=== design 1 ===
Fig. 1: design 1, routed clock nets over the placement
Bar = 20 µm.
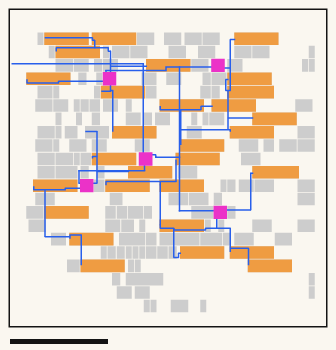
Fig. 2: design 1, sizing map
Bar = 20 µm.
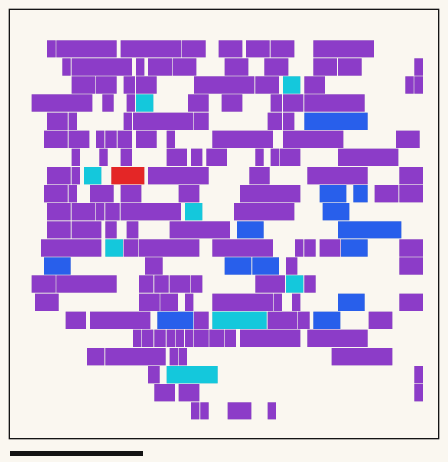
[src/rtl/qam_mapper.sv]
// ----------------------------------------------------------------------------
// qam_mapper
//
// Collects a serial bit stream into QPSK (2-bit) or 16-QAM (4-bit, Gray
// coded) symbols and presents each symbol as an offset-binary I/Q pair behind
// a valid/ready handshake. The mode is captured on the first bit of a symbol,
// so toggling it mid-symbol only affects the following symbol.
//
// Parameters:
//   OUT_W  width of each I/Q output word (offset binary, MID = 2^(OUT_W-1))
//   AMP    unit amplitude step; levels are MID +/- AMP and MID +/- 3*AMP
//   CNT_W  width of the consumed-symbol counter
//
// Ports:
//   CLOCK_50   in   system clock, rising edge
//   reset      in   asynchronous, active-high reset
//   mode       in   0 = QPSK, 1 = 16-QAM (sampled on the first bit of a symbol)
//   flush      in   discard the partially collected symbol (wins over a bit)
//   bit_in     in   serial data bit
//   bit_valid  in   qualifies bit_in
//   bit_ready  out  bit_in is accepted this cycle when bit_valid is also high
//   i_out      out  in-phase level
//   q_out      out  quadrature level
//   sym_mode   out  mode the presented symbol was built with
//   sym_valid  out  i_out/q_out/sym_mode hold a symbol
//   sym_ready  in   downstream consumes the presented symbol
//   sym_count  out  number of symbols consumed (wraps)
// ----------------------------------------------------------------------------
module qam_mapper #(
    parameter int OUT_W = 8,
    parameter int AMP   = 32,
    parameter int CNT_W = 16
) (
    input  logic             CLOCK_50,
    input  logic             reset,
    input  logic             mode,
    input  logic             flush,
    input  logic             bit_in,
    input  logic             bit_valid,
    output logic             bit_ready,
    output logic [OUT_W-1:0] i_out,
    output logic [OUT_W-1:0] q_out,
    output logic             sym_mode,
    output logic             sym_valid,
    input  logic             sym_ready,
    output logic [CNT_W-1:0] sym_count
);

    // The outermost level must stay inside the offset-binary range.
    generate
        if (3 * AMP >= 2 ** (OUT_W - 1)) begin : g_amp_check
            $error("qam_mapper: 3*AMP must be less than 2^(OUT_W-1)");
        end
    endgenerate

    // Levels are formed at OUT_W+1 signed bits; the range check above
    // guarantees the low OUT_W bits never wrap.
    localparam int                MID    = 2 ** (OUT_W - 1);
    localparam logic signed [OUT_W:0] MID_S  = (OUT_W + 1)'(MID);
    localparam logic signed [OUT_W:0] AMP_S  = (OUT_W + 1)'(AMP);
    localparam logic signed [OUT_W:0] LVL_M3 = MID_S - AMP_S - AMP_S - AMP_S;
    localparam logic signed [OUT_W:0] LVL_M1 = MID_S - AMP_S;
    localparam logic signed [OUT_W:0] LVL_P1 = MID_S + AMP_S;
    localparam logic signed [OUT_W:0] LVL_P3 = MID_S + AMP_S + AMP_S + AMP_S;
    localparam logic [OUT_W-1:0]      LVL_MID = MID_S[OUT_W-1:0];

    // QPSK: bit 0 -> +AMP, bit 1 -> -AMP
    function automatic logic [OUT_W-1:0] qpsk_level(input logic b);
        return b ? LVL_M1[OUT_W-1:0] : LVL_P1[OUT_W-1:0];
    endfunction

    // 16-QAM Gray pair (first bit, second bit): 00 -3, 01 -1, 11 +1, 10 +3
    function automatic logic [OUT_W-1:0] gray_level(input logic [1:0] bb);
        logic [OUT_W-1:0] lvl;
        case (bb)
            2'b00:   lvl = LVL_M3[OUT_W-1:0];
            2'b01:   lvl = LVL_M1[OUT_W-1:0];
            2'b11:   lvl = LVL_P1[OUT_W-1:0];
            default: lvl = LVL_P3[OUT_W-1:0];
        endcase
        return lvl;
    endfunction

    // Collector state
    logic [1:0]       r_cnt;
    logic [3:0]       r_shift;     // oldest bit at the highest used position
    logic             r_mode_q;

    // Output register
    logic [OUT_W-1:0] r_i_out;
    logic [OUT_W-1:0] r_q_out;
    logic             r_sym_mode;
    logic             r_sym_valid;
    logic [CNT_W-1:0] r_sym_count;

    logic             w_mode_eff;
    logic             w_last;
    logic             w_bit_acc;
    logic             w_load;
    logic             w_consume;
    logic [OUT_W-1:0] w_i_next;
    logic [OUT_W-1:0] w_q_next;

    // On the first bit the symbol length follows the incoming mode, since
    // mode_q has not been captured yet.
    assign w_mode_eff = (r_cnt == 2'd0) ? mode : r_mode_q;
    assign w_last     = w_mode_eff ? (r_cnt == 2'd3) : (r_cnt == 2'd1);
    assign w_consume  = r_sym_valid && sym_ready;

    // Only the completing bit can be stalled, and only by a full output
    // register that is not draining this cycle.
    assign bit_ready  = !(w_last && r_sym_valid && !sym_ready);
    assign w_bit_acc  = bit_valid && bit_ready;
    assign w_load     = w_bit_acc && w_last && !flush;

    // The completing bit is never the first one, so mode_q is already valid.
    // QPSK: b0 = shift[0], b1 = bit_in.
    // 16-QAM: b0 = shift[2], b1 = shift[1], b2 = shift[0], b3 = bit_in.
    always_comb begin
        w_i_next = LVL_MID;
        w_q_next = LVL_MID;
        if (r_mode_q) begin
            w_i_next = gray_level({r_shift[2], r_shift[1]});
            w_q_next = gray_level({r_shift[0], bit_in});
        end else begin
            w_i_next = qpsk_level(r_shift[0]);
            w_q_next = qpsk_level(bit_in);
        end
    end

    // NOTE: all state uses non-blocking assignments so every register samples
    // the pre-edge values of its neighbours, independent of statement order.
    always_ff @(posedge CLOCK_50 or posedge reset) begin
        if (reset) begin
            r_cnt       <= 2'd0;
            r_shift     <= 4'd0;
            r_mode_q    <= 1'b0;
            r_i_out     <= LVL_MID;
            r_q_out     <= LVL_MID;
            r_sym_mode  <= 1'b0;
            r_sym_valid <= 1'b0;
            r_sym_count <= '0;
        end else begin
            if (flush) begin
                r_cnt <= 2'd0;
            end else if (w_bit_acc) begin
                r_shift <= {r_shift[2:0], bit_in};
                if (r_cnt == 2'd0) begin
                    r_mode_q <= mode;
                end
                r_cnt <= w_last ? 2'd0 : r_cnt + 2'd1;
            end

            if (w_load) begin
                r_i_out     <= w_i_next;
                r_q_out     <= w_q_next;
                r_sym_mode  <= r_mode_q;
                r_sym_valid <= 1'b1;
            end else if (w_consume) begin
                r_sym_valid <= 1'b0;
            end

            if (w_consume) begin
                r_sym_count <= r_sym_count + CNT_W'(1);
            end
        end
    end

    assign i_out     = r_i_out;
    assign q_out     = r_q_out;
    assign sym_mode  = r_sym_mode;
    assign sym_valid = r_sym_valid;
    assign sym_count = r_sym_count;

endmodule

[config.mk]
export PLATFORM = sky130hd
export DESIGN_NAME = qam_mapper
export DESIGN_NICKNAME = d
export VERILOG_FILES = /design/src/rtl/qam_mapper.sv
export SDC_FILE = /design/constraint.sdc
export NUM_CORES = 1
export LEC_CHECK = 0
export CORE_MARGIN = 2
export CORE_UTILIZATION = 40
export CTS_CLUSTER_SIZE = 16
export DETAILED_ROUTE_END_ITERATION = 6
export HOLD_SLACK_MARGIN = 0.12
export MAX_ROUTING_LAYER = met4
export PLACE_DENSITY = 0.69
export SETUP_SLACK_MARGIN = 0.1
export SLEW_MARGIN = 20
export SYNTH_ARGS = -nofsm -noshare
export SYNTH_HDL_FRONTEND = slang
export SYNTH_SLANG_ARGS = --single-unit
[constraint.sdc]
create_clock -name CLOCK_50 -period 2.7 [get_ports CLOCK_50]
set_input_delay 0.27 -clock CLOCK_50 [delete_from_list [all_inputs] [get_ports CLOCK_50]]
set_output_delay 0.27 -clock CLOCK_50 [all_outputs]
set_load 0.02 [all_outputs]
==> impl_metrics.tcl <==
# place-and-route summary
set metrics [dict create \
    sequential_cell_fraction_of_total_power_pct 46.0 \
    final.min_clock_period_ns 2.415 \
    maxCapViolCount 0 \
    total_power_uw 1315 \
    synth-xor-area-share_pct 10.83 \
    endpoints_failing_hold 0 \
    synth_cell_types 32 \
    vias_in_the_first_global_route 1033 \
    critical_path.slowest_cell "sky130_fd_sc_hd__dfrtp_1" \
    signal_buffers 32 \
    grt_use_total_pct 15.08 \
    maximum_number_of_pins_on_one_net_before_global_route_repair 30 \
    post-cts-setup-buffers 0 \
    cp-end-kind "output pin" \
    routabilityCongestion 0.7769 \
    hold-worst-slack_ns 0.2976 \
    global_route_wire_length_before_repair_um 4602 \
    critical_path_cell_count 6 \
    pre_cts_slack_ns 0.3794 \
    run_status "finished clean" \
    routed_wire_length_per_instance_um 12.37 \
    tightest_slew_ns 0.6348 \
    sequential_cell_area_um2 728.2 \
    synth.area.top_cells "sky130_fd_sc_hd__dfrtp_1 46%, sky130_fd_sc_hd__xnor2_1 8.4%, sky130_fd_sc_hd__mux2_2 7.0%, sky130_fd_sc_hd__buf_4 5.7%, sky130_fd_sc_hd__dfstp_2 3.6%" \
    number_of_buffers_created_by_cts 5 \
    die_y_um 64.32 \
    num-multi-input-gates 94 \
    yosys_cell_count 132 \
    drtPass1Iterations 4 \
]
## Picture notes: Fig. 1
- orange: flip-flops (count 29)
- blue: clock wires (length 397 µm)
- magenta: clock-net drivers (count 5)
- flops lie: widely spread

## Picture notes: Fig. 2
- blue: x2 (cells 13; share 7.8%; most used mux2_2)
- cyan: x3 and x4 (cells 8; share 4.8%; most used clkbuf_4)
- purple: x1 and smaller (cells 145; share 87%; most used clkdlybuf4s50_1)
- red: x6 and larger (cells 1; share 0.60%; most used clkbuf_8)

[power groups by stage]
| stage | combinational [µW] | sequential, µW | clock [µW] |
|---|---|---|---|
| 2_1_floorplan | 203 | 679 | 0 |
| 3_3_place_gp | 431 | 609 | 0 |
| 3_5_place_dp | 441 | 614 | 0 |
| 4_1_cts | 444 | 606 | 277 |
| 5_1_grt | 482 | 618 | 301 |
| 6_report | 442 | 605 | 268 |
[Yosys cell counts, drive strengths merged]
master	number
a21o	1
a21oi	3
a31oi	2
and3	1
and4	1
buf	12
clkbuf	1
conb	1
dfrtp	27
dfstp	2
ha	4
inv	5
mux2	9
mux2i	1
nand2	11
nand2b	1
nand3	9
nand3b	1
nand4	2
nor2	6
nor2b	2
nor3	3
nor4	2
o21a	1
o21ai	3
o22ai	1
o32ai	1
or2	1
xnor2	14
xor2	4
[registers in the layout, indices dropped and copies added, names as in the netlist]
register,count
sym_valid,1
q_out,2
r_shift,3
sym_mode,1
r_mode_q,1
i_out,3
sym_count,16
r_cnt,2
[metal layers]
layer / up-vias / wire length (µm)
li1: 495 / -
met1: 502 / 1170
met3: 5 / 128
met4: 0 / 48
met5: - / 0
met2: 32 / 1286

=== design 2 ===
Fig. 3: design 2, sizing map
Bar = 20 µm.
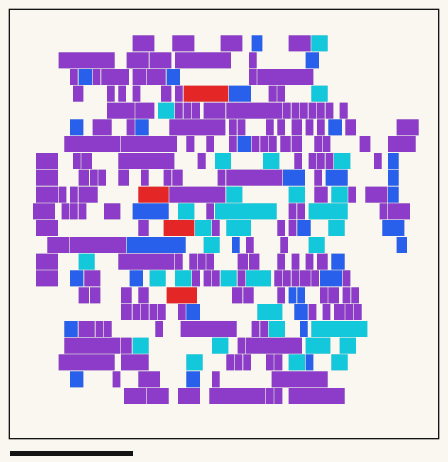
Fig. 4: design 2, close-up of the layout
Window x 37 to 67, y 2 to 32 µm. Cells in gray, sequential cells in the stronger gray; small squares are vias.
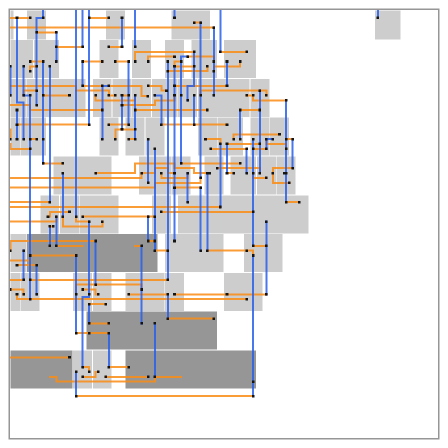
===== src/rtl/uart_rx_fsm_pkg.sv =====
// Shared definitions for the UART receiver control path: state encoding,
// legal oversampling ratios and frame-shape constants.
package uart_rx_fsm_pkg;

  typedef enum logic [2:0] {
    ST_IDLE   = 3'd0,
    ST_START  = 3'd1,
    ST_DATA   = 3'd2,
    ST_PARITY = 3'd3,
    ST_STOP   = 3'd4
  } rx_state_e;

  localparam logic [5:0] PRESC_8  = 6'd8;
  localparam logic [5:0] PRESC_16 = 6'd16;
  localparam logic [5:0] PRESC_32 = 6'd32;

  // Bit index of the last data bit; the start bit is index 0.
  localparam logic [3:0] LAST_DATA_BIT = 4'd8;

  function automatic logic presc_legal(input logic [5:0] presc);
    return (presc == PRESC_8) || (presc == PRESC_16) || (presc == PRESC_32);
  endfunction

  // An unsupported ratio is replaced by the smallest legal one so that the
  // bit-end compare always has a reachable terminal value.
  function automatic logic [5:0] presc_sanitize(input logic [5:0] presc);
    return presc_legal(presc) ? presc : PRESC_8;
  endfunction

endpackage


===== src/rtl/uart_rx_edge_bit_counter.sv =====
// Oversample edge counter and frame bit counter. The edge counter runs
// 0..last_edge and wraps; every wrap advances the bit counter. Clear wins
// over enable.
module uart_rx_edge_bit_counter (
  input  logic       clk,
  input  logic       rst_n,
  input  logic       en,
  input  logic       clr,
  input  logic [5:0] last_edge,
  output logic [5:0] edge_cnt,
  output logic [3:0] bit_cnt,
  output logic       bit_end
);

  assign bit_end = (edge_cnt == last_edge);

  // Edge/bit counting with synchronous clear from the FSM.
  always_ff @(posedge clk or negedge rst_n) begin
    if (!rst_n) begin
      edge_cnt <= 6'd0;
      bit_cnt  <= 4'd0;
    end else if (clr) begin
      edge_cnt <= 6'd0;
      bit_cnt  <= 4'd0;
    end else if (en) begin
      if (bit_end) begin
        edge_cnt <= 6'd0;
        bit_cnt  <= bit_cnt + 4'd1;
      end else begin
        edge_cnt <= edge_cnt + 6'd1;
      end
    end
  end

endmodule


===== src/rtl/uart_rx_fsm.sv =====
// UART receiver sequencing FSM.
//
//   state     | meaning
//   ----------+-----------------------------------------------------------
//   ST_IDLE   | line idle, counters held at 0, waiting for RX_IN low
//   ST_START  | start bit (bit 0); start check strobed at its bit end
//   ST_DATA   | data bits 1..8; deserializer shift strobed at each bit end
//   ST_PARITY | parity bit (bit 9), only when the frame carries parity
//   ST_STOP   | stop bit; stop check and data_valid at its bit end
//
// All transitions except IDLE->START happen at bit end
// (edge_cnt == Prescale-1). Frame format (ratio, parity) is captured on
// the IDLE->START transition and held until the next frame.
module uart_rx_fsm
  import uart_rx_fsm_pkg::*;
(
  input  logic       CLK,
  input  logic       RST,
  input  logic       RX_IN,
  input  logic       PAR_EN,
  input  logic [5:0] Prescale,
  input  logic       strt_glitch,
  input  logic       par_err,
  input  logic       stp_err,
  output logic [5:0] edge_cnt,
  output logic [3:0] bit_cnt,
  output logic       dat_samp_en,
  output logic       deser_en,
  output logic       strt_chk_en,
  output logic       par_chk_en,
  output logic       stp_chk_en,
  output logic       data_valid
);

  rx_state_e  state_q;
  rx_state_e  state_d;
  logic [5:0] presc_q;
  logic       par_en_q;
  logic       start_det;
  logic       bit_end;
  logic       cnt_en;
  logic       cnt_clr;
  logic [5:0] last_edge;

  assign start_det = (state_q == ST_IDLE) && !RX_IN;
  assign last_edge = presc_q - 6'd1;
  assign cnt_en    = (state_q != ST_IDLE);
  // Counters sit at zero throughout IDLE and are cleared on the cycle that
  // leaves a frame, so every frame starts from edge 0 / bit 0.
  assign cnt_clr   = (state_q == ST_IDLE) || (state_d == ST_IDLE);

  uart_rx_edge_bit_counter u_cnt (
    .clk       (CLK),
    .rst_n     (RST),
    .en        (cnt_en),
    .clr       (cnt_clr),
    .last_edge (last_edge),
    .edge_cnt  (edge_cnt),
    .bit_cnt   (bit_cnt),
    .bit_end   (bit_end)
  );

  // State register.
  always_ff @(posedge CLK or negedge RST) begin
    if (!RST) begin
      state_q <= ST_IDLE;
    end else begin
      state_q <= state_d;
    end
  end

  // Frame format capture on start detection, held for the whole frame.
  always_ff @(posedge CLK or negedge RST) begin
    if (!RST) begin
      presc_q  <= PRESC_8;
      par_en_q <= 1'b0;
    end else if (start_det) begin
      presc_q  <= presc_sanitize(Prescale);
      par_en_q <= PAR_EN;
    end
  end

  // Next-state and strobe decode.
  always_comb begin
    state_d     = state_q;
    dat_samp_en = 1'b0;
    deser_en    = 1'b0;
    strt_chk_en = 1'b0;
    par_chk_en  = 1'b0;
    stp_chk_en  = 1'b0;
    data_valid  = 1'b0;
    case (state_q)
      ST_IDLE: begin
        if (!RX_IN) begin
          state_d = ST_START;
        end
      end
      ST_START: begin
        dat_samp_en = 1'b1;
        if (bit_end) begin
          strt_chk_en = 1'b1;
          state_d     = strt_glitch ? ST_IDLE : ST_DATA;
        end
      end
      ST_DATA: begin
        dat_samp_en = 1'b1;
        if (bit_end) begin
          deser_en = 1'b1;
          if (bit_cnt == LAST_DATA_BIT) begin
            state_d = par_en_q ? ST_PARITY : ST_STOP;
          end
        end
      end
      ST_PARITY: begin
        dat_samp_en = 1'b1;
        if (bit_end) begin
          par_chk_en = 1'b1;
          state_d    = par_err ? ST_IDLE : ST_STOP;
        end
      end
      ST_STOP: begin
        dat_samp_en = 1'b1;
        if (bit_end) begin
          stp_chk_en = 1'b1;
          data_valid = !stp_err;
          state_d    = ST_IDLE;
        end
      end
      default: begin
        state_d = ST_IDLE;
      end
    endcase
  end

endmodule


===== config.mk =====
export PLATFORM = sky130hd
export DESIGN_NAME = uart_rx_fsm
export DESIGN_NICKNAME = d
export VERILOG_FILES = /design/src/rtl/uart_rx_fsm_pkg.sv /design/src/rtl/uart_rx_edge_bit_counter.sv /design/src/rtl/uart_rx_fsm.sv
export SDC_FILE = /design/constraint.sdc
export NUM_CORES = 1
export LEC_CHECK = 0
export ABC_AREA = 1
export CAP_MARGIN = 25
export CORE_MARGIN = 3
export CORE_UTILIZATION = 35
export CTS_BUF_LIST = sky130_fd_sc_hd__clkbuf_2 sky130_fd_sc_hd__clkbuf_4 sky130_fd_sc_hd__clkbuf_8
export DETAILED_ROUTE_END_ITERATION = 8
export GPL_TIMING_DRIVEN = 1
export SLEW_MARGIN = 5
export SYNTH_ARGS = -nofsm -noshare
export SYNTH_HDL_FRONTEND = slang
export SYNTH_SLANG_ARGS = --single-unit

===== constraint.sdc =====
create_clock -name CLK -period 2.4 [get_ports CLK]
set_input_delay 0.72 -clock CLK [delete_from_list [all_inputs] [get_ports CLK]]
set_output_delay 0.72 -clock CLK [all_outputs]
set_load 0.01 [all_outputs]

==> impl_metrics.tcl <==
# place-and-route summary
set metrics [dict create \
    min_period_over_period_pct 101.2 \
    synth_area_um2 1404 \
    cp.arrival_ns 1.71 \
    post-synth-top-count-cell "sky130_fd_sc_hd__nand2_1" \
    sequential_cell_fraction_of_total_power_pct 31.9 \
    topCombFamilyByArea "simple AND/OR/NAND/NOR gates" \
    run_status "complete, but fails checks" \
    synthAdderAreaFrac_pct 3.565 \
    synthesis.yosys.warnings 0 \
    worst_hold_path.num_cells 2 \
    power_clock_uw 232 \
    pwr-share-comb_pct 52.3 \
    final.min_clock_period_ns 2.429 \
    via_count 1314 \
    pwr.group.combinational_uw 769 \
    maximum_number_of_pins_on_one_net_before_global_route_repair 21 \
    violated_checks "negative setup slack" \
    edf_count 0 \
    endpoints_failing_hold 0 \
    drtIter0Drc 78 \
    yosysTopAreaCellShare_pct 33.87 \
    grt_use_total_pct 13.53 \
    finalSetupViolCount 3 \
    critPathRequiredTime_ns 1.68 \
    postLayoutCoreUtil_pct 53.25 \
    hold_path.class "flip-flop to flip-flop" \
    final_worst_setup_slack_ns -0.02885 \
    buffer_ports.inserted 28 \
]
Notes on Fig. 3 above:
- blue: x2 (cells 33; share 13%; most used nor2_2)
- red: x6 and larger (cells 4; share 1.6%; most used clkbuf_8)
- purple: x1 and smaller (cells 187; share 73%; most used nand2_1)
- cyan: x3 and x4 (cells 32; share 13%; most used buf_4)

Notes on Fig. 4 above:
- orange: M1
- blue: M2
- netlist names of flops here include: presc_q (3)
- sequential cells in the window: 3
- cells with their middle in the window: 55
- most frequent: nand2_1 (20), nand3_1 (7), inv_1 (6)

==> stage by stage <==
stage	std cells	area (µm²)
after global routing	304	2008
after global placement	298	1906
after detailed placement	298	1906
final	304	2008
after CTS	304	1982
after floorplan	201	1404
==> worst max-delay path: stages, from the launching register on <==
cell and delay (ns):
sky130_fd_sc_hd__dfrtp_1 0.39, sky130_fd_sc_hd__buf_4 0.15, sky130_fd_sc_hd__nor2_4 0.14, sky130_fd_sc_hd__nand2_4 0.07
sky130_fd_sc_hd__nor2_4 0.12, sky130_fd_sc_hd__xor2_4 0.22, sky130_fd_sc_hd__nand3_4 0.12, sky130_fd_sc_hd__nor3_2 0.11
sky130_fd_sc_hd__buf_2 0.14
==> area by class of cell <==
type,instances,share of cell area (%)
inverters,41,7.664
clock buffers,4,2.430
flip-flops and latches,20,24.98
multi-input cells,139,40.12
well taps,48,2.991
repair buffers,52,21.81
==> per-layer routing <==
| metal | GRT usage [%] | up-vias | share of wire (%) |
|---|---|---|---|
| li1 | - | 719 | - |
| met3 | 1.594 | 2 | 2.8 |
| met1 | 18.08 | 575 | 51 |
| met2 | 22.35 | 18 | 45 |
| met4 | 4.989 | 0 | 1.1 |
| met5 | 0 | - | 0 |

=== design 3 ===
Fig. 5: design 3, sizing map
Bar = 20 µm.
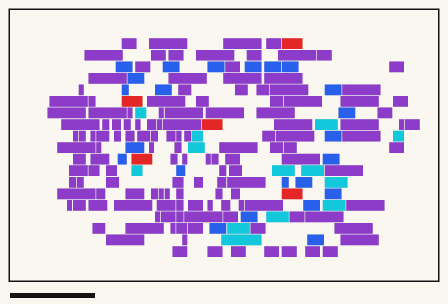
`config.mk`:
```
export PLATFORM = sky130hd
export DESIGN_NAME = spi_slave_fsm
export DESIGN_NICKNAME = d
export VERILOG_FILES = /design/src/rtl/spi_slave_fsm.sv
export SDC_FILE = /design/constraint.sdc
export NUM_CORES = 1
export LEC_CHECK = 0
export CORE_ASPECT_RATIO = 0.6
export CORE_MARGIN = 4
export CORE_UTILIZATION = 37
export CTS_CLUSTER_DIAMETER = 60
export DETAILED_ROUTE_END_ITERATION = 8
export SLEW_MARGIN = 20
export SYNTH_ARGS = -nofsm -noshare
export SYNTH_HDL_FRONTEND = slang
export SYNTH_SLANG_ARGS = --single-unit
```
`constraint.sdc`:
```
create_clock -name clk -period 3.4 [get_ports clk]
set_input_delay 1.02 -clock clk [delete_from_list [all_inputs] [get_ports clk]]
set_output_delay 1.02 -clock clk [all_outputs]
set_load 0.005 [all_outputs]
```
`src/rtl/spi_slave_fsm.sv`:
```
// SPI slave serial front end: deserialises 10-bit command frames for the RAM
// and shifts the RAM read word back out on MISO after a read-data command.
module spi_slave_fsm #(
  parameter int unsigned DATA_WIDH  = 8,
  parameter int unsigned FRAME_WIDH = DATA_WIDH + 2
) (
  input  logic                  clk,
  input  logic                  rst,
  input  logic                  SS_n,
  input  logic                  MOSI,
  output logic                  MISO,
  output logic [FRAME_WIDH-1:0] rx_data,
  output logic                  rx_valid,
  input  logic [DATA_WIDH-1:0]  tx_data,
  input  logic                  tx_valid
);

  localparam int unsigned CNT_W = $clog2(FRAME_WIDH + 1);
  localparam int unsigned TXC_W = $clog2(DATA_WIDH + 2);

  typedef enum logic [2:0] {
    IDLE,
    CHK_CMD,
    WRITE,
    READ_ADD,
    READ_DATA
  } state_e;

  state_e                state_q, state_d;
  logic [CNT_W-1:0]      cnt_q, cnt_d;
  logic [FRAME_WIDH-1:0] frame_q, frame_d;
  logic [FRAME_WIDH-1:0] rx_data_q, rx_data_d;
  logic                  rx_valid_q, rx_valid_d;
  logic                  rd_addr_flag_q, rd_addr_flag_d;
  logic [DATA_WIDH-1:0]  tx_shift_q, tx_shift_d;
  logic [TXC_W-1:0]      tx_cnt_q, tx_cnt_d;
  logic                  miso_q, miso_d;

  always_ff @(posedge clk or posedge rst) begin
    if (rst) begin
      state_q        <= IDLE;
      cnt_q          <= '0;
      frame_q        <= '0;
      rx_data_q      <= '0;
      rx_valid_q     <= 1'b0;
      rd_addr_flag_q <= 1'b0;
      tx_shift_q     <= '0;
      tx_cnt_q       <= '0;
      miso_q         <= 1'b0;
    end else begin
      state_q        <= state_d;
      cnt_q          <= cnt_d;
      frame_q        <= frame_d;
      rx_data_q      <= rx_data_d;
      rx_valid_q     <= rx_valid_d;
      rd_addr_flag_q <= rd_addr_flag_d;
      tx_shift_q     <= tx_shift_d;
      tx_cnt_q       <= tx_cnt_d;
      miso_q         <= miso_d;
    end
  end

  // tx_cnt_q: 0 = waiting for tx_valid, 1..DATA_WIDH = shifting, DATA_WIDH+1 = done
  always_comb begin
    state_d        = state_q;
    cnt_d          = cnt_q;
    frame_d        = frame_q;
    rx_data_d      = rx_data_q;
    rx_valid_d     = 1'b0;
    rd_addr_flag_d = rd_addr_flag_q;
    tx_shift_d     = tx_shift_q;
    tx_cnt_d       = tx_cnt_q;
    miso_d         = 1'b0;

    unique case (state_q)
      IDLE: begin
        cnt_d    = '0;
        tx_cnt_d = '0;
        if (!SS_n) state_d = CHK_CMD;
      end
      default: begin
        if (SS_n) begin
          state_d  = IDLE;
          cnt_d    = '0;
          tx_cnt_d = '0;
        end else if (state_q == CHK_CMD) begin
          frame_d = FRAME_WIDH'(MOSI);
          cnt_d   = CNT_W'(1);
          if (!MOSI)               state_d = WRITE;
          else if (rd_addr_flag_q) state_d = READ_DATA;
          else                     state_d = READ_ADD;
        end else if (cnt_q != CNT_W'(FRAME_WIDH)) begin
          frame_d = {frame_q[FRAME_WIDH-2:0], MOSI};
          cnt_d   = cnt_q + CNT_W'(1);
          if (cnt_q == CNT_W'(FRAME_WIDH - 1)) begin
            rx_data_d  = {frame_q[FRAME_WIDH-2:0], MOSI};
            rx_valid_d = 1'b1;
            if (state_q == READ_ADD)  rd_addr_flag_d = 1'b1;
            if (state_q == READ_DATA) rd_addr_flag_d = 1'b0;
          end
        end else if (state_q == READ_DATA) begin
          if (tx_cnt_q == '0) begin
            if (tx_valid) begin
              tx_shift_d = tx_data;
              tx_cnt_d   = TXC_W'(1);
            end
          end else if (tx_cnt_q <= TXC_W'(DATA_WIDH)) begin
            miso_d     = tx_shift_q[DATA_WIDH-1];
            tx_shift_d = {tx_shift_q[DATA_WIDH-2:0], 1'b0};
            tx_cnt_d   = tx_cnt_q + TXC_W'(1);
          end
        end
      end
    endcase
  end

  assign MISO     = miso_q;
  assign rx_data  = rx_data_q;
  assign rx_valid = rx_valid_q;

endmodule

```
==> impl_metrics.tcl <==
# place-and-route summary
set metrics [dict create \
    run_status "finished clean" \
    via_count 1252 \
    area_growth_syn_to_layout_pct 20.41 \
    synth-area-yosys_um2 1913 \
    yosys.stat.seqShare_pct 53.63 \
    cp-end-kind "flip-flop" \
    timing.critical_path.from_type "primary input" \
    vias_in_the_first_global_route 1305 \
    lay_top_cells "41 x sky130_fd_sc_hd__dfrtp_1, 24 x sky130_fd_sc_hd__clkdlybuf4s50_1, 18 x sky130_fd_sc_hd__mux2_2" \
    core_region_area_um2 4778 \
    yosysTopAreaCellShare_pct 53.63 \
    finalSetupViolCount 0 \
    clock_tree.buffer_depth 2 \
    yosys_cell_count 152 \
    drtIter0Drc 52 \
]
Notes on Fig. 5 above:
- blue: x2 (cells 23; share 13%; most used mux2_2)
- purple: x1 and smaller (cells 140; share 77%; most used dfrtp_1)
- red: x6 and larger (cells 5; share 2.8%; most used clkbuf_8)
- cyan: x3 and x4 (cells 13; share 7.2%; most used mux2_4)

per-layer routing:
layer  vias to the layer above  wire length, µm  GRT usage (%)
met3                         7              129          3.638
met2                        18             1673          19.26
met5                         -                0              0
met4                         0               80          6.555
met1                       627             1832          17.66
li1                        600                -              -
state kept, by name, indices dropped and copies added, names as in the netlist:
register        cells
rx_data            10
frame_q             9
tx_shift_q          8
cnt_q               4
tx_cnt_q            4
state_q             3
MISO                1
rd_addr_flag_q      1
rx_valid            1
metrics by stage:
step / hold WS (ns) / cells / setup slack [ns]
finish: 0.5083 / 244 / 0.6465
global route: 0.5195 / 244 / 0.5868
CTS: 0.5108 / 244 / 0.6384
detailed placement: 0.4897 / 236 / 0.3224
global placement: 0.4901 / 236 / 0.3738
floorplan: 0.4606 / 152 / 1.001
power groups by stage:
stage | combinational (µW) | sequential, µW | clock [µW]
finish | 130 | 559 | 315
global route | 148 | 564 | 352
CTS | 132 | 559 | 327
detailed placement | 131 | 569 | 0
global placement | 123 | 567 | 0
floorplan | 93.5 | 555 | 0

=== design 4 ===
--- config.mk ---
export PLATFORM = sky130hd
export DESIGN_NAME = pe_local_port
export DESIGN_NICKNAME = d
export VERILOG_FILES = /design/src/rtl/pe_local_port.sv
export SDC_FILE = /design/constraint.sdc
export NUM_CORES = 1
export LEC_CHECK = 0
export CAP_MARGIN = 10
export CORE_ASPECT_RATIO = 1.25
export CORE_MARGIN = 2
export CORE_UTILIZATION = 56
export CTS_CLUSTER_SIZE = 12
export DETAILED_ROUTE_END_ITERATION = 7
export GPL_TIMING_DRIVEN = 0
export PLACE_DENSITY = 0.85
export REMOVE_ABC_BUFFERS = 1
export SKIP_LAST_GASP = 1
export SYNTH_ARGS = -nofsm -noshare
export SYNTH_HDL_FRONTEND = slang
export SYNTH_SLANG_ARGS = --single-unit
--- constraint.sdc ---
create_clock -name clk -period 4.7 [get_ports clk]
set_input_delay 0.94 -clock clk [delete_from_list [all_inputs] [get_ports clk]]
set_output_delay 0.94 -clock clk [all_outputs]
set_load 0.01 [all_outputs]
--- src/rtl/pe_local_port.sv ---
// Network interface between a PE and its router's local port: sorts ingress
// packets into filter/ifmap FIFOs and packetizes PE partial sums for egress.
module pe_local_port #(
    parameter logic [2:0]  ADDRX      = 3'd0,
    parameter logic [4:0]  ADDRY      = 5'd0,
    parameter logic [7:0]  PSUM_DST   = 8'h00,
    parameter int unsigned FIFO_DEPTH = 4
) (
    input  logic        clk,
    input  logic        rst,
    input  logic        rx_valid,
    output logic        rx_ready,
    input  logic [31:0] rx_pkt,
    output logic        filt_valid,
    input  logic        filt_ready,
    output logic [12:0] filt_data,
    output logic [7:0]  filt_src,
    output logic        ifm_valid,
    input  logic        ifm_ready,
    output logic [12:0] ifm_data,
    input  logic        psum_valid,
    output logic        psum_ready,
    input  logic [12:0] psum_data,
    output logic        tx_valid,
    input  logic        tx_ready,
    output logic [31:0] tx_pkt,
    output logic [7:0]  err_cnt
);

    localparam int unsigned PTR_W = $clog2(FIFO_DEPTH);
    localparam int unsigned CNT_W = PTR_W + 1;
    localparam int unsigned DATA_W = 13;
    localparam int unsigned FENT_W = DATA_W + 8;

    logic [FENT_W-1:0] filt_mem_q [FIFO_DEPTH];
    logic [DATA_W-1:0] ifm_mem_q  [FIFO_DEPTH];

    logic [PTR_W-1:0] filt_wptr_q, filt_wptr_d, filt_rptr_q, filt_rptr_d;
    logic [PTR_W-1:0] ifm_wptr_q, ifm_wptr_d, ifm_rptr_q, ifm_rptr_d;
    logic [CNT_W-1:0] filt_cnt_q, filt_cnt_d, ifm_cnt_q, ifm_cnt_d;
    logic [7:0]       err_cnt_q, err_cnt_d;
    logic             tx_valid_q, tx_valid_d;
    logic [31:0]      tx_pkt_q, tx_pkt_d;

    logic hit, filt_tgt, ifm_tgt, drop_tgt;
    logic filt_full, ifm_full, rx_fire;
    logic filt_push, filt_pop, ifm_push, ifm_pop, drop_acc, psum_acc;
    logic unused_rsvd;

    assign unused_rsvd = rx_pkt[31];

    // Ingress classification straight off the incoming packet
    assign hit      = (rx_pkt[28:21] == {ADDRY, ADDRX});
    assign filt_tgt = hit && (rx_pkt[30:29] == 2'b00);
    assign ifm_tgt  = hit && (rx_pkt[30:29] == 2'b01);
    assign drop_tgt = !filt_tgt && !ifm_tgt;

    // Full is judged on registered occupancy; a same-cycle pop does not free a slot
    assign filt_full = (filt_cnt_q == CNT_W'(FIFO_DEPTH));
    assign ifm_full  = (ifm_cnt_q == CNT_W'(FIFO_DEPTH));

    always_comb begin
        rx_ready = 1'b0;
        if (!rst) begin
            if (filt_tgt)     rx_ready = !filt_full;
            else if (ifm_tgt) rx_ready = !ifm_full;
            else              rx_ready = 1'b1;
        end
    end

    assign rx_fire    = rx_valid && rx_ready;
    assign filt_push  = rx_fire && filt_tgt;
    assign ifm_push   = rx_fire && ifm_tgt;
    assign drop_acc   = rx_fire && drop_tgt;
    assign filt_valid = (filt_cnt_q != '0);
    assign ifm_valid  = (ifm_cnt_q != '0);
    assign filt_pop   = filt_valid && filt_ready;
    assign ifm_pop    = ifm_valid && ifm_ready;
    assign psum_ready = !rst && (!tx_valid_q || tx_ready);
    assign psum_acc   = psum_valid && psum_ready;

    assign filt_data = filt_mem_q[filt_rptr_q][DATA_W-1:0];
    assign filt_src  = filt_mem_q[filt_rptr_q][FENT_W-1:DATA_W];
    assign ifm_data  = ifm_mem_q[ifm_rptr_q];
    assign tx_valid  = tx_valid_q;
    assign tx_pkt    = tx_pkt_q;
    assign err_cnt   = err_cnt_q;

    // Next-state for pointers, occupancy, drop counter and egress register
    always_comb begin
        filt_wptr_d = filt_wptr_q;
        filt_rptr_d = filt_rptr_q;
        filt_cnt_d  = filt_cnt_q;
        ifm_wptr_d  = ifm_wptr_q;
        ifm_rptr_d  = ifm_rptr_q;
        ifm_cnt_d   = ifm_cnt_q;
        err_cnt_d   = err_cnt_q;
        tx_valid_d  = tx_valid_q;
        tx_pkt_d    = tx_pkt_q;

        if (filt_push) filt_wptr_d = filt_wptr_q + PTR_W'(1);
        if (filt_pop)  filt_rptr_d = filt_rptr_q + PTR_W'(1);
        if (filt_push && !filt_pop)      filt_cnt_d = filt_cnt_q + CNT_W'(1);
        else if (!filt_push && filt_pop) filt_cnt_d = filt_cnt_q - CNT_W'(1);

        if (ifm_push) ifm_wptr_d = ifm_wptr_q + PTR_W'(1);
        if (ifm_pop)  ifm_rptr_d = ifm_rptr_q + PTR_W'(1);
        if (ifm_push && !ifm_pop)      ifm_cnt_d = ifm_cnt_q + CNT_W'(1);
        else if (!ifm_push && ifm_pop) ifm_cnt_d = ifm_cnt_q - CNT_W'(1);

        if (drop_acc && (err_cnt_q != 8'hFF)) err_cnt_d = err_cnt_q + 8'd1;

        if (psum_acc) begin
            tx_valid_d = 1'b1;
            tx_pkt_d   = {1'b0, 2'b10, PSUM_DST, ADDRY, ADDRX, psum_data};
        end else if (tx_ready) begin
            tx_valid_d = 1'b0;
        end
    end

    always_ff @(posedge clk or posedge rst) begin
        if (rst) begin
            filt_wptr_q <= '0;
            filt_rptr_q <= '0;
            filt_cnt_q  <= '0;
            ifm_wptr_q  <= '0;
            ifm_rptr_q  <= '0;
            ifm_cnt_q   <= '0;
            err_cnt_q   <= '0;
            tx_valid_q  <= 1'b0;
            tx_pkt_q    <= '0;
        end else begin
            filt_wptr_q <= filt_wptr_d;
            filt_rptr_q <= filt_rptr_d;
            filt_cnt_q  <= filt_cnt_d;
            ifm_wptr_q  <= ifm_wptr_d;
            ifm_rptr_q  <= ifm_rptr_d;
            ifm_cnt_q   <= ifm_cnt_d;
            err_cnt_q   <= err_cnt_d;
            tx_valid_q  <= tx_valid_d;
            tx_pkt_q    <= tx_pkt_d;
        end
    end

    // Storage arrays need no reset; occupancy alone decides what is valid
    always_ff @(posedge clk) begin
        if (filt_push) filt_mem_q[filt_wptr_q] <= {rx_pkt[20:13], rx_pkt[12:0]};
        if (ifm_push)  ifm_mem_q[ifm_wptr_q]   <= rx_pkt[12:0];
    end

endmodule

Fig. 6: design 4, routed clock nets over the placement
Bar = 20 µm.
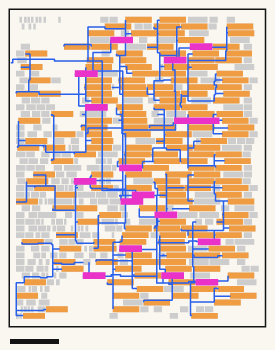
- orange: flip-flops (count 173)
- magenta: clock-net drivers (count 17)
- blue: clock wires (length 1760 µm)
- flops lie: widely spread
- routed clock nets: 18

Fig. 7: design 4, sizing map
Bar = 20 µm.
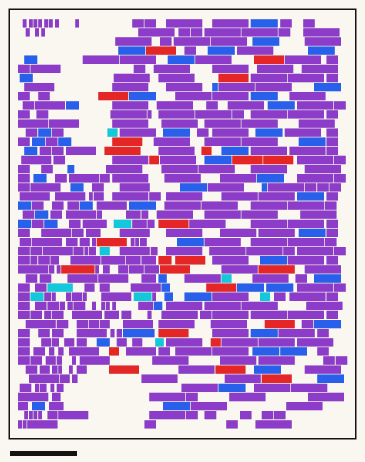
- purple: x1 and smaller (cells 383; share 81%; most used edfxtp_1)
- blue: x2 (cells 58; share 12%; most used mux4_2)
- red: x6 and larger (cells 25; share 5.3%; most used clkbuf_16)
- cyan: x3 and x4 (cells 9; share 1.9%; most used clkinv_4)

==> impl_metrics.tcl <==
# place-and-route summary
set metrics [dict create \
    initial_core_utilization_pct 56.92 \
    pre_cts_slack_ns 0.6684 \
    worst_path_dominant_cell_family "simple AND/OR/NAND/NOR gates" \
    run_status "finished clean" \
    cts_repair_resize_count 0 \
    layout_cell_share_with_drive_strength_beyond_1_pct 19.37 \
    drtPass1Iterations 4 \
    simple_gate_area_share_of_the_yosys_netlist_pct 3.777 \
    p_per_area_nw_per_um2 515.2 \
    cts_max_level 4 \
    num-multi-input-gates 150 \
    area_growth_syn_to_layout_pct 26.22 \
    synth-area-yosys_um2 6858 \
    grt_use_total_pct 20.21 \
    buffer_ports.inserted 111 \
    synthAdderAreaFrac_pct 2.591 \
    drtIter0Drc 213 \
]
Fig. 8: design 4, close-up of the layout
Window x 62 to 92, y 17 to 47 µm. Cells in gray, sequential cells in the stronger gray; small squares are vias.
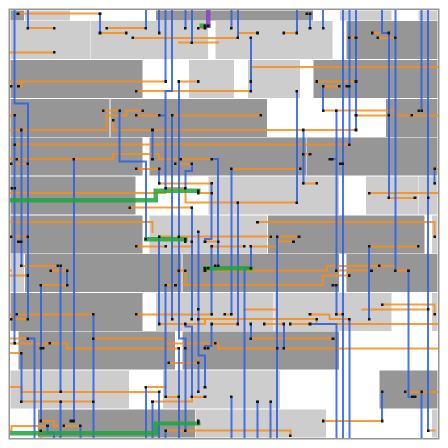
- orange: M1
- blue: M2
- green: M3
- purple: M4
- cells with their middle in the window: 31
- most frequent: edfxtp_1 (18), mux4_2 (6), clkbuf_16 (4)
- sequential cells in the window: 18
- netlist names of flops here include: filt_mem_q (17), ifm_mem_q (1)

-- power by group --
part,internal (µW),leakage (µW),switching [µW]
logic,729,0.00112,363
registers,1740,0.00166,249
clock network,792,0.000288,586
total,3260,0.00306,1200
-- registers in the layout, indices dropped and copies added, names as in the netlist --
register and flops:
ifm_rptr_q 2, filt_mem_q 84, tx_valid 1, ifm_cnt_q 3, ifm_mem_q 52, ifm_wptr_q 2
filt_cnt_q 3, filt_wptr_q 2, tx_pkt 14, err_cnt 8, filt_rptr_q 2
-- layer usage --
| metal | vias to the layer above | track usage (%) | wire length (µm) |
|---|---|---|---|
| met2 | 143 | 33.54 | 6442 |
| met3 | 25 | 7.415 | 885 |
| met1 | 1754 | 24.39 | 4678 |
| li1 | 1535 | - | - |
| met4 | 0 | 6.966 | 229 |
| met5 | - | 0 | 0 |
-- worst max-delay path by stage --
stage | end | slack, ns | cells after the start
4_1_cts | rx_ready | 0.75 | 5
3_5_place_dp | filt_cnt_q[2] | 0.67 | 10
2_1_floorplan | filt_cnt_q[2] | 1.38 | 9
5_1_grt | rx_ready | 0.64 | 5
6_report | rx_ready | 0.75 | 5
3_3_place_gp | filt_cnt_q[2] | 0.78 | 10

=== design 5 ===
[src/rtl/div_pkg.sv]
// Shared types and constants for the divider issue/capture stage.
package div_pkg;

  localparam int DIV_W = 10;

  // Quotient reported for a bypassed zero divisor; callers slice to their width.
  localparam logic [31:0] SAT_ALL_ONES = 32'hFFFF_FFFF;

  typedef enum logic [1:0] {
    ST_IDLE  = 2'd0,
    ST_ISSUE = 2'd1,
    ST_WAIT  = 2'd2,
    ST_DRAIN = 2'd3
  } div_state_e;

endpackage

[src/rtl/div_op_fifo.sv]
// Synchronous operand FIFO holding {a,b} pairs; wrap-bit pointers distinguish
// full from empty, flush clears both pointers in one cycle.
module div_op_fifo #(
  parameter int W     = 10,
  parameter int DEPTH = 4
) (
  input  logic         clk,
  input  logic         rst_n,
  input  logic         flush,
  input  logic         push,
  input  logic [W-1:0] push_a,
  input  logic [W-1:0] push_b,
  input  logic         pop,
  output logic [W-1:0] head_a,
  output logic [W-1:0] head_b,
  output logic         full,
  output logic         empty
);

  localparam int AW = $clog2(DEPTH);

  logic [AW:0]    wr_ptr_q, wr_ptr_d;
  logic [AW:0]    rd_ptr_q, rd_ptr_d;
  logic [2*W-1:0] mem_q [DEPTH];
  logic           do_push;
  logic           do_pop;

  assign empty = (wr_ptr_q == rd_ptr_q);
  assign full  = (wr_ptr_q[AW] != rd_ptr_q[AW]) &&
                 (wr_ptr_q[AW-1:0] == rd_ptr_q[AW-1:0]);

  assign {head_a, head_b} = mem_q[rd_ptr_q[AW-1:0]];

  always_comb begin
    do_push  = push && !full && !flush;
    do_pop   = pop && !empty && !flush;
    wr_ptr_d = wr_ptr_q;
    rd_ptr_d = rd_ptr_q;
    if (flush) begin
      wr_ptr_d = '0;
      rd_ptr_d = '0;
    end else begin
      if (do_push) wr_ptr_d = wr_ptr_q + {{AW{1'b0}}, 1'b1};
      if (do_pop)  rd_ptr_d = rd_ptr_q + {{AW{1'b0}}, 1'b1};
    end
  end

  always_ff @(posedge clk or negedge rst_n) begin
    if (!rst_n) begin
      wr_ptr_q <= '0;
      rd_ptr_q <= '0;
    end else begin
      wr_ptr_q <= wr_ptr_d;
      rd_ptr_q <= rd_ptr_d;
    end
  end

  // Storage carries no reset; only entries between the pointers are ever read.
  always_ff @(posedge clk) begin
    if (do_push) mem_q[wr_ptr_q[AW-1:0]] <= {push_a, push_b};
  end

endmodule

[src/rtl/div_issue_ctrl.sv]
// Operand issue / result capture stage in front of the fixed-point divider.
// Optional DIV_ISSUE_DVZ_BYPASS_EN: zero divisors are answered locally without a divider run.
module div_issue_ctrl
  import div_pkg::*;
#(
  parameter int W     = DIV_W,
  parameter int DEPTH = 4
) (
  input  logic         clk,
  input  logic         rst_n,
  input  logic         flush,
  input  logic         in_valid,
  output logic         in_ready,
  input  logic [W-1:0] in_a,
  input  logic [W-1:0] in_b,
  output logic [W-1:0] div_a,
  output logic [W-1:0] div_b,
  output logic         div_start,
  output logic         div_sclr,
  input  logic         div_busy,
  input  logic         div_valid,
  input  logic [W-1:0] div_q,
  input  logic         div_dvz,
  input  logic         div_ovf,
  output logic         out_valid,
  input  logic         out_ready,
  output logic [W-1:0] out_q,
  output logic         out_dvz,
  output logic         out_ovf,
  output logic [15:0]  done_cnt
);

  div_state_e   state_q, state_d;
  logic [W-1:0] div_a_q, div_a_d;
  logic [W-1:0] div_b_q, div_b_d;
  logic         seen_busy_q, seen_busy_d;
  logic         out_valid_q, out_valid_d;
  logic [W-1:0] out_q_q, out_q_d;
  logic         out_dvz_q, out_dvz_d;
  logic         out_ovf_q, out_ovf_d;
  logic [15:0]  done_cnt_q, done_cnt_d;

  logic         fifo_pop;
  logic         fifo_full;
  logic         fifo_empty;
  logic [W-1:0] head_a;
  logic [W-1:0] head_b;

  div_op_fifo #(.W(W), .DEPTH(DEPTH)) u_fifo (
    .clk    (clk),
    .rst_n  (rst_n),
    .flush  (flush),
    .push   (in_valid),
    .push_a (in_a),
    .push_b (in_b),
    .pop    (fifo_pop),
    .head_a (head_a),
    .head_b (head_b),
    .full   (fifo_full),
    .empty  (fifo_empty)
  );

  assign in_ready  = !fifo_full;
  assign div_start = (state_q == ST_ISSUE);
  assign div_sclr  = flush;
  assign div_a     = div_a_q;
  assign div_b     = div_b_q;
  assign out_valid = out_valid_q;
  assign out_q     = out_q_q;
  assign out_dvz   = out_dvz_q;
  assign out_ovf   = out_ovf_q;
  assign done_cnt  = done_cnt_q;

  always_comb begin
    state_d     = state_q;
    div_a_d     = div_a_q;
    div_b_d     = div_b_q;
    seen_busy_d = seen_busy_q;
    out_valid_d = out_valid_q;
    out_q_d     = out_q_q;
    out_dvz_d   = out_dvz_q;
    out_ovf_d   = out_ovf_q;
    done_cnt_d  = done_cnt_q;
    fifo_pop    = 1'b0;

    if (flush) begin
      state_d     = ST_IDLE;
      out_valid_d = 1'b0;
      seen_busy_d = 1'b0;
    end else begin
      case (state_q)
        ST_IDLE: begin
          if (!fifo_empty) begin
`ifdef DIV_ISSUE_DVZ_BYPASS_EN
            if (head_b == '0) begin
              fifo_pop    = 1'b1;
              out_q_d     = SAT_ALL_ONES[W-1:0];
              out_dvz_d   = 1'b1;
              out_ovf_d   = 1'b0;
              out_valid_d = 1'b1;
              state_d     = ST_DRAIN;
            end else
`endif
            if (!div_busy) begin
              fifo_pop = 1'b1;
              div_a_d  = head_a;
              div_b_d  = head_b;
              state_d  = ST_ISSUE;
            end
          end
        end
        ST_ISSUE: begin
          seen_busy_d = 1'b0;
          state_d     = ST_WAIT;
        end
        ST_WAIT: begin
          if (div_busy) seen_busy_d = 1'b1;
          // A valid seen before busy has risen belongs to the previous operation.
          if (seen_busy_q && div_valid && !div_busy) begin
            out_q_d     = div_q;
            out_dvz_d   = div_dvz;
            out_ovf_d   = div_ovf;
            out_valid_d = 1'b1;
            state_d     = ST_DRAIN;
          end
        end
        ST_DRAIN: begin
          if (out_valid_q && out_ready) begin
            out_valid_d = 1'b0;
            done_cnt_d  = done_cnt_q + 16'd1;
            state_d     = ST_IDLE;
          end
        end
        default: state_d = ST_IDLE;
      endcase
    end
  end

  always_ff @(posedge clk or negedge rst_n) begin
    if (!rst_n) begin
      state_q     <= ST_IDLE;
      div_a_q     <= '0;
      div_b_q     <= '0;
      seen_busy_q <= 1'b0;
      out_valid_q <= 1'b0;
      out_q_q     <= '0;
      out_dvz_q   <= 1'b0;
      out_ovf_q   <= 1'b0;
      done_cnt_q  <= '0;
    end else begin
      state_q     <= state_d;
      div_a_q     <= div_a_d;
      div_b_q     <= div_b_d;
      seen_busy_q <= seen_busy_d;
      out_valid_q <= out_valid_d;
      out_q_q     <= out_q_d;
      out_dvz_q   <= out_dvz_d;
      out_ovf_q   <= out_ovf_d;
      done_cnt_q  <= done_cnt_d;
    end
  end

endmodule
[config.mk]
export PLATFORM = sky130hd
export DESIGN_NAME = div_issue_ctrl
export DESIGN_NICKNAME = d
export VERILOG_FILES = /design/src/rtl/div_pkg.sv /design/src/rtl/div_op_fifo.sv /design/src/rtl/div_issue_ctrl.sv
export SDC_FILE = /design/constraint.sdc
export NUM_CORES = 1
export LEC_CHECK = 0
export CAP_MARGIN = 0
export CELL_PAD_IN_SITES_DETAIL_PLACEMENT = 0
export CELL_PAD_IN_SITES_GLOBAL_PLACEMENT = 1
export CORE_AREA = 2 2 130 132
export DETAILED_ROUTE_END_ITERATION = 12
export DIE_AREA = 0 0 132 134
export PLACE_DENSITY = 0.6
export SLEW_MARGIN = 10
export SYNTH_ARGS = -nofsm -noshare
export SYNTH_HDL_FRONTEND = slang
export SYNTH_SLANG_ARGS = --single-unit
[constraint.sdc]
create_clock -name clk -period 2.73 [get_ports clk]
set_clock_uncertainty 0.15 [all_clocks]
set_input_delay 0.546 -clock clk [delete_from_list [all_inputs] [get_ports clk]]
set_output_delay 0.546 -clock clk [all_outputs]
set_load 0.01 [all_outputs]
Fig. 9: design 5, routed clock nets over the placement
Bar = 50 µm.
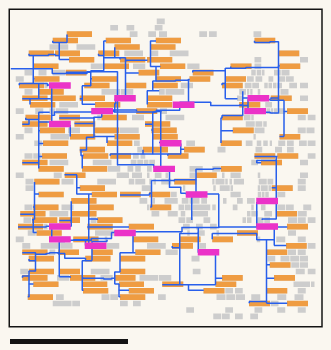
- magenta: clock-net drivers (count 17)
- blue: clock wires (length 1720 µm)
- orange: flip-flops (count 138)
- routed clock nets: 18
- flops lie: widely spread

Fig. 10: design 5, clock nets
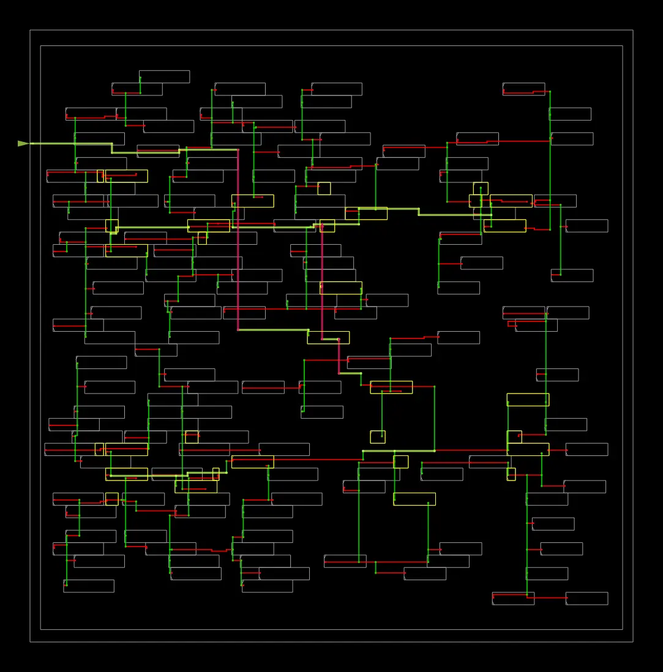
Clock Power: 2040 µW
sequential cell count: 138

==> impl_metrics.tcl <==
# place-and-route summary
set metrics [dict create \
    crit_end "in_ready" \
    max_clock_freq_mhz 379.8 \
    clkTransAtPathRegs_ns 0.06 \
    synthAoiAreaFrac_pct 1.970 \
    yosysTopAreaCellShare_pct 42.99 \
    hold_path.class "flip-flop to flip-flop" \
    relSlewSlack_pct 68.52 \
    cp-startpoint "u_fifo.rd_ptr_q[2]" \
    antenna_found_initial 0 \
    tool_warnings 32 \
    post-route-drc-count 0 \
    run_status "finished clean" \
    num-multi-input-gates 152 \
    path_cells "xnor2_1, or3_1, clkdlybuf4s50_1" \
    global_route_wire_length_before_repair_um 17440 \
    rr_worst_depth 6 \
    clock_latency_reported_for_the_late_side_of_the_worst_skew_pair_ns 0.41 \
    internal_power_uw 4418 \
]
Fig. 11: design 5, sizing map
Bar = 50 µm.
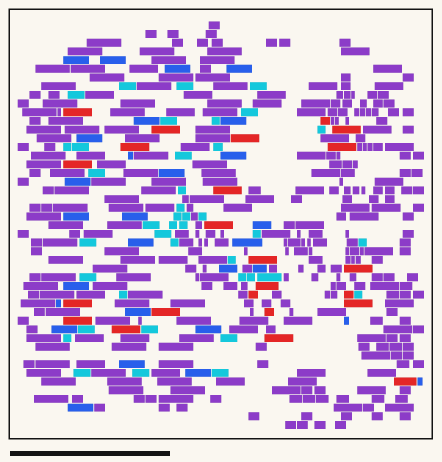
- red: x6 and larger (cells 23; share 5.3%; most used clkbuf_16)
- purple: x1 and smaller (cells 344; share 79%; most used clkdlybuf4s50_1)
- blue: x2 (cells 28; share 6.4%; most used mux4_2)
- cyan: x3 and x4 (cells 40; share 9.2%; most used mux2_4)

## worst min-delay path by stage
stage                       startpoint            to  depth (start not counted)
after CTS                 done_cnt[15]  done_cnt[15]                          1
after global placement    done_cnt[15]  done_cnt[15]                          1
after floorplan                  rst_n      div_a[0]                          0
final                     done_cnt[15]  done_cnt[15]                          1
after detailed placement  done_cnt[15]  done_cnt[15]                          1
after global routing           out_dvz       out_dvz                          1
## worst max-delay path: cells and delay by family, from the launching register on
kind | cells | cell delay (ns)
buffers and inverters | 1 | 0.49
flip-flops | 1 | 0.42
AND/OR/NAND/NOR | 1 | 0.42
XOR/XNOR | 1 | 0.20
## per-stage QoR
step / hold WS, ns / utilization, % / std cells / area (µm²) / setup WS, ns
5_1_grt: 0.3482 / 45.30 / 655 / 7378 / 0.006650
3_3_place_gp: 0.3107 / 41.98 / 622 / 6839 / 0.4096
6_report: 0.3267 / 45.30 / 655 / 7378 / 0.09682
4_1_cts: 0.3263 / 45.30 / 655 / 7378 / 0.04205
3_5_place_dp: 0.3186 / 41.98 / 622 / 6839 / 0.3734
2_1_floorplan: 0.1004 / - / 306 / 5588 / 0.6338

=== design 6 ===
Fig. 12: design 6, sequential cells colored by netlist name
Bar = 20 µm.
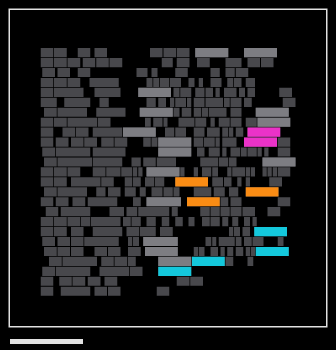
Fig. 13: design 6, sizing map
Bar = 20 µm.
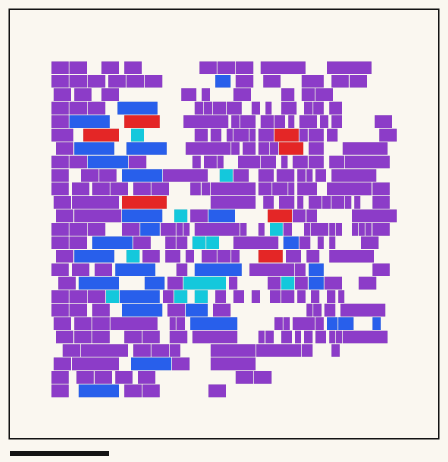
`src/rtl/pong_pkg.sv`:
```
// pong_pkg -- shared definitions for the pong match controller.
//   state_e      : match FSM states, in display-code order 0..4
//   MODE_*       : match mode encodings carried on the mode input
//   WIN_*        : winner output encodings
//   SIDE_*       : side identifiers used for the point scorer
//   idx_w()      : bit width needed to index n positions (at least 1)
package pong_pkg;

   typedef enum logic [2:0] {
      ST_IDLE  = 3'd0,
      ST_SERVE = 3'd1,
      ST_PLAY  = 3'd2,
      ST_POINT = 3'd3,
      ST_OVER  = 3'd4
   } state_e;

   localparam logic MODE_RALLY  = 1'b0;
   localparam logic MODE_VERSUS = 1'b1;

   localparam logic [1:0] WIN_NONE  = 2'b00;
   localparam logic [1:0] WIN_LEFT  = 2'b01;
   localparam logic [1:0] WIN_RIGHT = 2'b10;
   localparam logic [1:0] WIN_RALLY = 2'b11;

   localparam logic SIDE_LEFT  = 1'b0;
   localparam logic SIDE_RIGHT = 1'b1;

   function automatic int idx_w(input int n);
      return (n > 1) ? $clog2(n) : 1;
   endfunction

endpackage

```
`src/rtl/pong_edge_check.sv`:
```
// pong_edge_check -- collision detector for one side of the field.
// Owns the column compare and the arm flag: one event per visit of the ball
// to the paddle column, re-armed once the ball leaves the column.
//   clk        : clock
//   reset      : asynchronous, active-low reset (arm flag returns to 1)
//   en_i       : checks enabled (match in play and ball moving)
//   ball_x_i   : ball column
//   mask_bit_i : paddle occupancy at the ball's row
//   hit_o      : combinational strobe, event with paddle present
//   miss_o     : combinational strobe, event with paddle absent
module pong_edge_check #(
   parameter int XW         = 6,
   parameter int FIELD_W    = 64,
   parameter bit RIGHT_SIDE = 1'b0
) (
   input  logic          clk,
   input  logic          reset,
   input  logic          en_i,
   input  logic [XW-1:0] ball_x_i,
   input  logic          mask_bit_i,
   output logic          hit_o,
   output logic          miss_o
);

   localparam logic [XW-1:0] COL = RIGHT_SIDE ? XW'(FIELD_W - 2) : XW'(1);

   logic in_col;
   logic evt;
   logic arm_q, arm_d;

   // The right column also covers the last column, so a ball that skips
   // past FIELD_W-2 in one step is still seen.
   assign in_col = RIGHT_SIDE ? (ball_x_i >= COL) : (ball_x_i == COL);
   assign evt    = en_i & in_col & arm_q;
   assign hit_o  = evt & mask_bit_i;
   assign miss_o = evt & ~mask_bit_i;

   always_comb begin
      arm_d = arm_q;
      if (!in_col) begin
         arm_d = 1'b1;
      end else if (evt) begin
         arm_d = 1'b0;
      end
   end

   always_ff @(posedge clk or negedge reset) begin
      if (!reset) begin
         arm_q <= 1'b1;
      end else begin
         arm_q <= arm_d;
      end
   end

endmodule

```
`src/rtl/pong_referee.sv`:
```
// pong_referee -- match controller between the paddle/ball blocks and the
// scoreboard. Detects paddle hits and misses, pulses hits back to the ball,
// holds the ball in reset between points, keeps both scores and runs the
// idle/serve/play/point/over match sequence. All outputs are registered.
//   clk, reset            : clock, asynchronous active-low reset
//   start                 : begin a match from IDLE or OVER
//   mode                  : 1 = versus, 0 = rally (sampled at match start)
//   ball_moving           : ball block reports motion
//   ball_x, ball_y        : ball position
//   left_mask, right_mask : paddle occupancy, bit i = row i
//   hit_left, hit_right   : one-cycle bounce pulses
//   ball_reset_n          : active-low reset to ball and paddles
//   left_score, right_score, winner, state_o : scoreboard / display
// Build option: define PONG_WIN_BY_TWO_EN to require a two-point lead for a
// versus win (a side reaching the top score value wins outright).
module pong_referee
   import pong_pkg::*;
#(
   parameter int  FIELD_W     = 64,
   parameter int  FIELD_H     = 32,
   parameter int  SCORE_W     = 4,
   parameter int  WIN_SCORE   = 9,
   parameter int  SERVE_DELAY = 16,
   localparam int XW          = idx_w(FIELD_W),
   localparam int YW          = idx_w(FIELD_H)
) (
   input  logic               clk,
   input  logic               reset,
   input  logic               start,
   input  logic               mode,
   input  logic               ball_moving,
   input  logic [XW-1:0]      ball_x,
   input  logic [YW-1:0]      ball_y,
   input  logic [FIELD_H-1:0] left_mask,
   input  logic [FIELD_H-1:0] right_mask,
   output logic               hit_left,
   output logic               hit_right,
   output logic               ball_reset_n,
   output logic [SCORE_W-1:0] left_score,
   output logic [SCORE_W-1:0] right_score,
   output logic [1:0]         winner,
   output logic [2:0]         state_o
);

   localparam int                 CW         = idx_w(SERVE_DELAY);
   localparam logic [CW-1:0]      SERVE_LOAD = CW'(SERVE_DELAY - 1);
   localparam logic [SCORE_W-1:0] SCORE_MAX  = '1;

   state_e             state_q, state_d;
   logic [CW-1:0]      cnt_q, cnt_d;
   logic [SCORE_W-1:0] lscore_q, lscore_d, rscore_q, rscore_d;
   logic [1:0]         winner_q, winner_d;
   logic               mode_q, mode_d;
   logic               scorer_q, scorer_d;
   logic               hit_left_q, hit_right_q, ball_reset_n_q;
   logic               play_en, r_en;
   logic               l_hit, l_miss, r_hit, r_miss;
   logic [SCORE_W-1:0] pt_score, pt_other;

   function automatic logic [SCORE_W-1:0] sat_inc(input logic [SCORE_W-1:0] s);
      return (s == SCORE_MAX) ? s : s + 1'b1;
   endfunction

   function automatic logic is_win(input logic [SCORE_W-1:0] s,
                                   input logic [SCORE_W-1:0] o);
`ifdef PONG_WIN_BY_TWO_EN
      return (s == SCORE_MAX) ||
             ((int'(s) >= WIN_SCORE) && (int'(s) >= int'(o) + 2));
`else
      // While play continues the other side is necessarily below WIN_SCORE.
      return (int'(s) == WIN_SCORE) && (int'(o) < WIN_SCORE);
`endif
   endfunction

   assign play_en = (state_q == ST_PLAY) && ball_moving;
   // Left has priority if both columns ever coincide on a tiny field.
   assign r_en    = play_en & ~(l_hit | l_miss);

   pong_edge_check #(.XW(XW), .FIELD_W(FIELD_W), .RIGHT_SIDE(1'b0)) u_left (
      .clk        (clk),
      .reset      (reset),
      .en_i       (play_en),
      .ball_x_i   (ball_x),
      .mask_bit_i (left_mask[ball_y]),
      .hit_o      (l_hit),
      .miss_o     (l_miss)
   );

   pong_edge_check #(.XW(XW), .FIELD_W(FIELD_W), .RIGHT_SIDE(1'b1)) u_right (
      .clk        (clk),
      .reset      (reset),
      .en_i       (r_en),
      .ball_x_i   (ball_x),
      .mask_bit_i (right_mask[ball_y]),
      .hit_o      (r_hit),
      .miss_o     (r_miss)
   );

   always_comb begin
      state_d  = state_q;
      cnt_d    = cnt_q;
      lscore_d = lscore_q;
      rscore_d = rscore_q;
      winner_d = winner_q;
      mode_d   = mode_q;
      scorer_d = scorer_q;
      pt_score = (scorer_q == SIDE_LEFT) ? sat_inc(lscore_q) : sat_inc(rscore_q);
      pt_other = (scorer_q == SIDE_LEFT) ? rscore_q : lscore_q;
      case (state_q)
         ST_IDLE, ST_OVER: begin
            if (start) begin
               lscore_d = '0;
               rscore_d = '0;
               winner_d = WIN_NONE;
               mode_d   = mode;
               cnt_d    = SERVE_LOAD;
               state_d  = ST_SERVE;
            end
         end
         ST_SERVE: begin
            if (cnt_q == '0) begin
               state_d = ST_PLAY;
            end else begin
               cnt_d = cnt_q - 1'b1;
            end
         end
         ST_PLAY: begin
            if (mode_q == MODE_RALLY) begin
               if (l_hit) lscore_d = sat_inc(lscore_q);
               if (r_hit) rscore_d = sat_inc(rscore_q);
            end
            // A miss on one side is a point for the other.
            if (l_miss) begin
               scorer_d = SIDE_RIGHT;
               state_d  = ST_POINT;
            end else if (r_miss) begin
               scorer_d = SIDE_LEFT;
               state_d  = ST_POINT;
            end
         end
         ST_POINT: begin
            if (mode_q == MODE_RALLY) begin
               winner_d = WIN_RALLY;
               state_d  = ST_OVER;
            end else begin
               if (scorer_q == SIDE_LEFT) lscore_d = pt_score;
               else                       rscore_d = pt_score;
               if (is_win(pt_score, pt_other)) begin
                  winner_d = (scorer_q == SIDE_LEFT) ? WIN_LEFT : WIN_RIGHT;
                  state_d  = ST_OVER;
               end else begin
                  cnt_d   = SERVE_LOAD;
                  state_d = ST_SERVE;
               end
            end
         end
         default: state_d = ST_IDLE;
      endcase
   end

   always_ff @(posedge clk or negedge reset) begin
      if (!reset) begin
         state_q        <= ST_IDLE;
         cnt_q          <= '0;
         lscore_q       <= '0;
         rscore_q       <= '0;
         winner_q       <= WIN_NONE;
         mode_q         <= MODE_RALLY;
         scorer_q       <= SIDE_LEFT;
         hit_left_q     <= 1'b0;
         hit_right_q    <= 1'b0;
         ball_reset_n_q <= 1'b0;
      end else begin
         state_q        <= state_d;
         cnt_q          <= cnt_d;
         lscore_q       <= lscore_d;
         rscore_q       <= rscore_d;
         winner_q       <= winner_d;
         mode_q         <= mode_d;
         scorer_q       <= scorer_d;
         hit_left_q     <= l_hit;
         hit_right_q    <= r_hit;
         // Registered from the next state so it tracks state_o exactly.
         ball_reset_n_q <= (state_d == ST_PLAY);
      end
   end

   assign hit_left     = hit_left_q;
   assign hit_right    = hit_right_q;
   assign ball_reset_n = ball_reset_n_q;
   assign left_score   = lscore_q;
   assign right_score  = rscore_q;
   assign winner       = winner_q;
   assign state_o      = state_q;

endmodule

```
`config.mk`:
```
export PLATFORM = sky130hd
export DESIGN_NAME = pong_referee
export DESIGN_NICKNAME = d
export VERILOG_FILES = /design/src/rtl/pong_pkg.sv /design/src/rtl/pong_edge_check.sv /design/src/rtl/pong_referee.sv
export SDC_FILE = /design/constraint.sdc
export NUM_CORES = 1
export LEC_CHECK = 0
export CORE_MARGIN = 8
export CORE_UTILIZATION = 42
export DETAILED_ROUTE_END_ITERATION = 6
export PLACE_DENSITY = 0.81
export SETUP_SLACK_MARGIN = 0.02
export SLEW_MARGIN = 20
export SYNTH_ARGS = -nofsm -noshare
export SYNTH_HDL_FRONTEND = slang
export SYNTH_HIERARCHICAL = 1
export SYNTH_SLANG_ARGS = --single-unit
```
`constraint.sdc`:
```
create_clock -name clk -period 3.9 [get_ports clk]
set_input_delay 0.78 -clock clk [delete_from_list [all_inputs] [get_ports clk]]
set_output_delay 0.78 -clock clk [all_outputs]
set_load 0.03 [all_outputs]
```
==> impl_metrics.tcl <==
# place-and-route summary
set metrics [dict create \
    run_status "finished clean" \
    signal_buffers 109 \
    drtPass1Iterations 4 \
    synth-xor-area-share_pct 0.8398 \
    fp.dieArea_um2 7477 \
    clkSinkCount 24 \
    num-multi-input-gates 156 \
    swShare_pct 35.95 \
    std_cell_rows 25 \
    ys.flop_type "sky130_fd_sc_hd__dfrtp_1" \
    timing.rr.end "right_score[0]" \
    maxCapViolCount 0 \
    maximum_number_of_pins_on_one_net_before_global_route_repair 25 \
    final_worst_setup_slack_ns 0.2244 \
    critPathKind "primary input to flip-flop" \
    yosys.stat.seqShare_pct 28.91 \
]
## Picture notes: Fig. 12
- cyan: cnt_q (flops 4)
- orange: state_o (flops 3)
- magenta: winner (flops 2)
- not colored: 15

## Picture notes: Fig. 13
- purple: x1 and smaller (cells 254; share 84%; most used clkdlybuf4s50_1)
- blue: x2 (cells 28; share 9.3%; most used mux4_2)
- cyan: x3 and x4 (cells 12; share 4.0%; most used buf_4)
- red: x6 and larger (cells 7; share 2.3%; most used clkbuf_8)

==> how the worst min path moves through the flow <==
stage               cells past startpoint         start            to
global route                            1         reset      cnt_q[3]
detailed placement                      2      cnt_q[1]      cnt_q[1]
global placement                        2      cnt_q[1]      cnt_q[1]
floorplan                               2      cnt_q[1]      cnt_q[1]
CTS                                     2  u_left/arm_q  u_left/arm_q
finish                                  1         reset      cnt_q[2]
==> state kept, by name, summed over array words and instances (netlist names) <==
register,count
scorer_q,1
hit_left,1
winner,2
cnt_q,4
hit_right,1
mode_q,1
u_right/arm_q,1
state_o,3
right_score,4
u_left/arm_q,1
ball_reset_n,1
left_score,4
==> through the flow <==
| step | cells | cell area, µm² |
|---|---|---|
| final | 368 | 3273 |
| after floorplan | 198 | 2086 |
| after CTS | 365 | 3224 |
| after detailed placement | 360 | 3162 |
| after global routing | 368 | 3273 |
| after global placement | 360 | 3162 |
==> layer usage <==
| layer | part of all wire, % | GRT usage [%] | wire (µm) |
|---|---|---|---|
| met1 | 37 | 19.29 | 2446 |
| met2 | 50 | 32.43 | 3326 |
| met3 | 11 | 7.089 | 727 |
| met4 | 1.4 | 5.477 | 90 |
| met5 | 0 | 0 | 0 |

=== design 7 ===
Fig. 14: design 7, clock nets
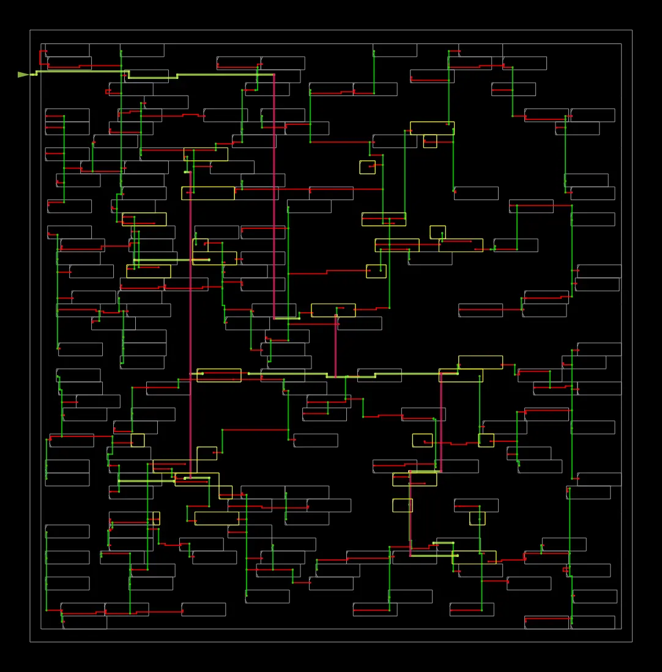
<file path="src/rtl/inst_loader_pkg.sv">
// Shared constants for the instruction RAM loader: FSM encoding and
// word/byte geometry used by both the loader and the RAM address shift.
package inst_loader_pkg;

    typedef enum logic [2:0] {
        IDLE  = 3'd0,
        LEN   = 3'd1,
        DATA  = 3'd2,
        WRITE = 3'd3,
        DONE  = 3'd4
    } state_t;

    localparam int BYTES_PER_WORD = 4;
    localparam int WORD_SHIFT     = 2;
    localparam int BYTE_CNT_W     = 2;

endpackage

</file>
<file path="src/rtl/inst_loader_if.sv">
// Byte-stream input handshake plus instruction RAM write port, grouped as
// one bundle between the loader (master) and its surroundings (slave).
interface inst_loader_if #(
    parameter int W = 32
) ();

    logic [7:0]   rx_data;
    logic         rx_valid;
    logic         rx_ready;
    logic         is_write;
    logic [W-1:0] im_addr;
    logic [W-1:0] im_inst;

    modport master (
        input  rx_data,
        input  rx_valid,
        output rx_ready,
        output is_write,
        output im_addr,
        output im_inst
    );

    modport slave (
        output rx_data,
        output rx_valid,
        input  rx_ready,
        input  is_write,
        input  im_addr,
        input  im_inst
    );

endinterface

</file>
<file path="src/rtl/inst_loader_byte_assembler.sv">
// Packs accepted bytes little-endian into a word; word_valid marks the
// accept that completes a word, with word_next holding that complete word.
module inst_loader_byte_assembler
    import inst_loader_pkg::*;
#(
    parameter int W = 32
) (
    input  logic         clk,
    input  logic         rst,
    input  logic         clear,
    input  logic         byte_en,
    input  logic [7:0]   byte_in,
    output logic [W-1:0] word_next,
    output logic         word_valid
);

    logic [BYTE_CNT_W-1:0] cnt_q, cnt_d;
    logic [W-1:0]          shift_q, shift_d;

    // New bytes enter at the top so byte 0 ends up in bits [7:0] after four shifts.
    always_comb begin
        cnt_d   = cnt_q;
        shift_d = shift_q;
        if (clear) begin
            cnt_d = '0;
        end else if (byte_en) begin
            shift_d = {byte_in, shift_q[W-1:8]};
            cnt_d   = cnt_q + 1'b1;
        end
    end

    always_ff @(posedge clk or posedge rst) begin
        if (rst) begin
            cnt_q   <= '0;
            shift_q <= '0;
        end else begin
            cnt_q   <= cnt_d;
            shift_q <= shift_d;
        end
    end

    assign word_next  = shift_d;
    assign word_valid = byte_en && !clear && (cnt_q == BYTE_CNT_W'(BYTES_PER_WORD - 1));

endmodule

</file>
<file path="src/rtl/inst_loader.sv">
// Instruction RAM loader: reads a word count then that many little-endian
// words from a byte stream and writes them to consecutive RAM addresses.
module inst_loader
    import inst_loader_pkg::*;
#(
    parameter int w         = 32,
    parameter int BASE_ADDR = 0,
    parameter int MAX_WORDS = 2057
) (
    input  logic          clk,
    input  logic          rst,
    input  logic          start,
    inst_loader_if.master bus,
    output logic          core_hold,
    output logic          busy,
    output logic          done,
    output logic          err
);

    localparam logic [w-1:0] BASE  = w'(BASE_ADDR);
    localparam logic [w-1:0] MAX_W = w'(MAX_WORDS);

    state_t         state_q, state_d;
    logic [w-1:0]   count_q, count_d;
    logic [w-1:0]   index_q, index_d;
    logic [w-1:0]   index_next;
    logic           err_q, err_d;
    logic [w-1:0]   im_addr_q, im_addr_d;
    logic [w-1:0]   im_inst_q, im_inst_d;

    logic           rx_ready;
    logic           byte_en;
    logic           start_ok;
    logic [w-1:0]   word_next;
    logic           word_valid;

    assign rx_ready   = (state_q == LEN) || (state_q == DATA);
    assign byte_en    = bus.rx_valid && rx_ready;
    assign start_ok   = start && ((state_q == IDLE) || (state_q == DONE));
    assign index_next = index_q + 1'b1;

    inst_loader_byte_assembler #(
        .W (w)
    ) u_asm (
        .clk        (clk),
        .rst        (rst),
        .clear      (start_ok),
        .byte_en    (byte_en),
        .byte_in    (bus.rx_data),
        .word_next  (word_next),
        .word_valid (word_valid)
    );

    always_comb begin
        state_d   = state_q;
        count_d   = count_q;
        index_d   = index_q;
        err_d     = err_q;
        im_addr_d = im_addr_q;
        im_inst_d = im_inst_q;
        case (state_q)
            IDLE, DONE: begin
                if (start) begin
                    state_d = LEN;
                    err_d   = 1'b0;
                    index_d = '0;
                    count_d = '0;
                end
            end
            LEN: begin
                if (word_valid) begin
                    count_d = word_next;
                    if (word_next == '0) begin
                        state_d = DONE;
                    end else begin
                        if (word_next > MAX_W) begin
                            err_d = 1'b1;
                        end
                        state_d = DATA;
                    end
                end
            end
            DATA: begin
                // Address/data are latched here so they are stable for the whole WRITE cycle.
                if (word_valid) begin
                    im_inst_d = word_next;
                    im_addr_d = BASE + (index_q << WORD_SHIFT);
                    state_d   = WRITE;
                end
            end
            WRITE: begin
                index_d = index_next;
                state_d = (index_next == count_q) ? DONE : DATA;
            end
            default: state_d = IDLE;
        endcase
    end

    always_ff @(posedge clk or posedge rst) begin
        if (rst) begin
            state_q   <= IDLE;
            count_q   <= '0;
            index_q   <= '0;
            err_q     <= 1'b0;
            im_addr_q <= '0;
            im_inst_q <= '0;
        end else begin
            state_q   <= state_d;
            count_q   <= count_d;
            index_q   <= index_d;
            err_q     <= err_d;
            im_addr_q <= im_addr_d;
            im_inst_q <= im_inst_d;
        end
    end

    // Words past the RAM depth are still framed but never strobed.
    assign bus.is_write = (state_q == WRITE) && (index_q < MAX_W);
    assign bus.rx_ready = rx_ready;
    assign bus.im_addr  = im_addr_q;
    assign bus.im_inst  = im_inst_q;
    assign busy         = (state_q == LEN) || (state_q == DATA) || (state_q == WRITE);
    assign core_hold    = busy;
    assign done         = (state_q == DONE);
    assign err          = err_q;

endmodule

</file>
<file path="src/flat_wrapper.sv">
// flat-port wrapper written by rule: the top's interface ports become plain ports
module inst_loader_flat import inst_loader_pkg::*;
#(
    parameter int w         = 32,
    parameter int BASE_ADDR = 0,
    parameter int MAX_WORDS = 2057
)
  (clk, rst, start, core_hold, busy, done, err, bus_rx_data, bus_rx_valid, bus_rx_ready, bus_is_write, bus_im_addr, bus_im_inst);
  inst_loader_if #(.W(32)) bus_i ();
  input  logic clk;
  input  logic rst;
  input  logic start;
  output logic core_hold;
  output logic busy;
  output logic done;
  output logic err;
  input wire logic [$bits(bus_i.rx_data)-1:0] bus_rx_data;
  input wire logic [$bits(bus_i.rx_valid)-1:0] bus_rx_valid;
  output wire logic [$bits(bus_i.rx_ready)-1:0] bus_rx_ready;
  output wire logic [$bits(bus_i.is_write)-1:0] bus_is_write;
  output wire logic [$bits(bus_i.im_addr)-1:0] bus_im_addr;
  output wire logic [$bits(bus_i.im_inst)-1:0] bus_im_inst;
  assign bus_i.rx_data = bus_rx_data;
  assign bus_i.rx_valid = bus_rx_valid;
  assign bus_rx_ready = bus_i.rx_ready;
  assign bus_is_write = bus_i.is_write;
  assign bus_im_addr = bus_i.im_addr;
  assign bus_im_inst = bus_i.im_inst;
  inst_loader #(.w(w), .BASE_ADDR(BASE_ADDR), .MAX_WORDS(MAX_WORDS)) u_core (.clk(clk), .rst(rst), .start(start), .bus(bus_i), .core_hold(core_hold), .busy(busy), .done(done), .err(err));
endmodule
</file>
<file path="config.mk">
export PLATFORM = sky130hd
export DESIGN_NAME = inst_loader_flat
export DESIGN_NICKNAME = d
export VERILOG_FILES = /design/src/rtl/inst_loader_pkg.sv /design/src/rtl/inst_loader_if.sv /design/src/rtl/inst_loader_byte_assembler.sv /design/src/rtl/inst_loader.sv /design/src/flat_wrapper.sv
export SDC_FILE = /design/constraint.sdc
export NUM_CORES = 1
export LEC_CHECK = 0
export CAP_MARGIN = 10
export CORE_AREA = 2 2 124 126
export CTS_CLUSTER_SIZE = 20
export DETAILED_ROUTE_END_ITERATION = 12
export DIE_AREA = 0 0 126 128
export GPL_TIMING_DRIVEN = 0
export PLACE_DENSITY_LB_ADDON = 0.12
export SLEW_MARGIN = 30
export SYNTH_ARGS = -nofsm -noshare
export SYNTH_HDL_FRONTEND = slang
export SYNTH_SLANG_ARGS = --single-unit
</file>
<file path="constraint.sdc">
create_clock -name clk -period 11.5 [get_ports clk]
set_clock_uncertainty 0.05 [all_clocks]
set_input_delay 1.15 -clock clk [delete_from_list [all_inputs] [get_ports clk]]
set_output_delay 1.15 -clock clk [all_outputs]
set_load 0.01 [all_outputs]
</file>
==> impl_metrics.tcl <==
# place-and-route summary
set metrics [dict create \
    run_status "finished clean" \
    worst_case_register_to_register_setup_slack_ns 8.09 \
    biggestCellCategory "registers" \
    grt_use_total_pct 28.93 \
    drtPass1Iterations 5 \
    drtIter0Drc 806 \
    clkTransAtPathRegs_ns 0.07 \
    drt-met1-wl_um 10010 \
    tool_warnings 27 \
    yosysTopAreaCellShare_pct 51.15 \
    edf_count 0 \
    yosysTopAreaCell "sky130_fd_sc_hd__dfrtp_1" \
    finish.net_count 939 \
    tightest_slew_ns 0.8599 \
    lay_top_count "sky130_fd_sc_hd__dfrtp_1" \
    synth-area-yosys_um2 8024 \
    finalSetupViolCount 0 \
]
About Fig. 14:
number of buffers created by CTS: 17
sequential cell count: 164
number of clock buffers in the layout: 18

==> state kept, by name, indices dropped and copies added (netlist names) <==
name,count
u_core.index_q,32
u_core.u_asm.shift_q,32
u_core.bus.im_addr,30
u_core.bus.im_inst,32
u_core.state_q,3
u_core.count_q,32
u_core.u_asm.cnt_q,2
u_core.err,1
==> critical path: cells and delay by family, from the launching register on <==
family	cells	cell delay, ns
flops	1	0.39
buf+inv	2	0.82
simple gates	3	0.88
compound gates	1	0.61
==> cells in the mapped netlist, drive strengths merged, types with 8 or more instances <==
master	number
a21oi	54
a31oi	9
and2	8
and3	10
buf	15
clkbuf	48
dfrtp	164
inv	43
mux2	30
mux2i	34
nand2	70
nand3	24
nand4	13
nor2	64
nor3	20
nor4	26
o21ai	49
o31ai	43
xnor2	23
xor2	18
==> through the flow <==
step / hold slack, ns / area, µm² / power [µW] / util, %
final: 0.4537 / 9664 / 2324 / 65.02
after global routing: 0.4666 / 9664 / 2447 / 65.02
after CTS: 0.4601 / 9659 / 2323 / 64.98
after detailed placement: 0.4453 / 9089 / 1758 / 61.14
after global placement: 0.4262 / 9054 / 1731 / 60.91
after floorplan: 0.4121 / 8028 / 1346 / -

=== design 8 ===
Fig. 15: design 8, close-up of the layout
Window x 30 to 60, y 6 to 36 µm. Cells in gray, sequential cells in the stronger gray; small squares are vias.
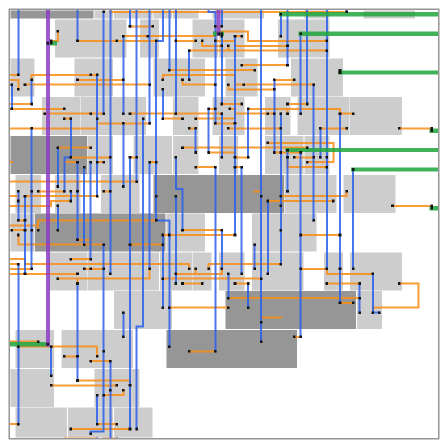
[config.mk]
export PLATFORM = sky130hd
export DESIGN_NAME = prog_ctr
export DESIGN_NICKNAME = d
export VERILOG_FILES = /design/src/rtl/prog_ctr_pkg.sv /design/src/rtl/prog_ctr_sat_counter.sv /design/src/rtl/prog_ctr.sv
export SDC_FILE = /design/constraint.sdc
export NUM_CORES = 1
export LEC_CHECK = 0
export CORE_ASPECT_RATIO = 1.4
export CORE_MARGIN = 2
export CORE_UTILIZATION = 40
export CTS_CLUSTER_SIZE = 8
export DETAILED_ROUTE_END_ITERATION = 8
export PLACE_DENSITY = 0.72
export SETUP_SLACK_MARGIN = 0.15
export SLEW_MARGIN = 0
export SYNTH_ARGS = -nofsm -noshare
export SYNTH_HDL_FRONTEND = slang
export SYNTH_SLANG_ARGS = --single-unit
[constraint.sdc]
create_clock -name Clk -period 2.1 [get_ports Clk]
set_input_delay 0.525 -clock Clk [delete_from_list [all_inputs] [get_ports Clk]]
set_output_delay 0.525 -clock Clk [all_outputs]
set_load 0.01 [all_outputs]
[src/rtl/prog_ctr_pkg.sv]
// prog_ctr_pkg: shared width and fetch-sequencer state type for the program counter
package prog_ctr_pkg;
  localparam int PC_W = 10;
  typedef enum logic [1:0] {IDLE, RUN, HALT} pc_state_t;
endpackage

[src/rtl/prog_ctr_sat_counter.sv]
// prog_ctr_sat_counter: W-bit up counter with synchronous clear (priority) and saturation at all-ones
//  clk, rst : clock, asynchronous active-high reset
//  clr, en  : clear to zero / count enable
//  cnt      : current count
module prog_ctr_sat_counter #(
  parameter int W = 16
) (
  input  logic         clk,
  input  logic         rst,
  input  logic         clr,
  input  logic         en,
  output logic [W-1:0] cnt
);
  logic [W-1:0] cnt_q, cnt_d;
  always_comb cnt_d = clr ? '0 : (en && !(&cnt_q)) ? cnt_q + W'(1) : cnt_q;
  always_ff @(posedge clk or posedge rst)
    if (rst) cnt_q <= '0;
    else     cnt_q <= cnt_d;
  assign cnt = cnt_q;
endmodule

[src/rtl/prog_ctr.sv]
// prog_ctr: program counter / fetch sequencer with start/done handshake, jumps, branches, halt and faults
//  Clk, Reset            : clock, asynchronous active-high reset
//  Start, ProgSel        : launch program ProgSel (3 is illegal) from IDLE or HALT
//  Stall, JumpEn         : hold PC / unconditional jump to Target
//  BranchEn, CondFlag    : jump to Target when CondFlag is set
//  HaltReq, Target       : halt at current PC / absolute target from the branch LUT
//  ProgCtr, Busy, Done   : instruction address, RUN and HALT indicators
//  Fault, CycleCount     : sticky range/select fault, saturating RUN-cycle count
module prog_ctr #(
  parameter int PC_W       = prog_ctr_pkg::PC_W,
  parameter int IMEM_DEPTH = 1024,
  parameter int START0     = 0,
  parameter int START1     = 256,
  parameter int START2     = 512,
  parameter int CNT_W      = 16
) (
  input  logic             Clk,
  input  logic             Reset,
  input  logic             Start,
  input  logic [1:0]       ProgSel,
  input  logic             Stall,
  input  logic             JumpEn,
  input  logic             BranchEn,
  input  logic             CondFlag,
  input  logic             HaltReq,
  input  logic [PC_W-1:0]  Target,
  output logic [PC_W-1:0]  ProgCtr,
  output logic             Busy,
  output logic             Done,
  output logic             Fault,
  output logic [CNT_W-1:0] CycleCount
);
  import prog_ctr_pkg::*;
  // A memory that fills the whole address space cannot be overrun, so range checks vanish.
  localparam bit              CHK  = IMEM_DEPTH < (1 << PC_W);
  localparam logic [PC_W:0]   LIM  = (PC_W+1)'(IMEM_DEPTH);
  localparam logic [PC_W-1:0] LAST = PC_W'(IMEM_DEPTH - 1);
  pc_state_t       st_q, st_d;
  logic [PC_W-1:0] pc_q, pc_d, entry;
  logic            fault_q, fault_d, clr, en, taken;
  assign entry = ProgSel == 2'd0 ? PC_W'(START0) : ProgSel == 2'd1 ? PC_W'(START1) : PC_W'(START2);
  assign taken = JumpEn | (BranchEn & CondFlag);
  always_comb begin
    st_d    = st_q;
    pc_d    = pc_q;
    fault_d = fault_q;
    clr     = 1'b0;
    en      = 1'b0;
    if (st_q == RUN) begin
      en = 1'b1;
      if (HaltReq) st_d = HALT;
      else if (Stall) pc_d = pc_q;
      else if (taken) begin
        if (CHK && {1'b0, Target} >= LIM) begin
          fault_d = 1'b1;
          st_d    = HALT;
        end else pc_d = Target;
      end else if (CHK && pc_q == LAST) begin
        fault_d = 1'b1;
        st_d    = HALT;
      end else pc_d = pc_q + PC_W'(1);
    end else if (Start) begin
      if (ProgSel == 2'd3) begin
        fault_d = 1'b1;
        st_d    = HALT;
      end else begin
        fault_d = 1'b0;
        st_d    = RUN;
        pc_d    = entry;
        clr     = 1'b1;
      end
    end
  end
  always_ff @(posedge Clk or posedge Reset)
    if (Reset) begin
      st_q    <= IDLE;
      pc_q    <= '0;
      fault_q <= 1'b0;
    end else begin
      st_q    <= st_d;
      pc_q    <= pc_d;
      fault_q <= fault_d;
    end
  prog_ctr_sat_counter #(.W(CNT_W)) u_cnt (
    .clk(Clk), .rst(Reset), .clr(clr), .en(en), .cnt(CycleCount)
  );
  assign ProgCtr = pc_q;
  assign Busy    = st_q == RUN;
  assign Done    = st_q == HALT;
  assign Fault   = fault_q;
endmodule

==> impl_metrics.tcl <==
# place-and-route summary
set metrics [dict create \
    run_status "finished clean" \
    hold_path.startpoint "Fault" \
    tool_warnings 26 \
    overall_routed_net_length_um 5023 \
    core_region_area_um2 4274 \
    rr_worst_depth 5 \
    routabilityCongestion 0.9236 \
    fp_nets 222 \
    postLayoutCoreUtil_pct 59.37 \
    synthAdderAreaFrac_pct 1.398 \
    synth_cell_types 48 \
    postRouteAntennaNets 0 \
    simple_gate_area_share_of_the_yosys_netlist_pct 26.28 \
    antenna_found_initial 0 \
    rsz0062_at_grt "false" \
    final.min_clock_period_ns 1.872 \
    swShare_pct 36.38 \
    ys.flop_type "sky130_fd_sc_hd__dfrtp_1" \
    synth-xor-area-share_pct 0 \
    clkSinkCount 29 \
    fillCellCount 418 \
    critPathRequiredTime_ns 1.57 \
    tritoncts "built" \
    post_synth_inst_count 200 \
    layout_cell_share_with_drive_strength_beyond_1_pct 15.27 \
    critical_path.slowest_cell "sky130_fd_sc_hd__clkdlybuf4s50_1" \
    synthesis.yosys.warnings 0 \
    synth.ff_latch_count 29 \
]
## Picture notes: Fig. 15
- blue: M2
- orange: M1
- purple: M4
- green: M3
- sequential cells in the window: 5
- cells with their middle in the window: 53
- most frequent: clkdlybuf4s50_1 (9), buf_4 (7)
- netlist names of flops here include: ProgCtr (3), st_q (2)

-- logic make-up (layout without fill, tap and decap cells) --
family	after synthesis	count (layout)
compound gates	64	64
fa+ha+maj	2	2
buf+inv	16	78
flops	29	29
mux	8	8
simple gates	81	81
-- layer usage --
layer  track usage, %  part of all wire, %  vias up
met5                0                    0        -
li1                 -                    -      888
met3            4.361                  5.9       12
met4            8.103                  2.4        0
met1            25.30                   41      862
met2            35.08                   50       63
-- metrics by stage --
step                instances  setup TNS, ns
floorplan                 200              0
global placement          313       -0.07436
detailed placement        313        -0.1943
CTS                       322              0
global route              322              0
finish                    322              0
-- area by class of cell --
class | instances | area share, %
clock buffer | 7 | 3.402
tap | 60 | 2.959
inverter | 4 | 0.5917
timing repair buffer | 67 | 25.25
sequential | 29 | 28.65
multi-input combinational | 155 | 39.15
-- timing repair --
item | CTS | global route
resized | 2 | 6
setup endpoints to repair | 2 | 9
buffers inserted | 2 | 0
pin swaps | 0 | 2
-- registers in the layout (all words and copies together) (netlist names) --
| signal | count |
|---|---|
| Fault | 1 |
| ProgCtr | 10 |
| st_q | 2 |
| u_cnt.cnt | 16 |

=== design 9 ===
### src/rtl/dadda_mult_pipe.sv
// Three-stage pipelined Dadda multiplier, unsigned or Baugh-Wooley signed per transaction.
// Define DADDA_MULT_TAG_EN to add an in_tag/out_tag sideband that travels with each product.
module dadda_mult_pipe #(
    parameter int WIDTH = 8
`ifdef DADDA_MULT_TAG_EN
    ,
    parameter int TAG_W = 4
`endif
) (
    input  logic                 clock,
    input  logic                 reset_n,
    input  logic                 in_valid,
    output logic                 in_ready,
    input  logic                 in_signed,
    input  logic [WIDTH-1:0]     in_a,
    input  logic [WIDTH-1:0]     in_b,
    output logic                 out_valid,
    input  logic                 out_ready,
    output logic [2*WIDTH-1:0]   out_product
`ifdef DADDA_MULT_TAG_EN
    ,
    input  logic [TAG_W-1:0]     in_tag,
    output logic [TAG_W-1:0]     out_tag
`endif
);

    localparam int NCOL = 2 * WIDTH;
    localparam int MAXH = WIDTH + 1;
    localparam int Heights [8] = '{2, 3, 4, 6, 9, 13, 19, 28};

    // Returns {row1, row0}. The constant-one slots are always present so column
    // heights, and hence the adder network, do not depend on the mode bit.
    function automatic logic [2*NCOL-1:0] dadda_reduce(
        input logic [WIDTH-1:0] a,
        input logic [WIDTH-1:0] b,
        input logic             sgn
    );
        logic              col  [NCOL][MAXH];
        logic              nxt  [NCOL][MAXH];
        int                cnt  [NCOL];
        int                ncnt [NCOL];
        int                d;
        int                idx;
        int                h;
        logic              pp;
        logic              x;
        logic              y;
        logic              z;
        logic              sum;
        logic              carry;
        logic [2*NCOL-1:0] rows;
        for (int c = 0; c < NCOL; c++) begin
            cnt[c] = 0;
            for (int r = 0; r < MAXH; r++) col[c][r] = 1'b0;
        end
        for (int i = 0; i < WIDTH; i++) begin
            for (int j = 0; j < WIDTH; j++) begin
                pp = a[i] & b[j];
                if (sgn && ((i == WIDTH - 1) != (j == WIDTH - 1))) pp = ~pp;
                col[i+j][cnt[i+j]] = pp;
                cnt[i+j]++;
            end
        end
        col[WIDTH][cnt[WIDTH]] = sgn;
        cnt[WIDTH]++;
        col[NCOL-1][cnt[NCOL-1]] = sgn;
        cnt[NCOL-1]++;

        for (int s = 7; s >= 0; s--) begin
            d = Heights[s];
            for (int c = 0; c < NCOL; c++) begin
                ncnt[c] = 0;
                for (int r = 0; r < MAXH; r++) nxt[c][r] = 1'b0;
            end
            for (int c = 0; c < NCOL; c++) begin
                idx = 0;
                // Carries already pushed in from column c-1 count toward this column's height.
                h = cnt[c] + ncnt[c];
                for (int k = 0; k < MAXH; k++) begin
                    if (h > d && cnt[c] - idx >= 2) begin
                        x = col[c][idx];
                        y = col[c][idx+1];
                        if (h == d + 1 || cnt[c] - idx == 2) begin
                            sum   = x ^ y;
                            carry = x & y;
                            idx   = idx + 2;
                            h     = h - 1;
                        end else begin
                            z     = col[c][idx+2];
                            sum   = x ^ y ^ z;
                            carry = (x & y) | (x & z) | (y & z);
                            idx   = idx + 3;
                            h     = h - 2;
                        end
                        nxt[c][ncnt[c]] = sum;
                        ncnt[c]++;
                        if (c + 1 < NCOL) begin
                            nxt[c+1][ncnt[c+1]] = carry;
                            ncnt[c+1]++;
                        end
                    end
                end
                for (int k = 0; k < MAXH; k++) begin
                    if (k >= idx && k < cnt[c]) begin
                        nxt[c][ncnt[c]] = col[c][k];
                        ncnt[c]++;
                    end
                end
            end
            col = nxt;
            cnt = ncnt;
        end

        for (int c = 0; c < NCOL; c++) begin
            rows[c]        = col[c][0];
            rows[NCOL + c] = col[c][1];
        end
        return rows;
    endfunction

    logic              v1_q, v2_q, v3_q;
    logic [WIDTH-1:0]  a_q, b_q;
    logic              sgn_q;
    logic [NCOL-1:0]   row0_q, row1_q;
    logic [NCOL-1:0]   prod_q;
    logic [2*NCOL-1:0] rows_d;
    logic              advance;
`ifdef DADDA_MULT_TAG_EN
    logic [TAG_W-1:0]  tag1_q, tag2_q, tag3_q;
`endif

    always_comb begin
        advance = !(v3_q && !out_ready);
        rows_d  = dadda_reduce(a_q, b_q, sgn_q);
    end

    always_ff @(posedge clock) begin
        if (!reset_n) begin
            v1_q   <= 1'b0;
            v2_q   <= 1'b0;
            v3_q   <= 1'b0;
            a_q    <= '0;
            b_q    <= '0;
            sgn_q  <= 1'b0;
            row0_q <= '0;
            row1_q <= '0;
            prod_q <= '0;
`ifdef DADDA_MULT_TAG_EN
            tag1_q <= '0;
            tag2_q <= '0;
            tag3_q <= '0;
`endif
        end else if (advance) begin
            v1_q <= in_valid;
            v2_q <= v1_q;
            v3_q <= v2_q;
            if (in_valid) begin
                a_q   <= in_a;
                b_q   <= in_b;
                sgn_q <= in_signed;
`ifdef DADDA_MULT_TAG_EN
                tag1_q <= in_tag;
`endif
            end
            if (v1_q) begin
                row0_q <= rows_d[NCOL-1:0];
                row1_q <= rows_d[2*NCOL-1:NCOL];
`ifdef DADDA_MULT_TAG_EN
                tag2_q <= tag1_q;
`endif
            end
            // Only real results load, so the output holds its last value across bubbles.
            if (v2_q) begin
                prod_q <= row0_q + row1_q;
`ifdef DADDA_MULT_TAG_EN
                tag3_q <= tag2_q;
`endif
            end
        end
    end

    assign in_ready    = advance;
    assign out_valid   = v3_q;
    assign out_product = prod_q;
`ifdef DADDA_MULT_TAG_EN
    assign out_tag     = tag3_q;
`endif

endmodule

### config.mk
export PLATFORM = sky130hd
export DESIGN_NAME = dadda_mult_pipe
export DESIGN_NICKNAME = d
export VERILOG_FILES = /design/src/rtl/dadda_mult_pipe.sv
export SDC_FILE = /design/constraint.sdc
export NUM_CORES = 1
export LEC_CHECK = 0
export CAP_MARGIN = 10
export CORE_MARGIN = 3
export CORE_UTILIZATION = 55
export CTS_CLUSTER_SIZE = 24
export DETAILED_ROUTE_END_ITERATION = 8
export PLACE_DENSITY = 0.77
export SETUP_SLACK_MARGIN = 0.3
export SYNTH_ARGS = -nofsm -noshare
export SYNTH_HDL_FRONTEND = slang
export SYNTH_SLANG_ARGS = --single-unit
### constraint.sdc
create_clock -name clock -period 7.4 [get_ports clock]
set_input_delay 1.48 -clock clock [delete_from_list [all_inputs] [get_ports clock]]
set_output_delay 1.48 -clock clock [all_outputs]
set_load 0.03 [all_outputs]
Fig. 16: design 9, sizing map
Bar = 20 µm.
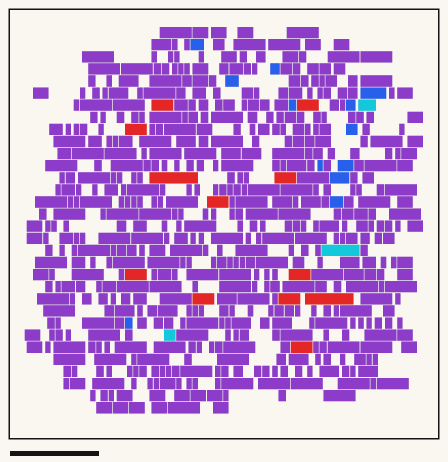
- blue: x2 (cells 12; share 2.1%; most used clkinv_2)
- purple: x1 and smaller (cells 543; share 95%; most used nand2_1)
- red: x6 and larger (cells 12; share 2.1%; most used clkbuf_8)
- cyan: x3 and x4 (cells 3; share 0.53%)

Fig. 17: design 9, clock nets
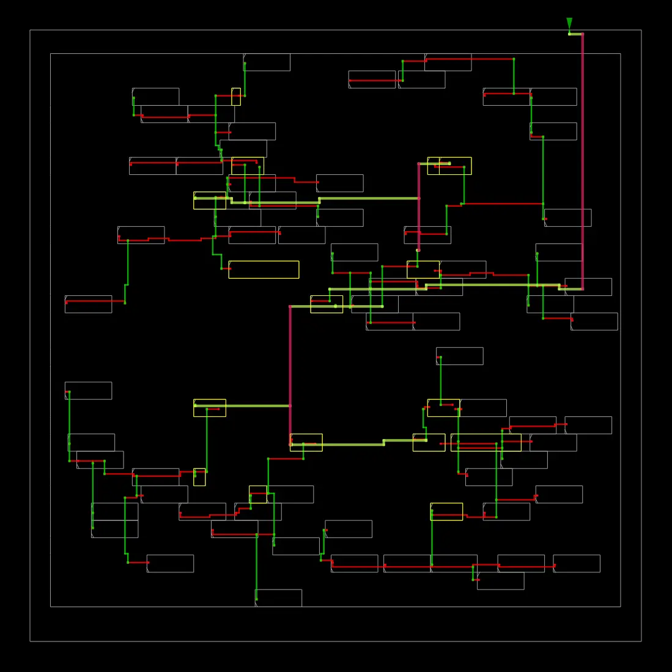
number of buffers created by CTS: 9
clock latency reported for the late side of the worst-skew pair: 0.34 ns

==> impl_metrics.tcl <==
# place-and-route summary
set metrics [dict create \
    clock_cell_share_of_area_pct 4.356 \
    post_synth_mux_area_share_pct 0.4474 \
    max_clock_freq_mhz 227.4 \
    switchingPower_uw 217.8 \
    pre_cts_slack_ns 3.006 \
    num_io_pins 39 \
    num-multi-input-gates 409 \
    grt_busiest_layer "met2" \
    power_frac_clock_pct 41.0 \
    tritoncts "built" \
    run_status "finished clean" \
    clkbuf_count 11 \
    grt_use_total_pct 22.23 \
    finish.net_count 642 \
    die_y_um 96.20 \
    maxUsedRoutingLayer "met4" \
]
Fig. 18: design 9, routed clock nets over the placement
Bar = 20 µm.
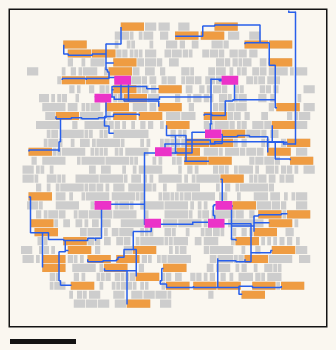
- orange: flip-flops (count 66)
- blue: clock wires (length 889 µm)
- magenta: clock-net drivers (count 9)
- flops lie: widely spread
- routed clock nets: 10

## synth_stat cells, types with 4 or more instances
cell	n	area share, %
sky130_fd_sc_hd__nor3_1	6	0.67
sky130_fd_sc_hd__a21oi_1	65	7.3
sky130_fd_sc_hd__a211oi_1	7	1.2
sky130_fd_sc_hd__nor2_1	12	1.0
sky130_fd_sc_hd__ha_1	20	5.6
sky130_fd_sc_hd__o211ai_1	6	1.0
sky130_fd_sc_hd__nand3_1	16	1.8
sky130_fd_sc_hd__inv_1	39	3.3
sky130_fd_sc_hd__nand2_1	141	12
sky130_fd_sc_hd__dfxtp_1	66	30
sky130_fd_sc_hd__o21ai_0	7	0.78
sky130_fd_sc_hd__and3_1	4	0.56
sky130_fd_sc_hd__fa_1	36	16
sky130_fd_sc_hd__xor2_1	5	0.98
sky130_fd_sc_hd__clkbuf_1	31	2.6
sky130_fd_sc_hd__and2_1	29	4.1
sky130_fd_sc_hd__buf_2	4	0.45
sky130_fd_sc_hd__xnor2_1	10	2.0
## sequential cells by signal (all words and copies together) (netlist names)
name,count
out_product,16
row0_q,16
row1_q,14
a_q,8
b_q,8
out_valid,1
sgn_q,1
v1_q,1
v2_q,1

=== design 10 ===
## config.mk

```make
export PLATFORM = sky130hd
export DESIGN_NAME = score_keeper
export DESIGN_NICKNAME = d
export VERILOG_FILES = /design/src/rtl/score_keeper_pkg.sv /design/src/rtl/score_keeper_edge_detect.sv /design/src/rtl/score_keeper.sv
export SDC_FILE = /design/constraint.sdc
export NUM_CORES = 1
export LEC_CHECK = 0
export CORE_ASPECT_RATIO = 0.9
export CORE_MARGIN = 8
export CORE_UTILIZATION = 57
export CTS_CLUSTER_DIAMETER = 60
export DETAILED_ROUTE_END_ITERATION = 8
export PLACE_DENSITY_LB_ADDON = 0.25
export SYNTH_ARGS = -nofsm -noshare
export SYNTH_HDL_FRONTEND = slang
export SYNTH_HIERARCHICAL = 1
export SYNTH_SLANG_ARGS = --single-unit
export TNS_END_PERCENT = 30
```

## constraint.sdc

```tcl
create_clock -name clk -period 2 [get_ports clk]
set_clock_uncertainty 0.05 [all_clocks]
set_input_delay 0.2 -clock clk [delete_from_list [all_inputs] [get_ports clk]]
set_output_delay 0.2 -clock clk [all_outputs]
set_load 0.02 [all_outputs]
```

## src/rtl/score_keeper_pkg.sv

```systemverilog
// Shared pong definitions: game state encoding and the score/pause defaults
// used by the score keeper, display controller and physics block.
package score_keeper_pkg;

    typedef enum logic [1:0] {
        ST_IDLE  = 2'd0,
        ST_PLAY  = 2'd1,
        ST_PAUSE = 2'd2,
        ST_OVER  = 2'd3
    } state_e;

    typedef logic [2:0] score_t;

    localparam score_t      DEF_MAX_SCORE    = 3'd7;
    localparam int unsigned DEF_PW           = 32'd8;
    localparam logic [7:0]  DEF_PAUSE_FRAMES = 8'd60;

    // Scores stop at MAX_SCORE because the game ends there, so no wrap handling.
    function automatic score_t score_inc(input score_t s);
        return s + 3'd1;
    endfunction

endpackage

```

## src/rtl/score_keeper_edge_detect.sv

```systemverilog
// Single-bit rising-edge detector: the pulse is the live input against a
// registered copy, so a level held for many cycles yields one pulse.
module score_keeper_edge_detect (
    input  logic clk,
    input  logic rst_n,
    input  logic d,
    output logic rise
);

    logic d_r;

    // Delayed copy of the input.
    always_ff @(posedge clk or negedge rst_n) begin
        if (!rst_n) begin
            d_r <= 1'b0;
        end else begin
            d_r <= d;
        end
    end

    assign rise = d & ~d_r;

endmodule

```

## src/rtl/score_keeper.sv

```systemverilog
// Game-score sequencer: latches goal events, applies them on frame ticks,
// runs the serve pause and game-over sequencing for the two pip displays.
module score_keeper
    import score_keeper_pkg::*;
#(
    parameter score_t      MAX_SCORE    = DEF_MAX_SCORE,
    parameter int unsigned PW           = DEF_PW,
    parameter logic [PW-1:0] PAUSE_FRAMES = DEF_PAUSE_FRAMES
) (
    input  logic       clk,
    input  logic       rst_n,
    input  logic       frame_tick,
    input  logic       goal_l,
    input  logic       goal_r,
    input  logic       start_btn,
    output logic [2:0] score_l,
    output logic [2:0] score_r,
    output logic       ball_freeze,
    output logic       serve_dir,
    output logic       game_over,
    output logic       winner
);

    localparam logic [PW-1:0] CNT_ONE  = {{(PW-1){1'b0}}, 1'b1};
    localparam logic [PW-1:0] CNT_ZERO = {PW{1'b0}};

    state_e        state_r;
    logic [PW-1:0] pause_cnt_r;
    logic          pend_l_r;
    logic          pend_r_r;

    logic   rise_l_s;
    logic   rise_r_s;
    logic   rise_start_s;
    logic   pend_l_nxt_s;
    logic   pend_r_nxt_s;
    score_t score_l_inc_s;
    score_t score_r_inc_s;

    score_keeper_edge_detect u_edge_goal_l (
        .clk   (clk),
        .rst_n (rst_n),
        .d     (goal_l),
        .rise  (rise_l_s)
    );

    score_keeper_edge_detect u_edge_goal_r (
        .clk   (clk),
        .rst_n (rst_n),
        .d     (goal_r),
        .rise  (rise_r_s)
    );

    score_keeper_edge_detect u_edge_start (
        .clk   (clk),
        .rst_n (rst_n),
        .d     (start_btn),
        .rise  (rise_start_s)
    );

    // Pending-goal capture: first event wins, left beats right on a tie.
    always_comb begin
        pend_l_nxt_s = pend_l_r;
        pend_r_nxt_s = pend_r_r;
        if ((state_r == ST_PLAY) && !pend_l_r && !pend_r_r) begin
            if (rise_l_s) begin
                pend_l_nxt_s = 1'b1;
            end else if (rise_r_s) begin
                pend_r_nxt_s = 1'b1;
            end else begin
                pend_l_nxt_s = 1'b0;
                pend_r_nxt_s = 1'b0;
            end
        end else begin
            pend_l_nxt_s = pend_l_r;
            pend_r_nxt_s = pend_r_r;
        end
    end

    assign score_l_inc_s = score_inc(score_l);
    assign score_r_inc_s = score_inc(score_r);

    // Game FSM with registered outputs; score changes only land on frame ticks.
    always_ff @(posedge clk or negedge rst_n) begin
        if (!rst_n) begin
            state_r     <= ST_IDLE;
            pause_cnt_r <= CNT_ZERO;
            pend_l_r    <= 1'b0;
            pend_r_r    <= 1'b0;
            score_l     <= 3'd0;
            score_r     <= 3'd0;
            ball_freeze <= 1'b1;
            serve_dir   <= 1'b0;
            game_over   <= 1'b0;
            winner      <= 1'b0;
        end else begin
            case (state_r)
                ST_IDLE: begin
                    score_l     <= 3'd0;
                    score_r     <= 3'd0;
                    pend_l_r    <= 1'b0;
                    pend_r_r    <= 1'b0;
                    if (rise_start_s) begin
                        state_r     <= ST_PLAY;
                        ball_freeze <= 1'b0;
                    end else begin
                        ball_freeze <= 1'b1;
                    end
                end

                ST_PLAY: begin
                    if (frame_tick && pend_l_nxt_s) begin
                        score_l     <= score_l_inc_s;
                        pend_l_r    <= 1'b0;
                        pend_r_r    <= 1'b0;
                        ball_freeze <= 1'b1;
                        serve_dir   <= 1'b0;
                        if (score_l_inc_s == MAX_SCORE) begin
                            state_r   <= ST_OVER;
                            game_over <= 1'b1;
                            winner    <= 1'b1;
                        end else begin
                            state_r     <= ST_PAUSE;
                            pause_cnt_r <= PAUSE_FRAMES;
                        end
                    end else if (frame_tick && pend_r_nxt_s) begin
                        score_r     <= score_r_inc_s;
                        pend_l_r    <= 1'b0;
                        pend_r_r    <= 1'b0;
                        ball_freeze <= 1'b1;
                        serve_dir   <= 1'b1;
                        if (score_r_inc_s == MAX_SCORE) begin
                            state_r   <= ST_OVER;
                            game_over <= 1'b1;
                            winner    <= 1'b0;
                        end else begin
                            state_r     <= ST_PAUSE;
                            pause_cnt_r <= PAUSE_FRAMES;
                        end
                    end else begin
                        pend_l_r <= pend_l_nxt_s;
                        pend_r_r <= pend_r_nxt_s;
                    end
                end

                ST_PAUSE: begin
                    pend_l_r <= 1'b0;
                    pend_r_r <= 1'b0;
                    if (frame_tick) begin
                        pause_cnt_r <= pause_cnt_r - CNT_ONE;
                        if (pause_cnt_r == CNT_ONE) begin
                            state_r     <= ST_PLAY;
                            ball_freeze <= 1'b0;
                        end else begin
                            ball_freeze <= 1'b1;
                        end
                    end else begin
                        pause_cnt_r <= pause_cnt_r;
                    end
                end

                ST_OVER: begin
                    ball_freeze <= 1'b1;
                    pend_l_r    <= 1'b0;
                    pend_r_r    <= 1'b0;
                    if (rise_start_s) begin
                        state_r   <= ST_IDLE;
                        score_l   <= 3'd0;
                        score_r   <= 3'd0;
                        game_over <= 1'b0;
                        winner    <= 1'b0;
                    end else begin
                        game_over <= 1'b1;
                    end
                end

                default: begin
                    state_r     <= ST_IDLE;
                    ball_freeze <= 1'b1;
                end
            endcase
        end
    end

endmodule

```

==> impl_metrics.tcl <==
# place-and-route summary
set metrics [dict create \
    power.ir.vdd_worst_mv 0.9535 \
    synth_area_um2 1678 \
    async_flop_share_pct 100.0 \
    finish.net_count 222 \
    global_route_wire_length_before_repair_um 6934 \
    worst-path-buf-inv 1 \
    min_period_over_period_pct 96.60 \
    core_region_area_um2 2770 \
    most_common_library_cells_after_synthesis "24 x sky130_fd_sc_hd__dfrtp_1, 12 x sky130_fd_sc_hd__ha_1, 12 x sky130_fd_sc_hd__inv_1" \
    vias_in_the_first_global_route 1527 \
    ys.flop_type "sky130_fd_sc_hd__dfrtp_1" \
    std_cell_rows 18 \
    die-width_um 73.19 \
    run_status "finished clean" \
    pre_cts_slack_ns -0.1100 \
    timing.critical_path.from_type "flip-flop" \
    power.static_leakage_uw 0.0009059 \
    post_synth_mux_area_share_pct 5.817 \
    clock_tree.buffer_depth 2 \
    initial_core_utilization_pct 60.57 \
]
registers in the layout, indices dropped and copies added (netlist names):
signal / cells
u_edge_goal_r/d_r: 1
u_edge_start/d_r: 1
score_r: 3
pause_cnt_r: 8
ball_freeze: 1
score_l: 3
serve_dir: 1
state_r: 2
u_edge_goal_l/d_r: 1
pend_l_r: 1
pend_r_r: 1
winner: 1
game_over: 1
where the power goes:
group	leakage (µW)	total [µW]	internal (µW)	switching (µW)
Sequential	0.000306	703	618	84.6
Combinational	0.000582	1490	691	795
Clock	0.0000177	229	75.0	154
Total	0.000906	2420	1380	1030
final timing paths:
kind	endpoint	slack [ns]	cells after the start
max in group asynchronous	ball_freeze	1.45	2
worst min-delay path	score_l[0]	0.16	2
worst max register to register	state_r[0]	0.07	6
worst max-delay path	state_r[0]	0.07	6
min in group clk	u_edge_goal_l/d_r	0.28	1
worst min register to register	game_over	0.47	1
repair_timing:
item / CTS / global route
gates cloned: 0 / 0
setup buffers: 1 / 0
resized: 4 / 8
setup endpoints to repair: 9 / 13
pin swaps: 0 / 3
Fig. 19: design 10, clock nets
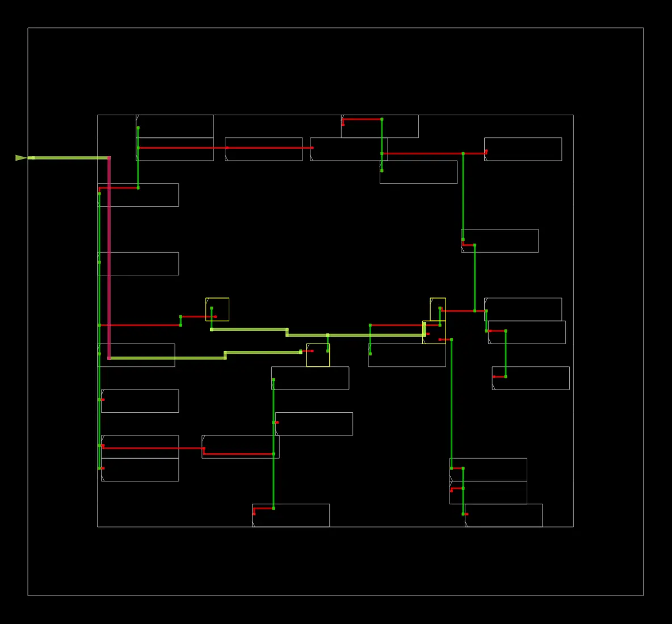
number of buffers created by CTS: 3
sequential cell count: 25


=== design 11 ===
===== config.mk =====
export PLATFORM = sky130hd
export DESIGN_NAME = muldiv_unit_flat
export DESIGN_NICKNAME = d
export VERILOG_FILES = /design/src/rtl/muldiv_pkg.sv /design/src/rtl/muldiv_if.sv /design/src/rtl/muldiv_signfix.sv /design/src/rtl/muldiv_unit.sv /design/src/flat_wrapper.sv
export SDC_FILE = /design/constraint.sdc
export NUM_CORES = 1
export LEC_CHECK = 0
export ABC_CLOCK_PERIOD_IN_PS = 9400
export CORE_AREA = 2 2 233 235
export DETAILED_ROUTE_END_ITERATION = 12
export DIE_AREA = 0 0 235 237
export HOLD_SLACK_MARGIN = 0.12
export PLACE_DENSITY = 0.53
export SYNTH_ARGS = -nofsm -noshare
export SYNTH_HDL_FRONTEND = slang
export SYNTH_HIERARCHICAL = 1
export SYNTH_SLANG_ARGS = --single-unit

===== constraint.sdc =====
create_clock -name clk -period 9.4 [get_ports clk]
set_input_delay 0.94 -clock clk [delete_from_list [all_inputs] [get_ports clk]]
set_output_delay 0.94 -clock clk [all_outputs]
set_load 0.02 [all_outputs]

===== src/rtl/muldiv_pkg.sv =====
// Shared encodings and sizing for the iterative multiply/divide engine.
package muldiv_pkg;

    localparam int unsigned MULDIV_WIDTH = 32;
    localparam int unsigned ITER_COUNT   = 32;
    localparam int unsigned CNT_W        = 6;

    typedef enum logic [1:0] {
        OP_MULT  = 2'b00,
        OP_MULTU = 2'b01,
        OP_DIV   = 2'b10,
        OP_DIVU  = 2'b11
    } op_e;

    typedef enum logic [1:0] {
        S_IDLE,
        S_CALC,
        S_FIX,
        S_DONE
    } state_e;

    function automatic logic op_is_div(input logic [1:0] op);
        return op[1];
    endfunction

endpackage


===== src/rtl/muldiv_if.sv =====
// Request/result bundle between decode, muldiv_unit and the LO/HI register block.
interface muldiv_if
    import muldiv_pkg::*;
#(
    parameter int unsigned WIDTH = MULDIV_WIDTH
) ();
    logic             start;
    logic [1:0]       op;
    logic [WIDTH-1:0] a;
    logic [WIDTH-1:0] b;
    logic             busy;
    logic             done;
    logic [WIDTH-1:0] lo_out;
    logic [WIDTH-1:0] hi_out;
    logic             div_by_zero;

    modport master (
        output start, op, a, b,
        input  busy, done, lo_out, hi_out, div_by_zero
    );

    modport slave (
        input  start, op, a, b,
        output busy, done, lo_out, hi_out, div_by_zero
    );
endinterface


===== src/rtl/muldiv_signfix.sv =====
// Conditional two's-complement negate; doubles as abs() when neg_i is the sign bit.
module muldiv_signfix #(
    parameter int unsigned W = 32
) (
    input  logic         neg_i,
    input  logic [W-1:0] val_i,
    output logic [W-1:0] res_o
);
    assign res_o = neg_i ? (~val_i + W'(1)) : val_i;
endmodule


===== src/rtl/muldiv_unit.sv =====
// Iterative shift-add multiplier / restoring divider producing {hi, lo} with a done strobe.
// Signed MULT/DIV are enabled by defining MULDIV_SIGNED_EN; otherwise they act as MULTU/DIVU.
module muldiv_unit
    import muldiv_pkg::*;
#(
    parameter int unsigned WIDTH = MULDIV_WIDTH
) (
    input  logic    clk,
    input  logic    rst,
    muldiv_if.slave bus
);
    localparam int unsigned DW = 2 * WIDTH;

    state_e           state_q;
    op_e              op_q;
    logic [CNT_W-1:0] cnt_q;
    logic [DW-1:0]    acc_q, acc_d;
    logic [WIDTH-1:0] opnd_q, a_raw_q, lo_q, hi_q;
    logic             sign_a_q, sign_b_q, b_zero_q;
    logic             busy_q, done_q, dbz_q;

    logic             signed_op_c, neg_a_c, neg_b_c, is_div_c;
    logic [WIDTH-1:0] abs_a_c, abs_b_c, quot_fix_c, rem_fix_c;
    logic [DW-1:0]    prod_fix_c;
    logic [WIDTH:0]   mul_sum_c, div_rem_c, div_trial_c;

`ifdef MULDIV_SIGNED_EN
    assign signed_op_c = (bus.op == OP_MULT) || (bus.op == OP_DIV);
`else
    assign signed_op_c = 1'b0;
`endif

    assign neg_a_c  = signed_op_c & bus.a[WIDTH-1];
    assign neg_b_c  = signed_op_c & bus.b[WIDTH-1];
    assign is_div_c = op_is_div(op_q);

    muldiv_signfix #(.W(WIDTH)) u_abs_a (.neg_i(neg_a_c), .val_i(bus.a), .res_o(abs_a_c));
    muldiv_signfix #(.W(WIDTH)) u_abs_b (.neg_i(neg_b_c), .val_i(bus.b), .res_o(abs_b_c));

    muldiv_signfix #(.W(DW)) u_fix_prod (
        .neg_i ((sign_a_q ^ sign_b_q) & ~is_div_c),
        .val_i (acc_q),
        .res_o (prod_fix_c)
    );
    muldiv_signfix #(.W(WIDTH)) u_fix_quot (
        .neg_i ((sign_a_q ^ sign_b_q) & is_div_c),
        .val_i (acc_q[WIDTH-1:0]),
        .res_o (quot_fix_c)
    );
    muldiv_signfix #(.W(WIDTH)) u_fix_rem (
        .neg_i (sign_a_q & is_div_c),
        .val_i (acc_q[DW-1:WIDTH]),
        .res_o (rem_fix_c)
    );

    // One iteration: multiply adds into the upper half then shifts right;
    // divide shifts left and keeps the trial difference when it is non-negative.
    always_comb begin
        mul_sum_c   = {1'b0, acc_q[DW-1:WIDTH]} + {1'b0, opnd_q};
        div_rem_c   = acc_q[DW-1:WIDTH-1];
        div_trial_c = div_rem_c - {1'b0, opnd_q};
        acc_d       = acc_q;
        if (is_div_c) begin
            if (!div_trial_c[WIDTH]) begin
                acc_d = {div_trial_c[WIDTH-1:0], acc_q[WIDTH-2:0], 1'b1};
            end else begin
                acc_d = {acc_q[DW-2:0], 1'b0};
            end
        end else if (acc_q[0]) begin
            acc_d = {mul_sum_c, acc_q[WIDTH-1:1]};
        end else begin
            acc_d = {1'b0, acc_q[DW-1:1]};
        end
    end

    always_ff @(posedge clk) begin
        if (rst) begin
            state_q  <= S_IDLE;
            op_q     <= OP_MULT;
            cnt_q    <= '0;
            acc_q    <= '0;
            opnd_q   <= '0;
            a_raw_q  <= '0;
            sign_a_q <= 1'b0;
            sign_b_q <= 1'b0;
            b_zero_q <= 1'b0;
            busy_q   <= 1'b0;
            done_q   <= 1'b0;
            dbz_q    <= 1'b0;
            lo_q     <= '0;
            hi_q     <= '0;
        end else begin
            done_q <= 1'b0;
            dbz_q  <= 1'b0;
            case (state_q)
                S_IDLE, S_DONE: begin
                    if (bus.start) begin
                        state_q  <= S_CALC;
                        op_q     <= op_e'(bus.op);
                        cnt_q    <= '0;
                        a_raw_q  <= bus.a;
                        sign_a_q <= neg_a_c;
                        sign_b_q <= neg_b_c;
                        b_zero_q <= (bus.b == '0);
                        busy_q   <= 1'b1;
                        if (op_is_div(bus.op)) begin
                            acc_q  <= {{WIDTH{1'b0}}, abs_a_c};
                            opnd_q <= abs_b_c;
                        end else begin
                            acc_q  <= {{WIDTH{1'b0}}, abs_b_c};
                            opnd_q <= abs_a_c;
                        end
                    end else begin
                        state_q <= S_IDLE;
                    end
                end
                S_CALC: begin
                    acc_q <= acc_d;
                    cnt_q <= cnt_q + CNT_W'(1);
                    if (cnt_q == CNT_W'(ITER_COUNT - 1)) begin
                        state_q <= S_FIX;
                    end
                end
                S_FIX: begin
                    state_q <= S_DONE;
                    busy_q  <= 1'b0;
                    done_q  <= 1'b1;
                    if (!is_div_c) begin
                        lo_q <= prod_fix_c[WIDTH-1:0];
                        hi_q <= prod_fix_c[DW-1:WIDTH];
                    end else if (b_zero_q) begin
                        lo_q  <= '1;
                        hi_q  <= a_raw_q;
                        dbz_q <= 1'b1;
                    end else begin
                        lo_q <= quot_fix_c;
                        hi_q <= rem_fix_c;
                    end
                end
                default: state_q <= S_IDLE;
            endcase
        end
    end

    assign bus.busy        = busy_q;
    assign bus.done        = done_q;
    assign bus.div_by_zero = dbz_q;
    assign bus.lo_out      = lo_q;
    assign bus.hi_out      = hi_q;

endmodule


===== src/flat_wrapper.sv =====
// flat-port wrapper written by rule: the top's interface ports become plain ports
module muldiv_unit_flat import muldiv_pkg::*;
#(
    parameter int unsigned WIDTH = MULDIV_WIDTH
)
  (clk, rst, bus_start, bus_op, bus_a, bus_b, bus_busy, bus_done, bus_lo_out, bus_hi_out, bus_div_by_zero);
  muldiv_if #(.WIDTH(WIDTH)) bus_i ();
  input  logic clk;
  input  logic rst;
  input wire logic [$bits(bus_i.start)-1:0] bus_start;
  input wire logic [$bits(bus_i.op)-1:0] bus_op;
  input wire logic [$bits(bus_i.a)-1:0] bus_a;
  input wire logic [$bits(bus_i.b)-1:0] bus_b;
  output wire logic [$bits(bus_i.busy)-1:0] bus_busy;
  output wire logic [$bits(bus_i.done)-1:0] bus_done;
  output wire logic [$bits(bus_i.lo_out)-1:0] bus_lo_out;
  output wire logic [$bits(bus_i.hi_out)-1:0] bus_hi_out;
  output wire logic [$bits(bus_i.div_by_zero)-1:0] bus_div_by_zero;
  assign bus_i.start = bus_start;
  assign bus_i.op = bus_op;
  assign bus_i.a = bus_a;
  assign bus_i.b = bus_b;
  assign bus_busy = bus_i.busy;
  assign bus_done = bus_i.done;
  assign bus_lo_out = bus_i.lo_out;
  assign bus_hi_out = bus_i.hi_out;
  assign bus_div_by_zero = bus_i.div_by_zero;
  muldiv_unit #(.WIDTH(WIDTH)) u_core (.clk(clk), .rst(rst), .bus(bus_i));
endmodule

==> impl_metrics.tcl <==
# place-and-route summary
set metrics [dict create \
    run_status "finished clean" \
    clkbuf_count 36 \
    signal_buffers 152 \
    routed-wl-met3_um 3920 \
    final.min_clock_period_ns 4.146 \
    tightest_slew_ns 1.142 \
    path_cells "inv_1, ha_1, fa_1, nor2b_1, o31a_1, o211a_1, o31a_1, a31oi_4, xor2_4, nor4_1, a2111oi_2, a32o_1" \
    grt_use_total_pct 23.28 \
    postRouteAntennaNets 0 \
    maxCapViolCount 0 \
    clockRootBuffer "sky130_fd_sc_hd__clkbuf_16" \
    synth_cell_types 91 \
    area_growth_syn_to_layout_pct 14.53 \
    num-multi-input-gates 1946 \
    rsz0062_at_grt "false" \
    die_y_um 237 \
    place_hpwl_um 51210 \
    global_route_wire_length_before_repair_um 103000 \
    critical_path.slowest_cell "sky130_fd_sc_hd__xor2_4" \
    timing.rr.end "u_core/acc_q[62]" \
    cp_slowest_stage_delay_ns 0.72 \
    async_flop_share_pct 0 \
    fp.dieArea_um2 55700 \
    flop-count 205 \
    drtPass1Iterations 5 \
    hold-worst-slack_ns 0.4601 \
]
-- flip-flops by register name (all words and copies together), names as in the netlist, 2 cells and up --
name,flops
u_core/opnd_q,32
u_core/state_q,2
u_core/bus.hi_out,32
u_core/cnt_q,6
u_core/a_raw_q,32
u_core/acc_q,64
u_core/bus.lo_out,32
-- metal layers --
metal / up-vias / track usage (%)
met2: 592 / 35.84
li1: 8791 / -
met5: - / 0
met1: 8674 / 33.77
met4: 0 / 6.732
met3: 73 / 2.961
-- kinds of logic (layout without fill, tap and decap cells) --
| kind of cell | after synthesis | in the layout | share of synthesized area, % |
|---|---|---|---|
| AND-OR/OR-AND | 773 | 773 | 29.43 |
| XOR/XNOR | 234 | 234 | 11.24 |
| adder cells (fa/ha/maj) | 74 | 74 | 5.111 |
| buffers and inverters | 227 | 273 | 4.948 |
| flip-flops | 205 | 205 | 22.29 |
| multiplexers | 111 | 111 | 6.077 |
| other | 1 | 21 | 0.02037 |
| AND/OR/NAND/NOR | 733 | 733 | 20.88 |
-- power breakdown --
group / switching (µW) / internal [µW] / total [µW] / leakage, µW
clock network: 426 / 591 / 1020 / 0.000421
logic: 1960 / 1240 / 3200 / 0.00555
registers: 408 / 1090 / 1500 / 0.00168
Fig. 20: design 11, sequential cells colored by netlist name
Bar = 50 µm.
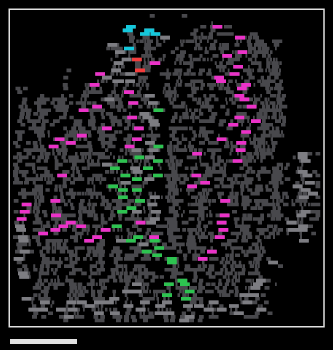
- cyan: u_core/cnt_q (flops 6; where north)
- green: u_core/a_raw_q (flops 32)
- red: u_core/state_q (flops 2)
- magenta: u_core/acc_q (flops 64)



==> layout pictures side by side <==
Sizing map.
panel A
Bar = 50 µm.
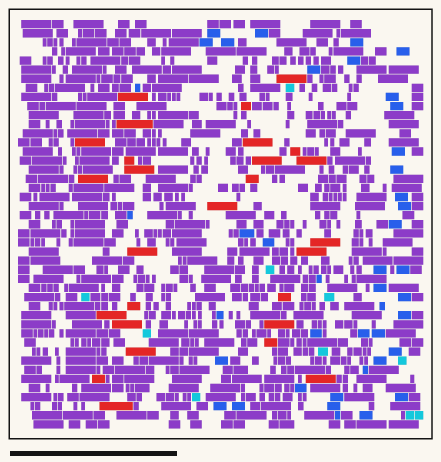
panel B
Bar = 20 µm.
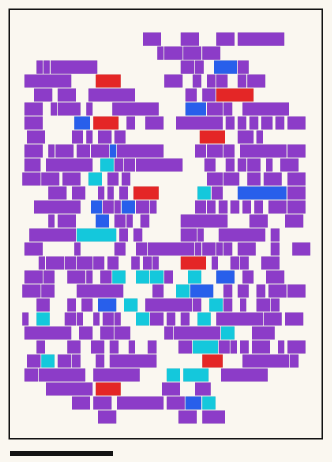
panel C
Bar = 50 µm.
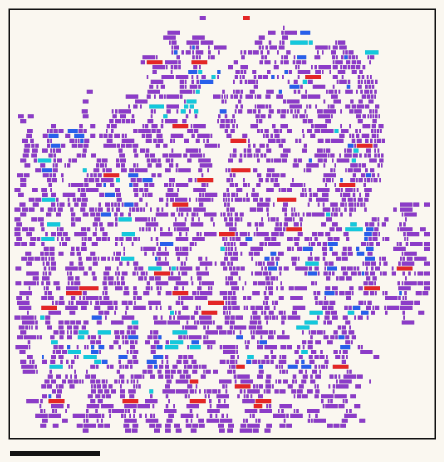
panel D
Bar = 20 µm.
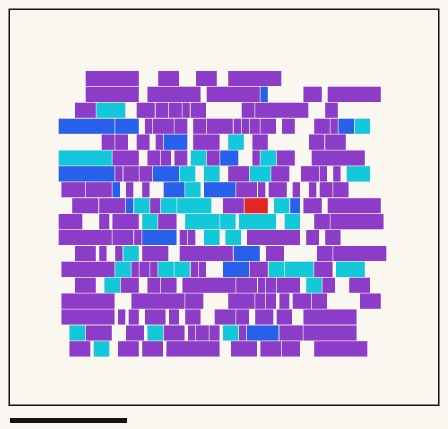
- design 10 = panel D
- design 7 = panel A
- design 8 = panel B
- design 11 = panel C
- largest die: panel C
- most cells: panel C


==> screenshots <==
Sequential cells colored by netlist name.
Bar = 20 µm.
image #1
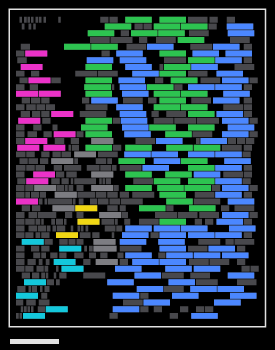
image #2
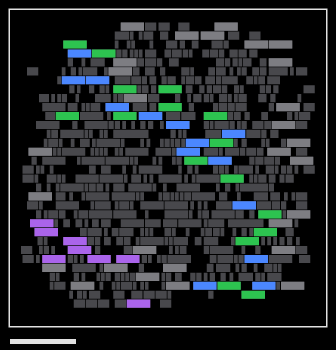
image #3
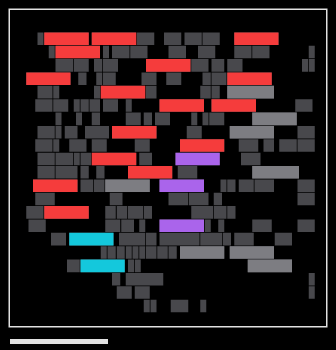
image #4
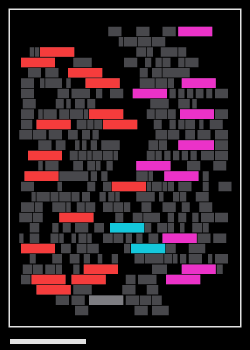
image #5
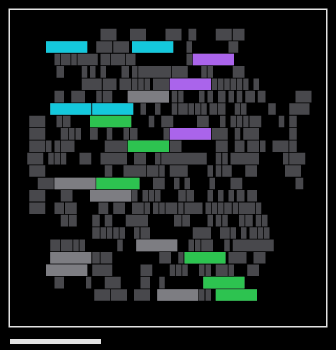
image #6
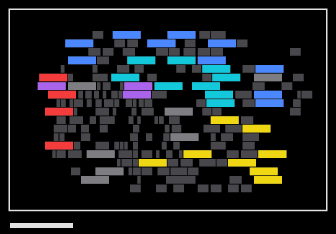
- smallest die: image #3
- fewest sequential cells: image #5
- design 9 = image #2
- design 4 = image #1
- design 2 = image #5
- design 3 = image #6
- design 1 = image #3
- design 8 = image #4

No activity file was given, so power comes from the tool's default toggle rates.
